=== err_rsp_collect_flat ===
err_rsp_collect_flat, clock distribution:
Drawn at 1.5 px/um.
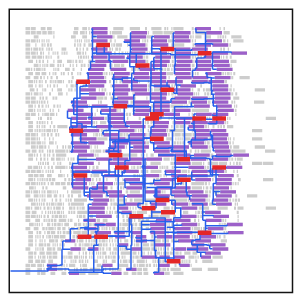

--- src/rtl/err_rsp_collect_if.sv ---
// Producer-channel handshake and firmware read port of the error-response collector.
// Signal names are taken from the collector's side: i_* flow into it, o_* flow out of it.
interface err_rsp_collect_if #(
    parameter int DATA_W = 32,
    parameter int NUM_CH = 4,
    parameter int CH_W   = (NUM_CH > 1) ? $clog2(NUM_CH) : 1
);
    logic [NUM_CH-1:0]        i_ch_valid;
    logic [NUM_CH*DATA_W-1:0] i_ch_data;
    logic [NUM_CH-1:0]        o_ch_ready;
    logic                     i_fw_rd_req;
    logic [DATA_W-1:0]        o_fw_rd_data;
    logic [CH_W-1:0]          o_fw_rd_ch;
    logic                     o_fw_rd_done;

    modport master (
        output i_ch_valid, i_ch_data, i_fw_rd_req,
        input  o_ch_ready, o_fw_rd_data, o_fw_rd_ch, o_fw_rd_done
    );

    modport slave (
        input  i_ch_valid, i_ch_data, i_fw_rd_req,
        output o_ch_ready, o_fw_rd_data, o_fw_rd_ch, o_fw_rd_done
    );
endinterface

--- src/rtl/err_rsp_collect.sv ---
// Collects error responses from NUM_CH producers via round-robin arbitration into a
// first-word fall-through FIFO that firmware drains; also counts backpressured cycles.
module err_rsp_collect #(
    parameter int DATA_W    = 32,
    parameter int DEPTH     = 8,
    parameter int NUM_CH    = 4,
    parameter int AF_THRESH = DEPTH - 2
) (
    input  logic                         i_clk,
    input  logic                         i_reset,
    err_rsp_collect_if.slave             bus,
    output logic                         o_fifo_full,
    output logic                         o_fifo_empty,
    output logic                         o_fifo_almost_full,
    output logic [$clog2(DEPTH+1)-1:0]   o_fifo_level,
    output logic [15:0]                  o_stall_cnt,
    input  logic                         i_stall_clr
);
    localparam int CH_W  = (NUM_CH > 1) ? $clog2(NUM_CH) : 1;
    localparam int LVL_W = $clog2(DEPTH + 1);
    localparam int PTR_W = (DEPTH > 1) ? $clog2(DEPTH) : 1;
    localparam int ENT_W = CH_W + DATA_W;

    logic [ENT_W-1:0] mem [DEPTH];
    logic [PTR_W-1:0] wr_ptr, rd_ptr;
    logic [CH_W-1:0]  rr_ptr;
    logic [CH_W-1:0]  grant_idx, cand;
    logic             grant_vld;
    logic             push, pop;
    logic [ENT_W-1:0] head;

    function automatic logic [PTR_W-1:0] ptr_inc(input logic [PTR_W-1:0] p);
        return (p == PTR_W'(DEPTH - 1)) ? '0 : p + PTR_W'(1);
    endfunction

    // Scan channels starting at rr_ptr; the first valid one found wins.
    always_comb begin
        // NOTE: every always_comb output gets a default first so no path infers a latch.
        grant_vld = 1'b0;
        grant_idx = '0;
        cand      = '0;
        for (int i = 0; i < NUM_CH; i++) begin
            cand = CH_W'((int'(rr_ptr) + i) % NUM_CH);
            if (!grant_vld && bus.i_ch_valid[cand]) begin
                grant_vld = 1'b1;
                grant_idx = cand;
            end
        end
    end

    // Ready ignores a same-cycle pop: a full FIFO never accepts, even while draining.
    assign push = grant_vld && !o_fifo_full && !i_reset;
    assign pop  = bus.i_fw_rd_req && !o_fifo_empty;

    assign bus.o_ch_ready = push ? (NUM_CH'(1) << grant_idx) : '0;

    assign o_fifo_empty       = (o_fifo_level == '0);
    assign o_fifo_full        = (o_fifo_level == LVL_W'(DEPTH));
    assign o_fifo_almost_full = (o_fifo_level >= LVL_W'(AF_THRESH));

    assign head             = mem[rd_ptr];
    assign bus.o_fw_rd_data = o_fifo_empty ? '0 : head[DATA_W-1:0];
    assign bus.o_fw_rd_ch   = o_fifo_empty ? '0 : head[DATA_W +: CH_W];

    // NOTE: storage has no reset; the pointers and level alone decide which entries are live.
    always_ff @(posedge i_clk) begin
        if (push) begin
            mem[wr_ptr] <= {grant_idx, bus.i_ch_data[int'(grant_idx)*DATA_W +: DATA_W]};
        end
    end

    // NOTE: non-blocking assignments so every register here samples pre-edge values.
    always_ff @(posedge i_clk) begin
        if (i_reset) begin
            wr_ptr           <= '0;
            rd_ptr           <= '0;
            o_fifo_level     <= '0;
            rr_ptr           <= '0;
            bus.o_fw_rd_done <= 1'b0;
            o_stall_cnt      <= '0;
        end else begin
            if (push) begin
                wr_ptr <= ptr_inc(wr_ptr);
                rr_ptr <= (grant_idx == CH_W'(NUM_CH - 1)) ? '0 : grant_idx + CH_W'(1);
            end
            if (pop) begin
                rd_ptr <= ptr_inc(rd_ptr);
            end
            case ({push, pop})
                2'b10:   o_fifo_level <= o_fifo_level + LVL_W'(1);
                2'b01:   o_fifo_level <= o_fifo_level - LVL_W'(1);
                default: o_fifo_level <= o_fifo_level;
            endcase
            bus.o_fw_rd_done <= pop;
            if (i_stall_clr) begin
                o_stall_cnt <= '0;
            end else if (|bus.i_ch_valid && o_fifo_full && o_stall_cnt != 16'hFFFF) begin
                o_stall_cnt <= o_stall_cnt + 16'd1;
            end
        end
    end
endmodule

--- src/flat_wrapper.sv ---
// flat-port wrapper written by rule: the top's interface ports become plain ports
module err_rsp_collect_flat 
#(
    parameter int DATA_W    = 32,
    parameter int DEPTH     = 8,
    parameter int NUM_CH    = 4,
    parameter int AF_THRESH = DEPTH - 2
)
  (i_clk, i_reset, o_fifo_full, o_fifo_empty, o_fifo_almost_full, o_fifo_level, o_stall_cnt, i_stall_clr, bus_i_ch_valid, bus_i_ch_data, bus_i_fw_rd_req, bus_o_ch_ready, bus_o_fw_rd_data, bus_o_fw_rd_ch, bus_o_fw_rd_done);
  err_rsp_collect_if #(.DATA_W(DATA_W), .NUM_CH(NUM_CH)) bus_i ();
  input  logic i_clk;
  input  logic i_reset;
  output logic o_fifo_full;
  output logic o_fifo_empty;
  output logic o_fifo_almost_full;
  output logic [$clog2(DEPTH+1)-1:0] o_fifo_level;
  output logic [15:0] o_stall_cnt;
  input  logic i_stall_clr;
  input wire logic [$bits(bus_i.i_ch_valid)-1:0] bus_i_ch_valid;
  input wire logic [$bits(bus_i.i_ch_data)-1:0] bus_i_ch_data;
  input wire logic [$bits(bus_i.i_fw_rd_req)-1:0] bus_i_fw_rd_req;
  output wire logic [$bits(bus_i.o_ch_ready)-1:0] bus_o_ch_ready;
  output wire logic [$bits(bus_i.o_fw_rd_data)-1:0] bus_o_fw_rd_data;
  output wire logic [$bits(bus_i.o_fw_rd_ch)-1:0] bus_o_fw_rd_ch;
  output wire logic [$bits(bus_i.o_fw_rd_done)-1:0] bus_o_fw_rd_done;
  assign bus_i.i_ch_valid = bus_i_ch_valid;
  assign bus_i.i_ch_data = bus_i_ch_data;
  assign bus_i.i_fw_rd_req = bus_i_fw_rd_req;
  assign bus_o_ch_ready = bus_i.o_ch_ready;
  assign bus_o_fw_rd_data = bus_i.o_fw_rd_data;
  assign bus_o_fw_rd_ch = bus_i.o_fw_rd_ch;
  assign bus_o_fw_rd_done = bus_i.o_fw_rd_done;
  err_rsp_collect #(.DATA_W(DATA_W), .DEPTH(DEPTH), .NUM_CH(NUM_CH), .AF_THRESH(AF_THRESH)) u_core (.i_clk(i_clk), .i_reset(i_reset), .bus(bus_i), .o_fifo_full(o_fifo_full), .o_fifo_empty(o_fifo_empty), .o_fifo_almost_full(o_fifo_almost_full), .o_fifo_level(o_fifo_level), .o_stall_cnt(o_stall_cnt), .i_stall_clr(i_stall_clr));
endmodule
--- config.mk ---
export PLATFORM = sky130hd
export DESIGN_NAME = err_rsp_collect_flat
export DESIGN_NICKNAME = d
export VERILOG_FILES = /design/src/rtl/err_rsp_collect_if.sv /design/src/rtl/err_rsp_collect.sv /design/src/flat_wrapper.sv
export SDC_FILE = /design/constraint.sdc
export NUM_CORES = 1
export LEC_CHECK = 0
export ABC_AREA = 1
export CAP_MARGIN = 5
export CORE_MARGIN = 10
export CORE_UTILIZATION = 50
export CTS_CLUSTER_SIZE = 24
export DETAILED_ROUTE_END_ITERATION = 7
export PLACE_DENSITY = 0.77
export SLEW_MARGIN = 15
export SYNTH_ARGS = -nofsm -noshare
export SYNTH_HDL_FRONTEND = slang
export SYNTH_SLANG_ARGS = --single-unit
--- constraint.sdc ---
create_clock -name i_clk -period 2.8 [get_ports i_clk]
set_clock_uncertainty 0.1 [all_clocks]
set_input_delay 0.42 -clock i_clk [delete_from_list [all_inputs] [get_ports i_clk]]
set_output_delay 0.42 -clock i_clk [all_outputs]
set_load 0.05 [all_outputs]
=== hilo_mdu ===
<file path="config.mk">
export PLATFORM = sky130hd
export DESIGN_NAME = hilo_mdu
export DESIGN_NICKNAME = d
export VERILOG_FILES = /design/src/rtl/hilo_mdu.sv
export SDC_FILE = /design/constraint.sdc
export NUM_CORES = 2
export LEC_CHECK = 0
export CELL_PAD_IN_SITES_DETAIL_PLACEMENT = 1
export CELL_PAD_IN_SITES_GLOBAL_PLACEMENT = 1
export CORE_MARGIN = 2
export CORE_UTILIZATION = 30
export CTS_CLUSTER_DIAMETER = 100
export CTS_CLUSTER_SIZE = 28
export DETAILED_ROUTE_END_ITERATION = 6
export PLACE_DENSITY_LB_ADDON = 0.1
export SKIP_LAST_GASP = 1
export SYNTH_ARGS = -nofsm -noshare
export SYNTH_HDL_FRONTEND = slang
export SYNTH_SLANG_ARGS = --single-unit
</file>
<file path="constraint.sdc">
create_clock -name clk -period 8.8 [get_ports clk]
set_clock_uncertainty 0.15 [all_clocks]
set_input_delay 1.76 -clock clk [delete_from_list [all_inputs] [get_ports clk]]
set_output_delay 1.76 -clock clk [all_outputs]
set_load 0.01 [all_outputs]
</file>
<file path="src/rtl/hilo_mdu.sv">
// hilo_mdu: multiply/divide unit that owns the architectural HI/LO registers.
// Latency: MTHI/MTLO/no-op/div-by-zero done N+1; MULT/MULTU N+2; MADD/MSUB N+3; DIV/DIVU N+DIV_CYCLES+2.
// Backpressure: req_ready = !busy; flush drops a same-cycle request and aborts any in-flight op without commit.
// Optional build macro HILO_MDU_MACC_EN adds MADD/MSUB (ACC state + 64-bit accumulate adder).
module hilo_mdu #(
   parameter int DIV_CYCLES = 32
) (
   input  logic        clk,
   input  logic        reset,
   input  logic        req_valid,
   input  logic [2:0]  req_op,
   input  logic [31:0] src0,
   input  logic [31:0] src1,
   input  logic        flush,
   output logic        req_ready,
   output logic        busy,
   output logic        done,
   output logic        div_zero,
   output logic [31:0] hi,
   output logic [31:0] lo
);

   localparam int CW = $clog2(DIV_CYCLES);
   localparam logic [CW-1:0] LAST_ITER = CW'(DIV_CYCLES - 1);

   localparam logic [2:0] OP_MULT  = 3'd0;
   localparam logic [2:0] OP_MULTU = 3'd1;
   localparam logic [2:0] OP_DIV   = 3'd2;
   localparam logic [2:0] OP_DIVU  = 3'd3;
   localparam logic [2:0] OP_MTHI  = 3'd4;
   localparam logic [2:0] OP_MTLO  = 3'd5;
   localparam logic [2:0] OP_MADD  = 3'd6;
   localparam logic [2:0] OP_MSUB  = 3'd7;

   typedef enum logic [2:0] {S_IDLE, S_MUL, S_ACC, S_DIV, S_FIN} state_t;

   state_t          r_state, w_next;
   logic [31:0]     r_hi, r_lo;
   logic            r_done, r_dz;
   logic [2:0]      r_op;
   logic [31:0]     r_a, r_b;
   logic [31:0]     r_quo, r_rem, r_div;
   logic [CW-1:0]   r_cnt;
   logic            r_neg_q, r_neg_r;
`ifdef HILO_MDU_MACC_EN
   logic [63:0]     r_prod;
`endif

   logic            w_accept, w_src1_zero, w_is_div_signed;
   logic [31:0]     w_src0_mag, w_src1_mag;
   logic            w_sgn;
   logic [63:0]     w_a_ext, w_b_ext, w_prod;
   logic [32:0]     w_rem_sh, w_trial;
   logic            w_qbit;
   logic [31:0]     w_rem_nxt, w_quo_fix, w_rem_fix;
   logic            w_commit, w_done_nxt, w_dz_nxt;
   logic [63:0]     w_commit_val;

   assign busy      = (r_state != S_IDLE);
   assign req_ready = !busy;
   assign done      = r_done;
   assign div_zero  = r_dz;
   assign hi        = r_hi;
   assign lo        = r_lo;

   assign w_accept        = req_valid && req_ready && !flush;
   assign w_src1_zero     = (src1 == 32'd0);
   assign w_is_div_signed = (req_op == OP_DIV);
   // The divider works on magnitudes; signs are re-applied in FIN.
   assign w_src0_mag = (w_is_div_signed && src0[31]) ? -src0 : src0;
   assign w_src1_mag = (w_is_div_signed && src1[31]) ? -src1 : src1;

   // Sign- or zero-extend to 64 bits so one multiplier serves both signed and unsigned forms.
   assign w_sgn   = (r_op == OP_MULT) || (r_op == OP_MADD) || (r_op == OP_MSUB);
   assign w_a_ext = {{32{w_sgn & r_a[31]}}, r_a};
   assign w_b_ext = {{32{w_sgn & r_b[31]}}, r_b};
   assign w_prod  = w_a_ext * w_b_ext;

   // Restoring step: the 33rd bit of the trial difference is the borrow.
   assign w_rem_sh  = {r_rem, r_quo[31]};
   assign w_trial   = w_rem_sh - {1'b0, r_div};
   assign w_qbit    = !w_trial[32];
   assign w_rem_nxt = w_qbit ? w_trial[31:0] : w_rem_sh[31:0];
   assign w_quo_fix = r_neg_q ? -r_quo : r_quo;
   assign w_rem_fix = r_neg_r ? -r_rem : r_rem;

   // State register.
   always_ff @(posedge clk) begin
      if (reset) r_state <= S_IDLE;
      else       r_state <= w_next;
   end

   // Next-state, commit selection and done/div_zero pulse generation.
   always_comb begin
      w_next       = r_state;
      w_commit     = 1'b0;
      w_commit_val = 64'd0;
      w_done_nxt   = 1'b0;
      w_dz_nxt     = 1'b0;
      case (r_state)
         S_IDLE: begin
            if (w_accept) begin
               case (req_op)
                  OP_MULT, OP_MULTU: w_next = S_MUL;
                  OP_DIV, OP_DIVU: begin
                     if (w_src1_zero) begin
                        w_done_nxt = 1'b1;
                        w_dz_nxt   = 1'b1;
                     end else begin
                        w_next = S_DIV;
                     end
                  end
`ifdef HILO_MDU_MACC_EN
                  OP_MADD, OP_MSUB: w_next = S_MUL;
`endif
                  default: w_done_nxt = 1'b1;
               endcase
            end
         end
         S_MUL: begin
            if (flush) begin
               w_next = S_IDLE;
            end
`ifdef HILO_MDU_MACC_EN
            else if (r_op == OP_MADD || r_op == OP_MSUB) begin
               w_next = S_ACC;
            end
`endif
            else begin
               w_commit     = 1'b1;
               w_commit_val = w_prod;
               w_next       = S_IDLE;
            end
         end
`ifdef HILO_MDU_MACC_EN
         S_ACC: begin
            if (flush) begin
               w_next = S_IDLE;
            end else begin
               w_commit     = 1'b1;
               w_commit_val = (r_op == OP_MSUB) ? ({r_hi, r_lo} - r_prod) : ({r_hi, r_lo} + r_prod);
               w_next       = S_IDLE;
            end
         end
`endif
         S_DIV: begin
            if (flush)                   w_next = S_IDLE;
            else if (r_cnt == LAST_ITER) w_next = S_FIN;
         end
         S_FIN: begin
            if (flush) begin
               w_next = S_IDLE;
            end else begin
               w_commit     = 1'b1;
               w_commit_val = {w_rem_fix, w_quo_fix};
               w_next       = S_IDLE;
            end
         end
         default: w_next = S_IDLE;
      endcase
      w_done_nxt = w_done_nxt | w_commit;
   end

   // HI/LO, operand capture, divider iteration and status pulses.
   always_ff @(posedge clk) begin
      if (reset) begin
         r_hi    <= '0;
         r_lo    <= '0;
         r_done  <= 1'b0;
         r_dz    <= 1'b0;
         r_op    <= '0;
         r_a     <= '0;
         r_b     <= '0;
         r_quo   <= '0;
         r_rem   <= '0;
         r_div   <= '0;
         r_cnt   <= '0;
         r_neg_q <= 1'b0;
         r_neg_r <= 1'b0;
`ifdef HILO_MDU_MACC_EN
         r_prod  <= '0;
`endif
      end else begin
         r_done <= w_done_nxt;
         r_dz   <= w_dz_nxt;
         if (w_commit) begin
            {r_hi, r_lo} <= w_commit_val;
         end else if (r_state == S_IDLE && w_accept && req_op == OP_MTHI) begin
            r_hi <= src0;
         end else if (r_state == S_IDLE && w_accept && req_op == OP_MTLO) begin
            r_lo <= src0;
         end
         if (r_state == S_IDLE && w_accept) begin
            r_op    <= req_op;
            r_a     <= src0;
            r_b     <= src1;
            r_quo   <= w_src0_mag;
            r_div   <= w_src1_mag;
            r_rem   <= '0;
            r_cnt   <= '0;
            r_neg_q <= w_is_div_signed && (src0[31] ^ src1[31]);
            r_neg_r <= w_is_div_signed && src0[31];
         end
         if (r_state == S_DIV) begin
            r_rem <= w_rem_nxt;
            r_quo <= {r_quo[30:0], w_qbit};
            r_cnt <= r_cnt + CW'(1);
         end
`ifdef HILO_MDU_MACC_EN
         if (r_state == S_MUL) r_prod <= w_prod;
`endif
      end
   end

endmodule

</file>
=== key_press_gen_flat ===
$ cat src/rtl/key_press_gen_if.sv
// key_press_gen_if: request/status bundle between a press requester and
// the key_press_gen driver. The requester side is "master" and the
// generator side is "slave".
interface key_press_gen_if #(
    parameter int CNT_W = 20
);
    logic             start;     // press request, sampled each clock
    logic [CNT_W-1:0] hold_len;  // press length, 0 selects the default
    logic             key_out;   // active-low key line (1 = released)
    logic             busy;      // press sequence in progress
    logic             done;      // one-cycle completion pulse

    modport master (
        output start,
        output hold_len,
        input  key_out,
        input  busy,
        input  done
    );

    modport slave (
        input  start,
        input  hold_len,
        output key_out,
        output busy,
        output done
    );
endinterface

$ cat src/rtl/key_press_gen.sv
// key_press_gen: drives an active-low key line with one press per accepted
// request: low for L cycles, then released for GAP_TIME cycles, then a
// one-cycle done pulse back in IDLE.
// Optional feature: define KEY_BOUNCE_EN to add contact bounce on both the
// press and release edges (BOUNCE_DN / BOUNCE_UP states). Without it the
// line makes single clean edges and the bounce parameters are unused.
module key_press_gen #(
    parameter int CNT_W         = 20,
    parameter int PRESS_TIME    = 1000,
    parameter int GAP_TIME      = 1000,
    parameter int BOUNCE_GLITCH = 3,
    parameter int BOUNCE_PERIOD = 16
) (
    input  logic           i_clk,
    input  logic           i_rst,
    key_press_gen_if.slave bus
);

`ifdef KEY_BOUNCE_EN
    typedef enum logic [2:0] {
        S_IDLE, S_BOUNCE_DN, S_HOLD, S_BOUNCE_UP, S_GAP
    } state_t;

    // Each bounced edge is 2*BOUNCE_GLITCH+1 toggles; the last toggle lands
    // on the edge that enters the following steady state.
    localparam int NTRANS = 2 * BOUNCE_GLITCH + 1;
    localparam int BW     = $clog2(NTRANS + 1);
`else
    typedef enum logic [1:0] {
        S_IDLE, S_HOLD, S_GAP
    } state_t;
`endif

    state_t           r_state;
    logic [CNT_W-1:0] r_cnt;     // shared duration counter, cleared per state
    logic [CNT_W-1:0] r_len;     // press length latched at accept
    logic             r_key;
    logic             r_busy;
    logic             r_done;

    logic [CNT_W-1:0] w_len_sel;
    logic             w_hold_tc;
    logic             w_gap_tc;

    assign w_len_sel = (bus.hold_len == '0) ? CNT_W'(PRESS_TIME) : bus.hold_len;
    assign w_hold_tc = (r_cnt == r_len - CNT_W'(1));
    assign w_gap_tc  = (r_cnt == CNT_W'(GAP_TIME - 1));

`ifdef KEY_BOUNCE_EN
    logic [BW-1:0]    r_bcnt;    // toggles already made on the current edge
    logic             w_per_tc;
    logic             w_last_tr;

    assign w_per_tc  = (r_cnt == CNT_W'(BOUNCE_PERIOD - 1));
    assign w_last_tr = (r_bcnt == BW'(NTRANS - 1));
`else
    // Bounce parameters are kept in the parameter list for a uniform
    // interface; fold them into an explicitly unused net.
    logic             w_unused_bounce;
    assign w_unused_bounce = ^{BOUNCE_GLITCH, BOUNCE_PERIOD};
`endif

    // Press sequencer: state, counters and every output are registered here.
    always_ff @(posedge i_clk) begin
        if (i_rst) begin
            r_state <= S_IDLE;
            r_cnt   <= '0;
            r_len   <= '0;
            r_key   <= 1'b1;
            r_busy  <= 1'b0;
            r_done  <= 1'b0;
`ifdef KEY_BOUNCE_EN
            r_bcnt  <= '0;
`endif
        end else begin
            r_done <= 1'b0;
            case (r_state)
                S_IDLE: begin
                    // done cycle is IDLE too, so a start there is accepted
                    if (bus.start) begin
                        r_len  <= w_len_sel;
                        r_key  <= 1'b0;
                        r_busy <= 1'b1;
                        r_cnt  <= '0;
`ifdef KEY_BOUNCE_EN
                        r_bcnt <= BW'(1);
                        if (BOUNCE_GLITCH == 0)
                            r_state <= S_HOLD;
                        else
                            r_state <= S_BOUNCE_DN;
`else
                        r_state <= S_HOLD;
`endif
                    end
                end

`ifdef KEY_BOUNCE_EN
                S_BOUNCE_DN: begin
                    if (w_per_tc) begin
                        r_key  <= ~r_key;
                        r_cnt  <= '0;
                        r_bcnt <= r_bcnt + BW'(1);
                        if (w_last_tr)
                            r_state <= S_HOLD;
                    end else begin
                        r_cnt <= r_cnt + CNT_W'(1);
                    end
                end
`endif

                S_HOLD: begin
                    if (w_hold_tc) begin
                        r_key <= 1'b1;
                        r_cnt <= '0;
`ifdef KEY_BOUNCE_EN
                        r_bcnt <= BW'(1);
                        if (BOUNCE_GLITCH == 0)
                            r_state <= S_GAP;
                        else
                            r_state <= S_BOUNCE_UP;
`else
                        r_state <= S_GAP;
`endif
                    end else begin
                        r_cnt <= r_cnt + CNT_W'(1);
                    end
                end

`ifdef KEY_BOUNCE_EN
                S_BOUNCE_UP: begin
                    if (w_per_tc) begin
                        r_key  <= ~r_key;
                        r_cnt  <= '0;
                        r_bcnt <= r_bcnt + BW'(1);
                        if (w_last_tr)
                            r_state <= S_GAP;
                    end else begin
                        r_cnt <= r_cnt + CNT_W'(1);
                    end
                end
`endif

                S_GAP: begin
                    if (w_gap_tc) begin
                        r_state <= S_IDLE;
                        r_busy  <= 1'b0;
                        r_done  <= 1'b1;
                        r_cnt   <= '0;
                    end else begin
                        r_cnt <= r_cnt + CNT_W'(1);
                    end
                end

                default: begin
                    r_state <= S_IDLE;
                    r_cnt   <= '0;
                    r_key   <= 1'b1;
                    r_busy  <= 1'b0;
                end
            endcase
        end
    end

    assign bus.key_out = r_key;
    assign bus.busy    = r_busy;
    assign bus.done    = r_done;

endmodule

$ cat src/flat_wrapper.sv
// flat-port wrapper written by rule: the top's interface ports become plain ports
module key_press_gen_flat 
#(
    parameter int CNT_W         = 20,
    parameter int PRESS_TIME    = 1000,
    parameter int GAP_TIME      = 1000,
    parameter int BOUNCE_GLITCH = 3,
    parameter int BOUNCE_PERIOD = 16
)
  (i_clk, i_rst, bus_start, bus_hold_len, bus_key_out, bus_busy, bus_done);
  key_press_gen_if #(.CNT_W(CNT_W)) bus_i ();
  input  logic i_clk;
  input  logic i_rst;
  input wire logic [$bits(bus_i.start)-1:0] bus_start;
  input wire logic [$bits(bus_i.hold_len)-1:0] bus_hold_len;
  output wire logic [$bits(bus_i.key_out)-1:0] bus_key_out;
  output wire logic [$bits(bus_i.busy)-1:0] bus_busy;
  output wire logic [$bits(bus_i.done)-1:0] bus_done;
  assign bus_i.start = bus_start;
  assign bus_i.hold_len = bus_hold_len;
  assign bus_key_out = bus_i.key_out;
  assign bus_busy = bus_i.busy;
  assign bus_done = bus_i.done;
  key_press_gen #(.CNT_W(CNT_W), .PRESS_TIME(PRESS_TIME), .GAP_TIME(GAP_TIME), .BOUNCE_GLITCH(BOUNCE_GLITCH), .BOUNCE_PERIOD(BOUNCE_PERIOD)) u_core (.i_clk(i_clk), .i_rst(i_rst), .bus(bus_i));
endmodule
$ cat config.mk
export PLATFORM = sky130hd
export DESIGN_NAME = key_press_gen_flat
export DESIGN_NICKNAME = d
export VERILOG_FILES = /design/src/rtl/key_press_gen_if.sv /design/src/rtl/key_press_gen.sv /design/src/flat_wrapper.sv
export SDC_FILE = /design/constraint.sdc
export NUM_CORES = 1
export LEC_CHECK = 0
export ABC_AREA = 1
export CELL_PAD_IN_SITES_DETAIL_PLACEMENT = 1
export CELL_PAD_IN_SITES_GLOBAL_PLACEMENT = 2
export CORE_AREA = 2 2 103 105
export DETAILED_ROUTE_END_ITERATION = 10
export DIE_AREA = 0 0 105 107
export PLACE_DENSITY = 0.75
export SETUP_SLACK_MARGIN = 0.1
export SYNTH_ARGS = -nofsm -noshare
export SYNTH_HDL_FRONTEND = slang
export SYNTH_SLANG_ARGS = --single-unit
$ cat constraint.sdc
create_clock -name i_clk -period 2.1 [get_ports i_clk]
set_input_delay 0.42 -clock i_clk [delete_from_list [all_inputs] [get_ports i_clk]]
set_output_delay 0.42 -clock i_clk [all_outputs]
set_load 0.05 [all_outputs]

## Gallery

Port wiring.
panel A
Drawn at 4 px/um.
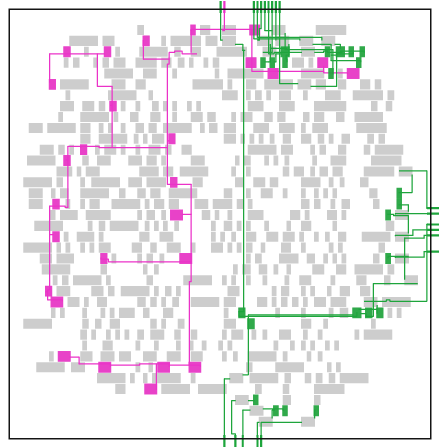
panel B
Drawn at 1 px/um.
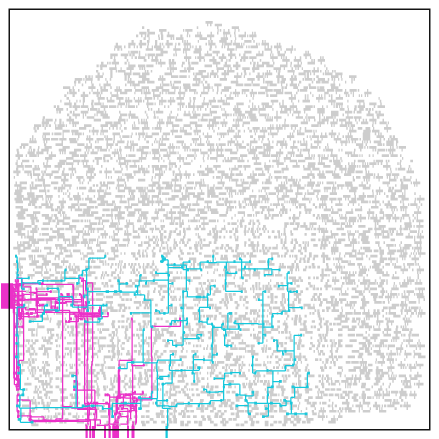
panel C
Drawn at 2 px/um.
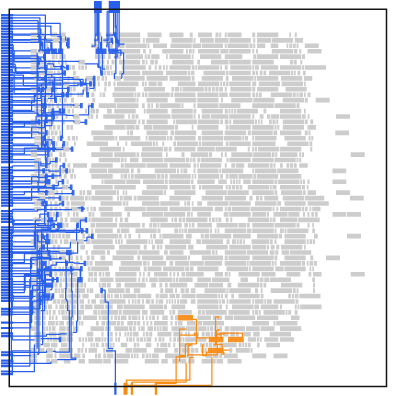
hilo_mdu is panel B.
key_press_gen_flat is panel A.
err_rsp_collect_flat is panel C.
- most cells: panel B
- smallest die: panel A

Key to panel C:
legend:
  blue:
    port: bus_i_ch_data
    direction: input
    end_cells: 128
    buffers: 128
    wire: 4010 um
  orange:
    port: o_fifo_level
    direction: output
    end_cells: 4
    buffers: 4
    wire: 353 um

err_rsp_collect_flat, placement by cell class:
Drawn at 1.5 px/um.
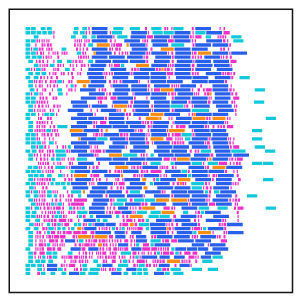
legend:
  cyan:
    class: remaining buffers and delay cells
    cells: 285
    share_of_their_area: 19%
  magenta:
    class: remaining logic cells
    cells: 1064
    share_of_their_area: 29%
  orange:
    class: clock drivers and dummy loads
    cells: 49
    share_of_their_area: 4.6%
  blue:
    class: registers
    cells: 304
    share_of_their_area: 48%

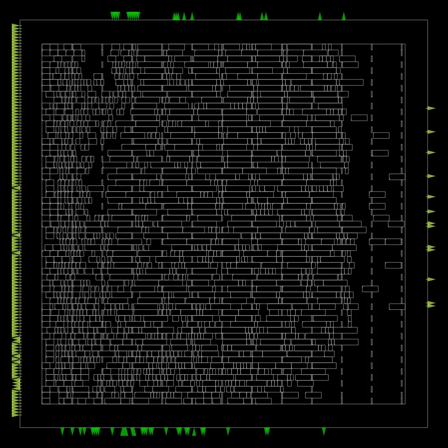
err_rsp_collect_flat: cell placement
seq_cells: 304
core footprint: 27800 um^2
Core Rows: 61

## Picture notes: 'clock distribution' of err_rsp_collect_flat
legend:
  blue:
    item: clock wires
    length: 2990 um
  red:
    item: clock-net drivers
    count: 27
  purple:
    item: flip-flops
    count: 304
routed clock nets: 28

==> results.json, err_rsp_collect_flat <==
{
  "tightest_slew_ns": 0.594,
  "top_regs": "u_core.mem (272), u_core.o_stall_cnt (16), u_core.o_fifo_level (4)",
  "grt_max_degree": 55,
  "clk_path_buf_depth": 3,
  "first_iter_violations": 1329,
  "finalWorstSetupSlack_ns": -0.0155,
  "violations": "setup timing",
  "ioPinCount": 198,
  "comb_area_share_pct": 24.3,
  "setup_viol": 3,
  "crit_required_ns": 2.28,
  "grt_pass1_wl_um": 62500,
  "pre_cts_ws_ns": -0.0453,
  "dr_wl_met3_um": 4440,
  "outcome": "complete, but fails checks"
}
-- err_rsp_collect_flat: worst register-to-register path, delay by kind of cell (launching register included) --
kind	cells	cell delay [ns]
buffers and inverters	5	0.77
DFF	1	0.40
and+or+nand+nor	11	1.01
-- err_rsp_collect_flat: metal layers --
metal  global-route usage, %  vias to the layer above
met2                    35.5                      681
met5                       0                        -
met3                    5.38                       90
met1                    29.4                     5427
li1                        -                     5412
met4                    5.54                        0
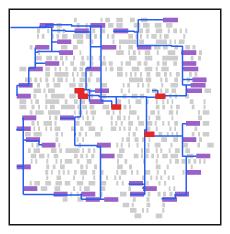
key_press_gen_flat: clock distribution
Drawn at 2 px/um.
legend:
  red:
    item: clock-net drivers
    count: 5
  purple:
    item: flip-flops
    count: 45
  blue:
    item: clock wires
    length: 731 um
routed clock nets: 6

==> results.json, key_press_gen_flat <==
{
  "outcome": "complete, no violations",
  "clk_pin_slew_ns": 0.09,
  "fin_crit_ns": 2.00,
  "comb_cells": 348,
  "vias_per_cell": 4.80,
  "ys_seq_share_pct": 28.5,
  "synth_cell_type_count": 35,
  "hpwl_um": 7590,
  "cts_max_level": 2,
  "area_growth_pct": 28.9,
  "arrival_ns": 2.18,
  "nNonClkBuffers": 60,
  "top_power_group": "combinational logic",
  "mi_logic_area_um2": 2120,
  "clk_path_buf_depth": 2,
  "drtAntennaViolNets": 0,
  "reg2reg_to": "u_core.r_cnt[8]$_SDFFE_PP0P_",
  "clock_buffers": 6,
  "design.seq.count": 45,
  "intPower_w": 0.00221,
  "power.switching_w": 0.00212,
  "ys_cells": 475,
  "worstSetupStartpoint": "u_core.r_cnt[1]$_SDFFE_PP0P_",
  "final_nets": 554,
  "portBuffers": 25,
  "power_leakage_nw": 1.77,
  "grt_setup_unrepaired": "true",
  "hold_violations": 0,
  "seq_area_share_pct": 22.4,
  "crit_required_ns": 2.28,
  "synth_flops": 45,
  "overflow": 0,
  "remaining_drc_errors": 0,
  "top_layer_used": "met4",
  "gr-usage-met2_pct": 31.4
}
## key_press_gen_flat: registers in the layout, indices dropped and copies added, names as in the netlist
signal / cells
u_core.bus.done: 1
u_core.r_state: 2
u_core.r_cnt: 20
u_core.bus.key_out: 1
u_core.bus.busy: 1
u_core.r_len: 20
## key_press_gen_flat: metrics by stage
step	TNS [ns]	cells	worst slack [ns]	total power, W
final	0	663	0.101	0.00433
after global routing	-0.286	663	-0.0291	0.00470
after CTS	0	649	0.0782	0.00387
after detailed placement	-0.245	636	-0.0365	0.00325
after global placement	0	636	0.0257	0.00322
after floorplan	0	475	0.197	0.00267
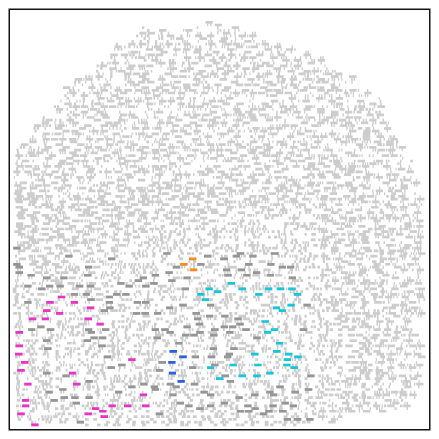
hilo_mdu: sequential cells grouped by signal name
Drawn at 1 px/um. Other sequential cells in the stronger grey, the rest of the logic in the fainter grey.
legend:
  magenta:
    name_in_the_netlist: r_div
    flops: 31
    where: lower left
  orange:
    name_in_the_netlist: r_op
    flops: 3
  cyan:
    name_in_the_netlist: r_quo
    flops: 32
    where: bottom centre
  blue:
    name_in_the_netlist: r_cnt
    flops: 5
    where: bottom centre

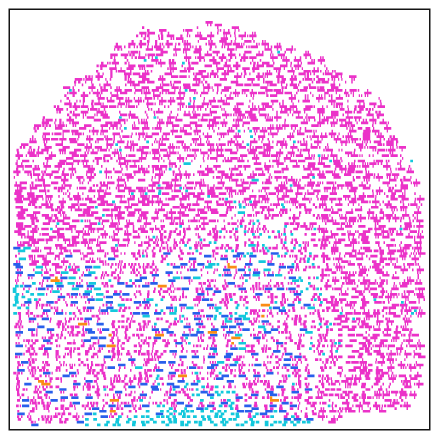
hilo_mdu: placement by cell class
Drawn at 1 px/um.
legend:
  blue:
    class: registers
    cells: 238
    share_of_their_area: 8.7%
  magenta:
    class: remaining logic cells
    cells: 5361
    share_of_their_area: 84%
  cyan:
    class: remaining buffers and delay cells
    cells: 363
    share_of_their_area: 6.8%
  orange:
    class: clock drivers and dummy loads
    cells: 21
    share_of_their_area: 0.73%

==> results.json, hilo_mdu <==
{
  "outcome": "complete, no violations",
  "synthTopLogicFamily": "adder cells",
  "fin_cells": 8294,
  "fin_crit_sh_pct": 95.3,
  "inverters_excl_clock": 1196,
  "overflow": 0,
  "totalWireLength_um": 185000,
  "cts_setup_buffers": 0,
  "synth_top_area_share_pct": 43.6,
  "reg2regPathDepth": 32,
  "vias_per_cell": 4.83,
  "grt_pass1_vias": 44764,
  "hold_violations": 0,
  "cp_top_family": "adder cells",
  "ioPinCount": 139,
  "final_nets": 7424,
  "dieWidth_um": 419,
  "seq_cell_power_w": 0.00118,
  "worst-setup-path-type": "flop to flop"
}
hilo_mdu: metrics by stage:
stage	setup WS [ns]	utilization, %	setup TNS, ns	hold slack, ns
global placement	0.139	33.2	0	0.295
detailed placement	0.102	33.2	0	0.299
finish	0.411	33.5	0	0.312
floorplan	0.403	-	0	0.282
CTS	0.0661	33.4	0	0.314
global route	-0.0692	33.5	-0.0789	0.340
hilo_mdu: routing by layer:
metal	up-vias	GRT usage, %
met2	410	39.8
li1	18143	-
met3	97	0.855
met5	-	0
met4	0	2.84
met1	21369	28.5

=== branch_unit ===
File: src/rtl/branch_unit_pkg.sv
// Shared widths, opcode classification masks, condition codes and BHT counter
// encodings for the branch unit and its condition evaluator.
package branch_unit_pkg;

   localparam int FLAGSIZE    = 4;
   localparam int OPCODESIZE  = 11;
   localparam int REGADDRSIZE = 5;

   // Mask/bitset pairs: (opcode & MASK) == BITS identifies the class.
   // The CB mask leaves opcode[3] open so it covers both CBZ and CBNZ.
   localparam logic [OPCODESIZE-1:0] B_MASK     = 11'b111111_00000;
   localparam logic [OPCODESIZE-1:0] B_BITS     = 11'b000101_00000;
   localparam logic [OPCODESIZE-1:0] CB_MASK    = 11'b1111111_0000;
   localparam logic [OPCODESIZE-1:0] CB_BITS    = 11'b1011010_0000;
   localparam logic [OPCODESIZE-1:0] BFLAG_MASK = 11'b11111111_000;
   localparam logic [OPCODESIZE-1:0] BFLAG_BITS = 11'b01010100_000;

   typedef struct packed {
      logic n;
      logic z;
      logic v;
      logic c;
   } nzvc_t;

   typedef enum logic [3:0] {
      COND_EQ = 4'h0,
      COND_NE = 4'h1,
      COND_HS = 4'h2,
      COND_LO = 4'h3,
      COND_MI = 4'h4,
      COND_PL = 4'h5,
      COND_VS = 4'h6,
      COND_VC = 4'h7,
      COND_HI = 4'h8,
      COND_LS = 4'h9,
      COND_GE = 4'ha,
      COND_LT = 4'hb,
      COND_GT = 4'hc,
      COND_LE = 4'hd
   } cond_e;

   typedef enum logic [1:0] {
      BHT_SNT = 2'b00,
      BHT_WNT = 2'b01,
      BHT_WT  = 2'b10,
      BHT_ST  = 2'b11
   } bht_cnt_e;

   // Two-bit saturating counter step; the extremes hold.
   function automatic logic [1:0] bht_next(input logic [1:0] cnt, input logic taken);
      logic [1:0] nxt;
      nxt = cnt;
      if (taken) begin
         if (cnt != BHT_ST) begin
            nxt = cnt + 2'd1;
         end else begin
            nxt = cnt;
         end
      end else begin
         if (cnt != BHT_SNT) begin
            nxt = cnt - 2'd1;
         end else begin
            nxt = cnt;
         end
      end
      return nxt;
   endfunction

endpackage

File: src/rtl/branch_cond_eval.sv
// Combinational branch classification and outcome: B, CBZ/CBNZ and B.cond
// evaluated against a supplied NZVC value and ALU zero result.
module branch_cond_eval
   import branch_unit_pkg::*;
(
   input  logic [OPCODESIZE-1:0] i_opcode,
   input  logic [3:0]            i_cond,
   input  logic [FLAGSIZE-1:0]   i_flags,
   input  logic                  i_zero,
   output logic                  o_is_branch,
   output logic                  o_taken
);

   nzvc_t w_f;
   logic  w_is_b;
   logic  w_is_cb;
   logic  w_is_bflag;
   logic  w_cond_true;

   assign w_f        = i_flags;
   assign w_is_b     = ((i_opcode & B_MASK) == B_BITS);
   assign w_is_cb    = ((i_opcode & CB_MASK) == CB_BITS);
   assign w_is_bflag = ((i_opcode & BFLAG_MASK) == BFLAG_BITS);

   // Condition-code table; codes 0xe and 0xf never take.
   always_comb begin
      w_cond_true = 1'b0;
      case (i_cond)
         COND_EQ: w_cond_true = w_f.z;
         COND_NE: w_cond_true = ~w_f.z;
         COND_HS: w_cond_true = w_f.c;
         COND_LO: w_cond_true = ~w_f.c;
         COND_MI: w_cond_true = w_f.n;
         COND_PL: w_cond_true = ~w_f.n;
         COND_VS: w_cond_true = w_f.v;
         COND_VC: w_cond_true = ~w_f.v;
         COND_HI: w_cond_true = w_f.c & ~w_f.z;
         COND_LS: w_cond_true = ~w_f.c | w_f.z;
         COND_GE: w_cond_true = (w_f.n == w_f.v);
         COND_LT: w_cond_true = (w_f.n != w_f.v);
         COND_GT: w_cond_true = ~w_f.z & (w_f.n == w_f.v);
         COND_LE: w_cond_true = w_f.z | (w_f.n != w_f.v);
         default: w_cond_true = 1'b0;
      endcase
   end

   // opcode[3] separates CBNZ (1) from CBZ (0).
   always_comb begin
      o_is_branch = w_is_b | w_is_cb | w_is_bflag;
      o_taken     = 1'b0;
      if (w_is_b) begin
         o_taken = 1'b1;
      end else if (w_is_cb) begin
         o_taken = i_opcode[3] ? ~i_zero : i_zero;
      end else if (w_is_bflag) begin
         o_taken = w_cond_true;
      end else begin
         o_taken = 1'b0;
      end
   end

endmodule

File: src/rtl/branch_unit.sv
// Branch unit: NZVC flag register with same-cycle bypass, BHT of 2-bit counters
// for fetch prediction, execute-stage resolve. Optional counters: BRANCH_STATS_EN.
module branch_unit
   import branch_unit_pkg::*;
#(
   parameter int PCW   = 64,
   parameter int DEPTH = 64
`ifdef BRANCH_STATS_EN
   ,
   parameter int CNTW  = 32
`endif
) (
   input  logic                   clk,
   input  logic                   reset,
   input  logic [PCW-1:0]         pred_pc,
   output logic                   pred_taken,
   input  logic                   flag_we,
   input  logic [FLAGSIZE-1:0]    flag_in,
   output logic [FLAGSIZE-1:0]    flags,
   input  logic                   res_valid,
   input  logic [PCW-1:0]         res_pc,
   input  logic [OPCODESIZE-1:0]  res_opcode,
   input  logic [REGADDRSIZE-1:0] res_rd,
   input  logic                   res_zero,
   input  logic                   res_pred_taken,
   output logic                   res_taken,
   output logic                   mispredict,
   output logic                   res_is_branch
`ifdef BRANCH_STATS_EN
   ,
   output logic [CNTW-1:0]        stat_branches,
   output logic [CNTW-1:0]        stat_mispredicts
`endif
);

   localparam int IDXW = $clog2(DEPTH);

   logic [1:0]          r_bht [DEPTH];
   logic [FLAGSIZE-1:0] r_flags;
   logic                r_res_taken;
   logic                r_mispredict;
   logic                r_res_is_branch;

   logic [IDXW-1:0]     w_pred_idx;
   logic [IDXW-1:0]     w_res_idx;
   logic [1:0]          w_pred_cnt;
   logic [FLAGSIZE-1:0] w_eff_flags;
   logic                w_is_branch;
   logic                w_taken;
   logic                w_update;
   logic                w_unused_bits;

   assign w_pred_idx = pred_pc[IDXW+1:2];
   assign w_res_idx  = res_pc[IDXW+1:2];
   assign w_pred_cnt = r_bht[w_pred_idx];
   assign pred_taken = w_pred_cnt[1];

   // A flag write in the same cycle belongs to the older instruction, so it wins.
   assign w_eff_flags = flag_we ? flag_in : r_flags;
   assign w_update    = res_valid & w_is_branch;

   // PC bits outside the index and the top Rt bit carry no information here.
   assign w_unused_bits = ^{pred_pc[PCW-1:IDXW+2], pred_pc[1:0],
                            res_pc[PCW-1:IDXW+2], res_pc[1:0],
                            res_rd[REGADDRSIZE-1:4]};

   branch_cond_eval u_cond_eval (
      .i_opcode    (res_opcode),
      .i_cond      (res_rd[3:0]),
      .i_flags     (w_eff_flags),
      .i_zero      (res_zero),
      .o_is_branch (w_is_branch),
      .o_taken     (w_taken)
   );

   // Flag register and single-cycle resolve pulses.
   always_ff @(posedge clk) begin
      if (reset) begin
         r_flags         <= 4'b0000;
         r_res_taken     <= 1'b0;
         r_mispredict    <= 1'b0;
         r_res_is_branch <= 1'b0;
      end else begin
         if (flag_we) begin
            r_flags <= flag_in;
         end
         r_res_taken     <= res_valid & w_taken;
         r_mispredict    <= res_valid & (w_taken ^ res_pred_taken);
         r_res_is_branch <= w_update;
      end
   end

   // BHT: whole table back to weakly-not-taken in one cycle; reads see pre-update value.
   always_ff @(posedge clk) begin
      if (reset) begin
         for (int i = 0; i < DEPTH; i++) begin
            r_bht[i] <= BHT_WNT;
         end
      end else if (w_update) begin
         r_bht[w_res_idx] <= bht_next(r_bht[w_res_idx], w_taken);
      end
   end

   assign flags         = r_flags;
   assign res_taken     = r_res_taken;
   assign mispredict    = r_mispredict;
   assign res_is_branch = r_res_is_branch;

`ifdef BRANCH_STATS_EN
   logic [CNTW-1:0] r_stat_branches;
   logic [CNTW-1:0] r_stat_mispredicts;

   // Wrapping event counters; non-branch flushes count as mispredicts.
   always_ff @(posedge clk) begin
      if (reset) begin
         r_stat_branches    <= '0;
         r_stat_mispredicts <= '0;
      end else begin
         if (w_update) begin
            r_stat_branches <= r_stat_branches + 1'b1;
         end
         if (res_valid && (w_taken ^ res_pred_taken)) begin
            r_stat_mispredicts <= r_stat_mispredicts + 1'b1;
         end
      end
   end

   assign stat_branches    = r_stat_branches;
   assign stat_mispredicts = r_stat_mispredicts;
`endif

endmodule

File: config.mk
export PLATFORM = sky130hd
export DESIGN_NAME = branch_unit
export DESIGN_NICKNAME = d
export VERILOG_FILES = /design/src/rtl/branch_unit_pkg.sv /design/src/rtl/branch_cond_eval.sv /design/src/rtl/branch_unit.sv
export SDC_FILE = /design/constraint.sdc
export NUM_CORES = 1
export LEC_CHECK = 0
export CAP_MARGIN = 20
export CORE_MARGIN = 1.5
export CORE_UTILIZATION = 61
export DETAILED_ROUTE_END_ITERATION = 8
export DONT_BUFFER_PORTS = 1
export GPL_TIMING_DRIVEN = 1
export PLACE_DENSITY = 0.81
export SLEW_MARGIN = 10
export SYNTH_ARGS = -nofsm -noshare
export SYNTH_HDL_FRONTEND = slang
export SYNTH_SLANG_ARGS = --single-unit
File: constraint.sdc
create_clock -name clk -period 7.4 [get_ports clk]
set_clock_uncertainty 0.1 [all_clocks]
set_input_delay 2.22 -clock clk [delete_from_list [all_inputs] [get_ports clk]]
set_output_delay 2.22 -clock clk [all_outputs]
set_load 0.01 [all_outputs]
=== wt_ram_arbiter_flat ===
### src/rtl/wt_ram_arbiter_if.sv
// -----------------------------------------------------------------------------
// wt_ram_arbiter_if
// Bundle of the weight-RAM arbiter buses: three requester ports (host
// loader write/read, conv read, fc read), the single-port RAM macro port and
// the shared read-return signals.
//   slave  : view used by the arbiter (takes requests, drives the RAM)
//   master : view used by the requesters / RAM side around the arbiter
// Parameters: AW address width, DW data width.
// -----------------------------------------------------------------------------
interface wt_ram_arbiter_if #(
  parameter int AW = 9,
  parameter int DW = 192
);
  logic          HostReq_i;
  logic          HostWe_i;
  logic [AW-1:0] HostAddr_i;
  logic [DW-1:0] HostWdata_i;
  logic          HostGnt_o;
  logic          HostRvalid_o;
  logic          ConvReq_i;
  logic [AW-1:0] ConvAddr_i;
  logic          ConvGnt_o;
  logic          ConvRvalid_o;
  logic          FcReq_i;
  logic [AW-1:0] FcAddr_i;
  logic          FcGnt_o;
  logic          FcRvalid_o;
  logic          RamCe_o;
  logic          RamWe_o;
  logic [AW-1:0] RamAddr_o;
  logic [DW-1:0] RamWdata_o;
  logic [DW-1:0] RamRdata_i;
  logic [DW-1:0] Rdata_o;
  logic [1:0]    Owner_o;

  modport slave (
    input  HostReq_i, HostWe_i, HostAddr_i, HostWdata_i,
    input  ConvReq_i, ConvAddr_i, FcReq_i, FcAddr_i, RamRdata_i,
    output HostGnt_o, HostRvalid_o, ConvGnt_o, ConvRvalid_o,
    output FcGnt_o, FcRvalid_o, RamCe_o, RamWe_o, RamAddr_o,
    output RamWdata_o, Rdata_o, Owner_o
  );

  modport master (
    output HostReq_i, HostWe_i, HostAddr_i, HostWdata_i,
    output ConvReq_i, ConvAddr_i, FcReq_i, FcAddr_i, RamRdata_i,
    input  HostGnt_o, HostRvalid_o, ConvGnt_o, ConvRvalid_o,
    input  FcGnt_o, FcRvalid_o, RamCe_o, RamWe_o, RamAddr_o,
    input  RamWdata_o, Rdata_o, Owner_o
  );
endinterface

### src/rtl/wt_ram_arbiter.sv
// -----------------------------------------------------------------------------
// wt_ram_arbiter
// Shares the single-port weight RAM between the host loader (read/write),
// the conv engine (read) and the fc engine (read). Round-robin ownership with
// bursts bounded to MAX_BURST beats while someone else waits; every read beat
// is tagged with its requester so the Rvalid pulse RD_LAT cycles later goes
// back to whoever issued it, even across owner changes.
// Ports:
//   clk   clock
//   rstn  synchronous active-low reset
//   bus   wt_ram_arbiter_if.slave (requester Req/Addr/Gnt/Rvalid, RAM port,
//         shared Rdata_o, Owner_o: 0 none, 1 host, 2 conv, 3 fc)
// Optional build macro: HOST_PRIO_EN -- host always wins arbitration and
// preempts a conv/fc owner after its current beat; round-robin is then kept
// only between conv and fc.
// -----------------------------------------------------------------------------
module wt_ram_arbiter #(
  parameter int AW        = 9,
  parameter int DW        = 192,
  parameter int MAX_BURST = 16,
  parameter int RD_LAT    = 1
) (
  input  logic              clk,
  input  logic              rstn,
  wt_ram_arbiter_if.slave   bus
);

  localparam int CW = $clog2(MAX_BURST + 1);

  localparam logic [1:0] OWN_NONE = 2'd0;
  localparam logic [1:0] OWN_HOST = 2'd1;
  localparam logic [1:0] OWN_CONV = 2'd2;
  localparam logic [1:0] OWN_FC   = 2'd3;

`ifdef HOST_PRIO_EN
  localparam logic [1:0] PTR_RST = OWN_CONV;
`else
  localparam logic [1:0] PTR_RST = OWN_HOST;
`endif

  typedef enum logic {ST_IDLE = 1'b0, ST_BUSY = 1'b1} state_e;

  state_e        state_r;
  logic [1:0]    owner_r;
  logic [1:0]    ptr_r;                 // requester with highest priority
  logic [CW-1:0] cnt_r;
  logic [1:0]    tag_r [RD_LAT];        // owner code of each read in flight

  logic          own_req_s;
  logic          beat_s;
  logic          wr_beat_s;
  logic          others_s;
  logic          burst_end_s;
  logic          preempt_s;
  logic          release_s;
  logic [1:0]    winner_s;

  // First requester set in req (bit0 host, bit1 conv, bit2 fc) scanning from 'first'
  function automatic logic [1:0] rr_pick(input logic [2:0] req, input logic [1:0] first);
    logic [1:0] cand;
    logic [1:0] res;
    res  = OWN_NONE;
    cand = first;
    for (int k = 0; k < 3; k++) begin
      if ((res == OWN_NONE) && (cand != OWN_NONE) && req[cand - 2'd1]) begin
        res = cand;
      end else begin
        res = res;
      end
      cand = (cand == OWN_FC) ? OWN_HOST : cand + 2'd1;
    end
    return res;
  endfunction

  // Priority pointer after 'own' gives up the RAM
  function automatic logic [1:0] ptr_after(input logic [1:0] own, input logic [1:0] cur);
    logic [1:0] nxt;
    case (own)
`ifdef HOST_PRIO_EN
      OWN_CONV: nxt = OWN_FC;
      OWN_FC:   nxt = OWN_CONV;
`else
      OWN_HOST: nxt = OWN_CONV;
      OWN_CONV: nxt = OWN_FC;
      OWN_FC:   nxt = OWN_HOST;
`endif
      default:  nxt = cur;
    endcase
    return nxt;
  endfunction

  // Owner request, beat detection, release conditions and idle-state winner
  always_comb begin
    case (owner_r)
      OWN_HOST: own_req_s = bus.HostReq_i;
      OWN_CONV: own_req_s = bus.ConvReq_i;
      OWN_FC:   own_req_s = bus.FcReq_i;
      default:  own_req_s = 1'b0;
    endcase
    beat_s      = (state_r == ST_BUSY) && own_req_s;
    wr_beat_s   = beat_s && (owner_r == OWN_HOST) && bus.HostWe_i;
    others_s    = (bus.HostReq_i && (owner_r != OWN_HOST)) ||
                  (bus.ConvReq_i && (owner_r != OWN_CONV)) ||
                  (bus.FcReq_i   && (owner_r != OWN_FC));
    // this beat is the MAX_BURST-th one of the current run
    burst_end_s = (cnt_r == CW'(MAX_BURST - 1));
`ifdef HOST_PRIO_EN
    preempt_s   = bus.HostReq_i && ((owner_r == OWN_CONV) || (owner_r == OWN_FC));
    if (bus.HostReq_i) begin
      winner_s = OWN_HOST;
    end else begin
      winner_s = rr_pick({bus.FcReq_i, bus.ConvReq_i, 1'b0}, ptr_r);
    end
`else
    preempt_s   = 1'b0;
    winner_s    = rr_pick({bus.FcReq_i, bus.ConvReq_i, bus.HostReq_i}, ptr_r);
`endif
    release_s   = (state_r == ST_BUSY) &&
                  (!own_req_s || (burst_end_s && others_s) || preempt_s);
  end

  // Ownership FSM, burst counter and read-tag pipeline
  always_ff @(posedge clk) begin
    if (!rstn) begin
      state_r <= ST_IDLE;
      owner_r <= OWN_NONE;
      ptr_r   <= PTR_RST;
      cnt_r   <= CW'(0);
      for (int i = 0; i < RD_LAT; i++) begin
        tag_r[i] <= OWN_NONE;
      end
    end else begin
      case (state_r)
        ST_IDLE: begin
          cnt_r <= CW'(0);
          if (winner_s != OWN_NONE) begin
            owner_r <= winner_s;
            state_r <= ST_BUSY;
          end
        end
        ST_BUSY: begin
          if (release_s) begin
            state_r <= ST_IDLE;
            owner_r <= OWN_NONE;
            cnt_r   <= CW'(0);
            ptr_r   <= ptr_after(owner_r, ptr_r);
          end else if (beat_s) begin
            // alone at MAX_BURST: wrap and keep the RAM
            cnt_r <= burst_end_s ? CW'(0) : cnt_r + CW'(1);
          end
        end
        default: begin
          state_r <= ST_IDLE;
          owner_r <= OWN_NONE;
          cnt_r   <= CW'(0);
        end
      endcase
      tag_r[0] <= (beat_s && !wr_beat_s) ? owner_r : OWN_NONE;
      for (int i = 1; i < RD_LAT; i++) begin
        tag_r[i] <= tag_r[i-1];
      end
    end
  end

  // Grant and RAM port drive for the current beat
  always_comb begin
    bus.HostGnt_o  = 1'b0;
    bus.ConvGnt_o  = 1'b0;
    bus.FcGnt_o    = 1'b0;
    bus.RamCe_o    = beat_s;
    bus.RamWe_o    = wr_beat_s;
    bus.RamAddr_o  = AW'(0);
    bus.RamWdata_o = (owner_r == OWN_HOST) ? bus.HostWdata_i : DW'(0);
    if (beat_s) begin
      case (owner_r)
        OWN_HOST: begin
          bus.HostGnt_o = 1'b1;
          bus.RamAddr_o = bus.HostAddr_i;
        end
        OWN_CONV: begin
          bus.ConvGnt_o = 1'b1;
          bus.RamAddr_o = bus.ConvAddr_i;
        end
        OWN_FC: begin
          bus.FcGnt_o   = 1'b1;
          bus.RamAddr_o = bus.FcAddr_i;
        end
        default: begin
          bus.RamAddr_o = AW'(0);
        end
      endcase
    end else begin
      bus.RamAddr_o = AW'(0);
    end
  end

  assign bus.HostRvalid_o = (tag_r[RD_LAT-1] == OWN_HOST);
  assign bus.ConvRvalid_o = (tag_r[RD_LAT-1] == OWN_CONV);
  assign bus.FcRvalid_o   = (tag_r[RD_LAT-1] == OWN_FC);
  assign bus.Rdata_o      = bus.RamRdata_i;
  assign bus.Owner_o      = owner_r;

endmodule

### src/flat_wrapper.sv
// flat-port wrapper written by rule: the top's interface ports become plain ports
module wt_ram_arbiter_flat 
#(
  parameter int AW        = 9,
  parameter int DW        = 192,
  parameter int MAX_BURST = 16,
  parameter int RD_LAT    = 1
)
  (clk, rstn, bus_HostReq_i, bus_HostWe_i, bus_HostAddr_i, bus_HostWdata_i, bus_ConvReq_i, bus_ConvAddr_i, bus_FcReq_i, bus_FcAddr_i, bus_RamRdata_i, bus_HostGnt_o, bus_HostRvalid_o, bus_ConvGnt_o, bus_ConvRvalid_o, bus_FcGnt_o, bus_FcRvalid_o, bus_RamCe_o, bus_RamWe_o, bus_RamAddr_o, bus_RamWdata_o, bus_Rdata_o, bus_Owner_o);
  wt_ram_arbiter_if #(.AW(AW), .DW(DW)) bus_i ();
  input  logic clk;
  input  logic rstn;
  input wire logic [$bits(bus_i.HostReq_i)-1:0] bus_HostReq_i;
  input wire logic [$bits(bus_i.HostWe_i)-1:0] bus_HostWe_i;
  input wire logic [$bits(bus_i.HostAddr_i)-1:0] bus_HostAddr_i;
  input wire logic [$bits(bus_i.HostWdata_i)-1:0] bus_HostWdata_i;
  input wire logic [$bits(bus_i.ConvReq_i)-1:0] bus_ConvReq_i;
  input wire logic [$bits(bus_i.ConvAddr_i)-1:0] bus_ConvAddr_i;
  input wire logic [$bits(bus_i.FcReq_i)-1:0] bus_FcReq_i;
  input wire logic [$bits(bus_i.FcAddr_i)-1:0] bus_FcAddr_i;
  input wire logic [$bits(bus_i.RamRdata_i)-1:0] bus_RamRdata_i;
  output wire logic [$bits(bus_i.HostGnt_o)-1:0] bus_HostGnt_o;
  output wire logic [$bits(bus_i.HostRvalid_o)-1:0] bus_HostRvalid_o;
  output wire logic [$bits(bus_i.ConvGnt_o)-1:0] bus_ConvGnt_o;
  output wire logic [$bits(bus_i.ConvRvalid_o)-1:0] bus_ConvRvalid_o;
  output wire logic [$bits(bus_i.FcGnt_o)-1:0] bus_FcGnt_o;
  output wire logic [$bits(bus_i.FcRvalid_o)-1:0] bus_FcRvalid_o;
  output wire logic [$bits(bus_i.RamCe_o)-1:0] bus_RamCe_o;
  output wire logic [$bits(bus_i.RamWe_o)-1:0] bus_RamWe_o;
  output wire logic [$bits(bus_i.RamAddr_o)-1:0] bus_RamAddr_o;
  output wire logic [$bits(bus_i.RamWdata_o)-1:0] bus_RamWdata_o;
  output wire logic [$bits(bus_i.Rdata_o)-1:0] bus_Rdata_o;
  output wire logic [$bits(bus_i.Owner_o)-1:0] bus_Owner_o;
  assign bus_i.HostReq_i = bus_HostReq_i;
  assign bus_i.HostWe_i = bus_HostWe_i;
  assign bus_i.HostAddr_i = bus_HostAddr_i;
  assign bus_i.HostWdata_i = bus_HostWdata_i;
  assign bus_i.ConvReq_i = bus_ConvReq_i;
  assign bus_i.ConvAddr_i = bus_ConvAddr_i;
  assign bus_i.FcReq_i = bus_FcReq_i;
  assign bus_i.FcAddr_i = bus_FcAddr_i;
  assign bus_i.RamRdata_i = bus_RamRdata_i;
  assign bus_HostGnt_o = bus_i.HostGnt_o;
  assign bus_HostRvalid_o = bus_i.HostRvalid_o;
  assign bus_ConvGnt_o = bus_i.ConvGnt_o;
  assign bus_ConvRvalid_o = bus_i.ConvRvalid_o;
  assign bus_FcGnt_o = bus_i.FcGnt_o;
  assign bus_FcRvalid_o = bus_i.FcRvalid_o;
  assign bus_RamCe_o = bus_i.RamCe_o;
  assign bus_RamWe_o = bus_i.RamWe_o;
  assign bus_RamAddr_o = bus_i.RamAddr_o;
  assign bus_RamWdata_o = bus_i.RamWdata_o;
  assign bus_Rdata_o = bus_i.Rdata_o;
  assign bus_Owner_o = bus_i.Owner_o;
  wt_ram_arbiter #(.AW(AW), .DW(DW), .MAX_BURST(MAX_BURST), .RD_LAT(RD_LAT)) u_core (.clk(clk), .rstn(rstn), .bus(bus_i));
endmodule
### config.mk
export PLATFORM = sky130hd
export DESIGN_NAME = wt_ram_arbiter_flat
export DESIGN_NICKNAME = d
export VERILOG_FILES = /design/src/rtl/wt_ram_arbiter_if.sv /design/src/rtl/wt_ram_arbiter.sv /design/src/flat_wrapper.sv
export SDC_FILE = /design/constraint.sdc
export NUM_CORES = 1
export LEC_CHECK = 0
export ABC_CLOCK_PERIOD_IN_PS = 5800
export CAP_MARGIN = 20
export CORE_AREA = 2 2 320 322
export DETAILED_ROUTE_END_ITERATION = 8
export DIE_AREA = 0 0 322 324
export PLACE_DENSITY = 0.3
export SLEW_MARGIN = 5
export SYNTH_ARGS = -nofsm -noshare
export SYNTH_HDL_FRONTEND = slang
export SYNTH_SLANG_ARGS = --single-unit
### constraint.sdc
create_clock -name clk -period 5.8 [get_ports clk]
set_clock_uncertainty 0.05 [all_clocks]
set_input_delay 1.16 -clock clk [delete_from_list [all_inputs] [get_ports clk]]
set_output_delay 1.16 -clock clk [all_outputs]
set_load 0.01 [all_outputs]
=== correlation_accum_cell ===
==> config.mk <==
export PLATFORM = sky130hd
export DESIGN_NAME = correlation_accum_cell
export DESIGN_NICKNAME = d
export VERILOG_FILES = /design/src/rtl/correlation_accum_cell.sv
export SDC_FILE = /design/constraint.sdc
export NUM_CORES = 2
export LEC_CHECK = 0
export ABC_AREA = 1
export ABC_CLOCK_PERIOD_IN_PS = 2200
export CORE_MARGIN = 1.5
export CORE_UTILIZATION = 62
export DETAILED_ROUTE_END_ITERATION = 10
export PLACE_DENSITY = 0.85
export SETUP_SLACK_MARGIN = 0.5
export SKIP_CTS_REPAIR_TIMING = 1
export SLEW_MARGIN = 10
export SYNTH_ARGS = -nofsm -noshare
export SYNTH_HDL_FRONTEND = slang
export SYNTH_SLANG_ARGS = --single-unit
==> constraint.sdc <==
create_clock -name CLK -period 2.2 [get_ports CLK]
set_clock_uncertainty 0.2 [all_clocks]
set_input_delay 0.22 -clock CLK [delete_from_list [all_inputs] [get_ports CLK]]
set_output_delay 0.22 -clock CLK [all_outputs]
set_load 0.1 [all_outputs]
==> src/rtl/correlation_accum_cell.sv <==
// correlation_accum_cell
// Windowed correlation accumulator for template matching. Each valid beat
// multiplies pixel I against NUM_TEMPLATES template pixels and accumulates
// sum(I^2), sum(T[k]*I) and, optionally, sum(I) over WINDOW_LEN beats. The
// completed sums are presented with a one-cycle out_valid strobe two cycles
// after the last beat of a window. I is forwarded to the next cell with a
// one-cycle delay.
//
// Build option: define CORR_SUM_I_EN to build the sum(I) accumulator. When the
// macro is undefined, sum_I is tied to zero and no sum(I) logic exists.
`timescale 1ns/1ps

module correlation_accum_cell #(
  parameter  int PIXEL_SIZE    = 8,
  parameter  int NUM_TEMPLATES = 10,
  parameter  int WINDOW_LEN    = 16,
  localparam int ACC_W         = 2*PIXEL_SIZE + $clog2(WINDOW_LEN)
) (
  input  logic                                     CLK,
  input  logic                                     RST_N,
  input  logic                                     clear,
  input  logic                                     in_valid,
  input  logic [PIXEL_SIZE-1:0]                    I,
  input  logic [NUM_TEMPLATES-1:0][PIXEL_SIZE-1:0] T,
  output logic [PIXEL_SIZE-1:0]                    I_out,
  output logic                                     I_valid_out,
  output logic [ACC_W-1:0]                         sum_I,
  output logic [ACC_W-1:0]                         sum_I_square,
  output logic [NUM_TEMPLATES-1:0][ACC_W-1:0]      sum_T_x_I,
  output logic                                     out_valid
);

  localparam int PROD_W = 2*PIXEL_SIZE;
  localparam int PAD_W  = ACC_W - PROD_W;
  localparam int CNT_W  = $clog2(WINDOW_LEN);
  localparam logic [CNT_W-1:0] LAST_BEAT = CNT_W'(WINDOW_LEN - 1);

  typedef enum logic {
    IDLE,
    ACCUM
  } state_t;

  state_t           state;
  logic [CNT_W-1:0] count;

  // A beat is accepted only when clear does not drop it.
  logic beat;
  assign beat = in_valid && !clear;

  // Pixel widened to product width so the multiplies are full precision.
  logic [PROD_W-1:0] i_wide;
  assign i_wide = {{PIXEL_SIZE{1'b0}}, I};

  // Stage-1 registers
  logic                                p_valid;
  logic                                p_first;
  logic                                p_last;
  logic [PROD_W-1:0]                   p_sq;
  logic [NUM_TEMPLATES-1:0][PROD_W-1:0] p_txi;

  // Stage-2 registers
  logic                                acc_last;
  logic [ACC_W-1:0]                    acc_sq;
  logic [NUM_TEMPLATES-1:0][ACC_W-1:0] acc_txi;

  // Beat counter and window FSM; clear aborts the open window.
  // NOTE: every clocked block uses non-blocking assignments so all registers
  // update from the same pre-edge values, which keeps the pipeline stages aligned.
  always_ff @(posedge CLK or negedge RST_N) begin
    if (!RST_N) begin
      state <= IDLE;
      count <= '0;
    end else if (clear) begin
      state <= IDLE;
      count <= '0;
    end else if (in_valid) begin
      state <= ACCUM;
      count <= (count == LAST_BEAT) ? '0 : count + 1'b1;
    end else if (state == ACCUM && count == '0) begin
      // Window just completed and no new beat followed.
      state <= IDLE;
    end
  end

  // Stage 1: form the squared pixel and per-template products.
  // NOTE: datapath registers are reset too, so every output is zero after
  // reset without depending on the valid qualifiers.
  always_ff @(posedge CLK or negedge RST_N) begin
    if (!RST_N) begin
      p_valid <= 1'b0;
      p_first <= 1'b0;
      p_last  <= 1'b0;
      p_sq    <= '0;
      p_txi   <= '0;
    end else begin
      p_valid <= beat;
      if (beat) begin
        p_first <= (count == '0);
        p_last  <= (count == LAST_BEAT);
        p_sq    <= i_wide * i_wide;
        for (int k = 0; k < NUM_TEMPLATES; k++) begin
          p_txi[k] <= {{PIXEL_SIZE{1'b0}}, T[k]} * i_wide;
        end
      end
    end
  end

  // Stage 2: accumulate; the first beat of a window loads instead of adding.
  always_ff @(posedge CLK or negedge RST_N) begin
    if (!RST_N) begin
      acc_last <= 1'b0;
      acc_sq   <= '0;
      acc_txi  <= '0;
    end else if (clear) begin
      acc_last <= 1'b0;
      acc_sq   <= '0;
      acc_txi  <= '0;
    end else begin
      acc_last <= p_valid && p_last;
      if (p_valid) begin
        acc_sq <= p_first ? {{PAD_W{1'b0}}, p_sq}
                          : acc_sq + {{PAD_W{1'b0}}, p_sq};
        for (int k = 0; k < NUM_TEMPLATES; k++) begin
          acc_txi[k] <= p_first ? {{PAD_W{1'b0}}, p_txi[k]}
                                : acc_txi[k] + {{PAD_W{1'b0}}, p_txi[k]};
        end
      end
    end
  end

  // Result registers: capture completed sums and pulse out_valid once.
  always_ff @(posedge CLK or negedge RST_N) begin
    if (!RST_N) begin
      out_valid    <= 1'b0;
      sum_I_square <= '0;
      sum_T_x_I    <= '0;
    end else begin
      out_valid <= acc_last;
      if (acc_last) begin
        sum_I_square <= acc_sq;
        sum_T_x_I    <= acc_txi;
      end
    end
  end

`ifdef CORR_SUM_I_EN
  logic [PIXEL_SIZE-1:0] p_i;
  logic [ACC_W-1:0]      acc_i;

  // Optional sum(I) path, aligned with the product pipeline above.
  always_ff @(posedge CLK or negedge RST_N) begin
    if (!RST_N) begin
      p_i   <= '0;
      acc_i <= '0;
      sum_I <= '0;
    end else begin
      if (beat) begin
        p_i <= I;
      end
      if (clear) begin
        acc_i <= '0;
      end else if (p_valid) begin
        acc_i <= p_first ? {{(ACC_W-PIXEL_SIZE){1'b0}}, p_i}
                         : acc_i + {{(ACC_W-PIXEL_SIZE){1'b0}}, p_i};
      end
      if (acc_last) begin
        sum_I <= acc_i;
      end
    end
  end
`else
  assign sum_I = '0;
`endif

  // Chain forwarding of the pixel stream, independent of clear.
  always_ff @(posedge CLK or negedge RST_N) begin
    if (!RST_N) begin
      I_out       <= '0;
      I_valid_out <= 1'b0;
    end else begin
      I_out       <= I;
      I_valid_out <= in_valid;
    end
  end

endmodule

=== fifoctrl_level ===
File: src/rtl/fifoctrl_level.sv
// FIFO controller: tracks read/write pointers and an explicit entry count for an
// external RAM. It supports a runtime depth (size_i), programmable almost-full and
// almost-empty thresholds, and sticky overflow/underflow error flags.
module fifoctrl_level #(
  parameter int unsigned AW = 4
) (
  input  logic          clk_i,
  input  logic          rst_n_i,
  input  logic [AW:0]   size_i,
  input  logic          push_i,
  input  logic          pop_i,
  input  logic          clear_i,
  input  logic [AW:0]   af_thresh_i,
  input  logic [AW:0]   ae_thresh_i,
  output logic [AW-1:0] w_addr_o,
  output logic [AW-1:0] r_addr_o,
  output logic          we_o,
  output logic          re_o,
  output logic [AW:0]   level_o,
  output logic          full_o,
  output logic          empty_o,
  output logic          almost_full_o,
  output logic          almost_empty_o,
  output logic          overflow_o,
  output logic          underflow_o
);

  localparam logic [AW:0] One = {{AW{1'b0}}, 1'b1};

  logic [AW-1:0] wptr_q, wptr_d;
  logic [AW-1:0] rptr_q, rptr_d;
  logic [AW:0]   level_q, level_d;
  logic          ovf_q, ovf_d;
  logic          udf_q, udf_d;

  logic          full, empty;
  logic          we, re;
  logic [AW:0]   wptr_inc, rptr_inc;

  // Status decode from the registered count.
  always_comb begin
    empty = (level_q == '0);
    full  = (level_q == size_i);
  end

  // Handshake: a pop needs data already stored, so a push into an empty FIFO cannot
  // feed a same-cycle pop. A push into a full FIFO is allowed only when a pop frees a slot.
  always_comb begin
    re = pop_i & ~empty & ~clear_i;
    we = push_i & ~clear_i & (~full | re);
  end

  // Pointer increment is one bit wider so that size_i == 2^AW still compares correctly.
  always_comb begin
    wptr_inc = {1'b0, wptr_q} + One;
    rptr_inc = {1'b0, rptr_q} + One;
  end

  // Next write/read pointer with wrap at the runtime depth.
  always_comb begin
    wptr_d = wptr_q;
    rptr_d = rptr_q;
    if (clear_i) begin
      wptr_d = '0;
      rptr_d = '0;
    end else begin
      if (we) begin
        wptr_d = (wptr_inc == size_i) ? '0 : wptr_inc[AW-1:0];
      end
      if (re) begin
        rptr_d = (rptr_inc == size_i) ? '0 : rptr_inc[AW-1:0];
      end
    end
  end

  // Next entry count: simultaneous accepted push and pop leave it unchanged.
  always_comb begin
    level_d = level_q;
    if (clear_i) begin
      level_d = '0;
    end else if (we && !re) begin
      level_d = level_q + One;
    end else if (re && !we) begin
      level_d = level_q - One;
    end
  end

  // Sticky error flags, cleared only by a flush or reset.
  always_comb begin
    ovf_d = ovf_q;
    udf_d = udf_q;
    if (clear_i) begin
      ovf_d = 1'b0;
      udf_d = 1'b0;
    end else begin
      if (push_i && !we) begin
        ovf_d = 1'b1;
      end
      if (pop_i && !re) begin
        udf_d = 1'b1;
      end
    end
  end

  // State registers with asynchronous active-low reset.
  always_ff @(posedge clk_i or negedge rst_n_i) begin
    if (!rst_n_i) begin
      wptr_q  <= '0;
      rptr_q  <= '0;
      level_q <= '0;
      ovf_q   <= 1'b0;
      udf_q   <= 1'b0;
    end else begin
      wptr_q  <= wptr_d;
      rptr_q  <= rptr_d;
      level_q <= level_d;
      ovf_q   <= ovf_d;
      udf_q   <= udf_d;
    end
  end

  // Output drive.
  always_comb begin
    w_addr_o       = wptr_q;
    r_addr_o       = rptr_q;
    we_o           = we;
    re_o           = re;
    level_o        = level_q;
    full_o         = full;
    empty_o        = empty;
    almost_full_o  = (level_q >= af_thresh_i);
    almost_empty_o = (level_q <= ae_thresh_i);
    overflow_o     = ovf_q;
    underflow_o    = udf_q;
  end

endmodule

File: config.mk
export PLATFORM = sky130hd
export DESIGN_NAME = fifoctrl_level
export DESIGN_NICKNAME = d
export VERILOG_FILES = /design/src/rtl/fifoctrl_level.sv
export SDC_FILE = /design/constraint.sdc
export NUM_CORES = 1
export LEC_CHECK = 0
export CAP_MARGIN = 40
export CORE_ASPECT_RATIO = 1.25
export CORE_MARGIN = 4
export CORE_UTILIZATION = 50
export CTS_BUF_LIST = sky130_fd_sc_hd__clkbuf_4
export DETAILED_ROUTE_END_ITERATION = 10
export PLACE_DENSITY = 0.83
export SYNTH_ARGS = -nofsm -noshare
export SYNTH_HDL_FRONTEND = slang
export SYNTH_SLANG_ARGS = --single-unit
File: constraint.sdc
create_clock -name clk_i -period 3.7 [get_ports clk_i]
set_input_delay 0.555 -clock clk_i [delete_from_list [all_inputs] [get_ports clk_i]]
set_output_delay 0.555 -clock clk_i [all_outputs]
set_load 0.005 [all_outputs]
correlation_accum_cell, clock distribution:
Drawn at 1 px/um.
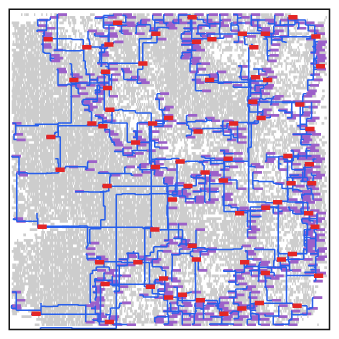
legend:
  blue:
    item: clock wires
    length: 9630 um
  red:
    item: clock-net drivers
    count: 75
  purple:
    item: flip-flops
    count: 633
routed clock nets: 76
flops lie: widely spread

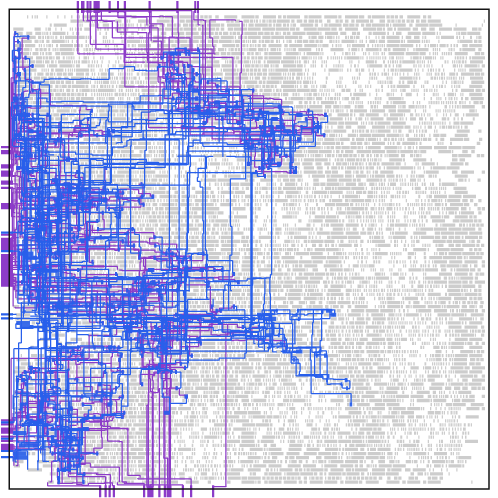
correlation_accum_cell: port wiring
Drawn at 1.5 px/um.
legend:
  purple:
    port: T
    direction: input
    end_cells: 640
    buffers: 198
    wire: 14900 um
  blue:
    port: I
    direction: input
    end_cells: 685
    buffers: 167
    wire: 21.1 mm

==> results.json, correlation_accum_cell <==
{
  "portBuffers": 321,
  "grt_pass1_wl_um": 309000,
  "log.warning_count": 31,
  "fin_crit_sh_pct": 174,
  "setup_viol": 152,
  "ys_seq_share_pct": 25.6,
  "whs_ns": -0.511,
  "critPathCapture": "p_txi[127]$_DFFE_PN0P_",
  "clk_pin_slew_ns": 0.06,
  "reg2reg_from": "p_txi[108]$_DFFE_PN0P_",
  "violations": "hold timing, setup timing",
  "path_cells": "buf_12 -> buf_12 -> buf_4 -> buf_8 -> nand2_1 -> inv_1 -> fa_1 -> fa_1 -> fa_1 -> inv_1 -> fa_1 -> inv_2 -> ha_4 -> a21o_1 -> a21boi_2 -> nand2_2 -> nand2_2 -> nand2_1 -> nand2_1 -> nand3_2 -> nand2_1",
  "slowest_delay_ns": 0.52,
  "whs_path_depth": 1,
  "dieArea_um2": 102000,
  "yosys.cell_count.top_type": "nand2_1",
  "place_area_um2": 71500,
  "ys_sh_simple_pct": 25.3,
  "hold_class": "input pin to flop",
  "intPower_w": 0.0480,
  "hold_violations": 35,
  "ys_warn_count": 0,
  "finalWorstSetupSlack_ns": -1.63,
  "outcome": "complete, but fails checks",
  "track_usage_pct": 38.2,
  "ioPinCount": 342,
  "crit_buf_inv": 7
}
correlation_accum_cell: layout make-up:
type                       count  area [um^2]
antenna                        9         22.5
clock buffer                  95         2030
clock inverter                39          519
fill                        6596        20800
inverter                    1872         7040
multi-input combinational   5896        40300
sequential                   633        15800
tap                         1287         1610
timing repair buffer        1114        10400
correlation_accum_cell: sequential cells by signal (all words and copies together), names as in the netlist, 4 cells and up:
name and cells:
acc_txi 200, sum_T_x_I 200, p_txi 160, acc_sq 20
sum_I_square 20, p_sq 15, I_out 8, count 4
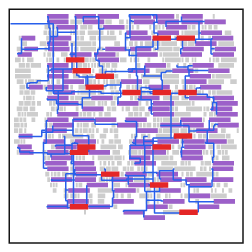
branch_unit: clock distribution
Drawn at 2 px/um.
legend:
  purple:
    item: flip-flops
    count: 135
  blue:
    item: clock wires
    length: 1620 um
  red:
    item: clock-net drivers
    count: 17
routed clock nets: 18
flops lie: widely spread

==> results.json, branch_unit <==
{
  "busiest_layer": "met2",
  "overflow": 0,
  "drtAntennaViolNets": 0,
  "synthTopLogicFamily": "simple AND/OR/NAND/NOR gates",
  "pre_cts_ws_ns": 1.31,
  "worstSetupStartpoint": "pred_pc[2]",
  "totalWireLength_um": 19000,
  "hold_violations": 0,
  "r2r_setup_slack_ns": 3.80,
  "final_nets": 781,
  "cts_max_level": 4,
  "gr-usage-met2_pct": 49.3,
  "diodes": 0,
  "first_iter_violations": 795,
  "cts-resized-gates": 0,
  "fin_crit_sh_pct": 82.5,
  "hold_class": "flop to flop",
  "outcome": "complete, no violations",
  "dr_wl_met2_um": 9510,
  "power_leakage_nw": 2.48,
  "whs_path_depth": 2,
  "dieArea_um2": 13500,
  "cpMaxStageDelayCell": "mux4_2",
  "setup_viol": 0,
  "slew_violations": 0,
  "muxShareOfSynthArea_pct": 15.8
}
==> branch_unit: final cells by class <==
| cell class | count | area, um^2 | share of cell area [%] |
|---|---|---|---|
| Tap cell | 172 | 215 | 2.60 |
| Clock buffer | 19 | 433 | 5.24 |
| Sequential cell | 135 | 3980 | 48.2 |
| Inverter | 4 | 15.0 | 0.182 |
| Multi-Input combinational cell | 466 | 3420 | 41.4 |
| Clock inverter | 13 | 179 | 2.16 |
| Timing Repair Buffer | 3 | 22.5 | 0.272 |
==> branch_unit: sequential cells by signal (all words and copies together), names as in the netlist <==
register	cells
r_bht	128
flags	4
mispredict	1
res_is_branch	1
res_taken	1
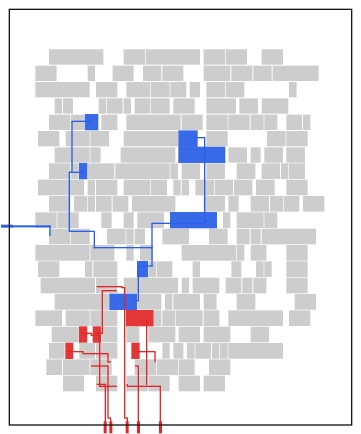
fifoctrl_level: port wiring
Drawn at 6 px/um.
legend:
  red:
    port: af_thresh_i
    direction: input
    end_cells: 5
    buffers: 5
    wire: 119 um
  blue:
    port: push_i
    direction: input
    end_cells: 7
    buffers: 1
    wire: 91.3 um

==> results.json, fifoctrl_level <==
{
  "outcome": "complete, no violations",
  "r2r_setup_slack_ns": 0.74,
  "gr-usage-met2_pct": 34.6,
  "cts_tree": "built",
  "ys_seq_share_pct": 25.2,
  "maxCapViolCount": 0,
  "power.switching_w": 0.000395,
  "place_inst": 228,
  "nNonClkBuffers": 41,
  "reg2regPathDepth": 10,
  "crit_buf_inv": 3,
  "fin_crit_ns": 3.18,
  "hold_violations": 0,
  "worst-setup-path-type": "input pin to primary output",
  "ys_sh_simple_pct": 17.5,
  "final_area_um2": 1960,
  "clk_path_buf_depth": 2,
  "hold_buffers": 0,
  "synth_area_um2": 1490,
  "area_growth_pct": 31.3,
  "slew_violations": 0,
  "whs_path_depth": 2,
  "ys_sh_adder_pct": 14.8,
  "setup_viol": 0,
  "slew_headroom_pct": 53.6,
  "diodes": 0,
  "startpoint_type": "input pin",
  "synthTopLogicFamily": "AND-OR/OR-AND gates",
  "critPathCapture": "almost_empty_o",
  "fmax_ghz": 0.314,
  "hold_path_end": "underflow_o$_DFFE_PN0P_",
  "finClkSkew_ns": 0.00937,
  "seq_cell_power_w": 0.000280,
  "powerComb_w": 0.000582,
  "cp_max_fo": 2,
  "top_area_cell": "dfrtp_1",
  "comb_cells": 125,
  "cts_max_level": 1,
  "fin_cells": 232,
  "design.seq.count": 15,
  "mostFrequentLayoutCells": "40 x clkdlybuf4s50_1, 16 x ha_1, 15 x dfrtp_1",
  "cts_sinks": 15,
  "numCtsBuffers": 3,
  "intPower_w": 0.000569
}
[fifoctrl_level: synthesized netlist by cell type, types with 3 or more instances]
library cell	count
ha_1	16
o21a_1	3
a21oi_1	4
xor2_1	4
xnor2_1	13
a21o_1	7
mux2_1	4
nand2_1	7
nand3_1	7
dfrtp_1	15
nand4_1	4
nor2_1	14
inv_1	13
[fifoctrl_level: flip-flops by register name, indices dropped and copies added (netlist names)]
signal       cells
level_o          5
overflow_o       1
r_addr_o         4
underflow_o      1
w_addr_o         4
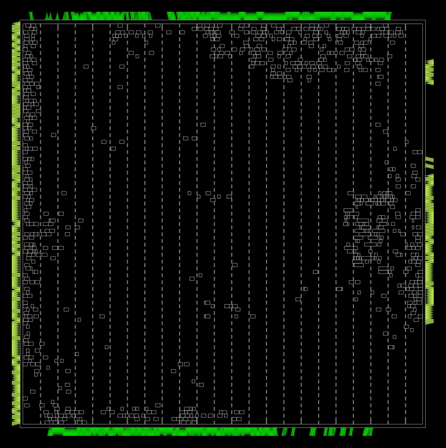
wt_ram_arbiter_flat: cell placement
core footprint: 101000 um^2
Finished Layout Cells: 2078

==> results.json, wt_ram_arbiter_flat <==
{
  "cts_max_level": 1,
  "vias_per_cell": 2.16,
  "log.warning_count": 32,
  "ff_type": "dfxtp_1",
  "fin_crit_sh_pct": 79.3,
  "taps": 1309,
  "cpMaxStageDelayCell": "clkdlybuf4s50_1",
  "setup_tns_ns": 0,
  "track_usage_pct": 7.19,
  "regArea_um2": 240,
  "pre_cts_ws_ns": 1.17,
  "crit_buf_inv": 3,
  "startpoint_type": "input pin",
  "clkPwrFrac_pct": 5.7,
  "powerClk_w": 0.000124,
  "r2r_setup_slack_ns": 3.52,
  "numCtsBuffers": 3,
  "top_power_group": "combinational logic",
  "ys_seq_share_pct": 6.27,
  "finalWorstSetupSlack_ns": 1.20,
  "outcome": "complete, no violations",
  "slowest_delay_ns": 0.55,
  "overflow": 0,
  "hold_violations": 0,
  "ys_cells": 540,
  "place_inst": 2068,
  "hold_buffers": 0,
  "largest_cell_class": "non-clock buffers"
}
[wt_ram_arbiter_flat: cells by family after synthesis]
logic type	synth area share, %
compound gates	6.70
xor+xnor	0.458
fa+ha+maj	1.63
buf+inv	42.1
flops	6.27
mux	3.99
simple gates	38.8
[wt_ram_arbiter_flat: layer usage]
metal / track usage, % / share of wire [%] / vias to the layer above
met4: 1.86 / 2.9 / 26
met1: 8.65 / 39 / 1920
li1: - / - / 1945
met2: 9.80 / 39 / 487
met5: 0 / 0.43 / -
met3: 5.54 / 18 / 106


==> gallery <==
Cell placement.
image #1
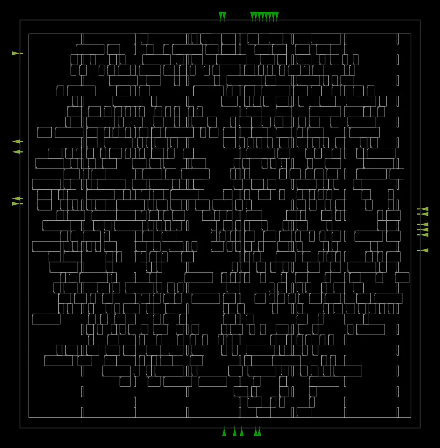
image #2
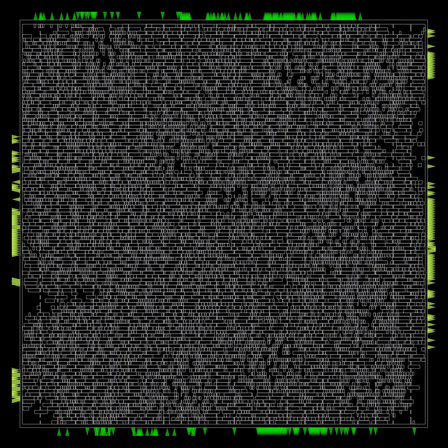
image #3
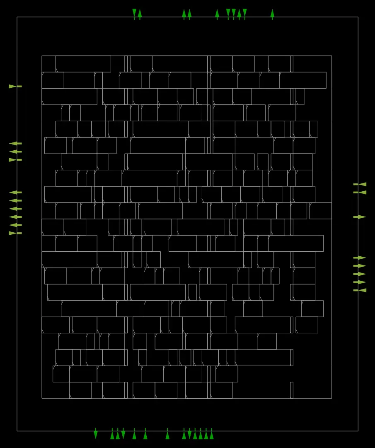
image #4
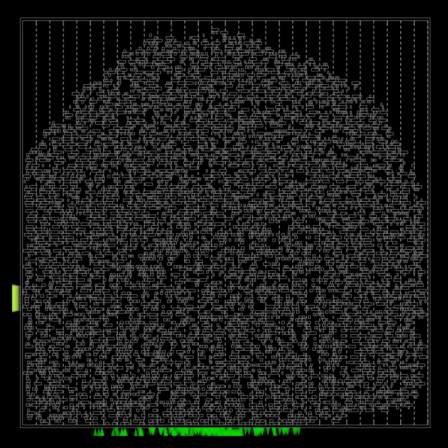
image #5
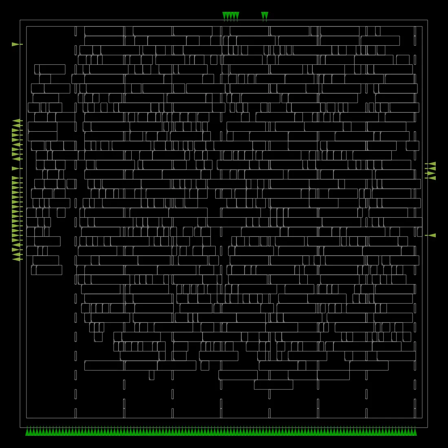
image #3 -> fifoctrl_level
image #2 -> correlation_accum_cell
image #4 -> hilo_mdu
image #5 -> branch_unit
image #1 -> key_press_gen_flat
- most sequential cells: image #2


==> layout pictures side by side <==
Placement by cell class.
picture 1
Drawn at 2 px/um.
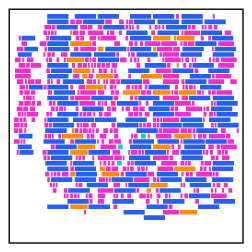
picture 2
Drawn at 2 px/um.
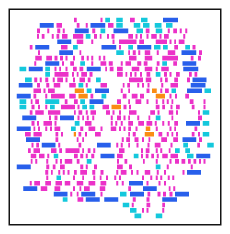
picture 3
Drawn at 4 px/um.
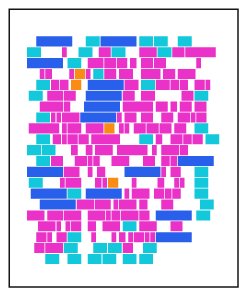
picture 4
Drawn at 1 px/um.
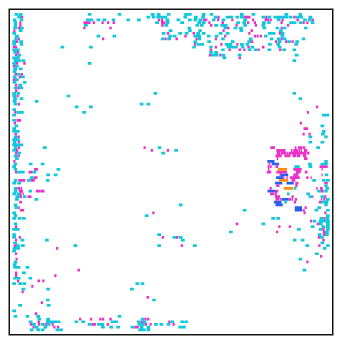
picture 5
Drawn at 1 px/um.
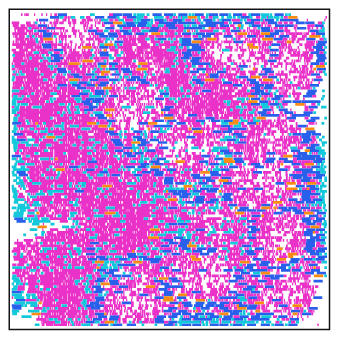
picture 4 -> wt_ram_arbiter_flat
picture 1 -> branch_unit
picture 2 -> key_press_gen_flat
picture 3 -> fifoctrl_level
picture 5 -> correlation_accum_cell
- most sequential cells: picture 5
- most cells: picture 5

Key to picture 1:
legend:
  cyan:
    class: remaining buffers and delay cells
    cells: 3
    share_of_their_area: 0.28%
  blue:
    class: registers
    cells: 135
    share_of_their_area: 49%
  orange:
    class: clock drivers and dummy loads
    cells: 32
    share_of_their_area: 7.6%
  magenta:
    class: remaining logic cells
    cells: 470
    share_of_their_area: 43%

No activity file was given, so power comes from the tool's default toggle rates.
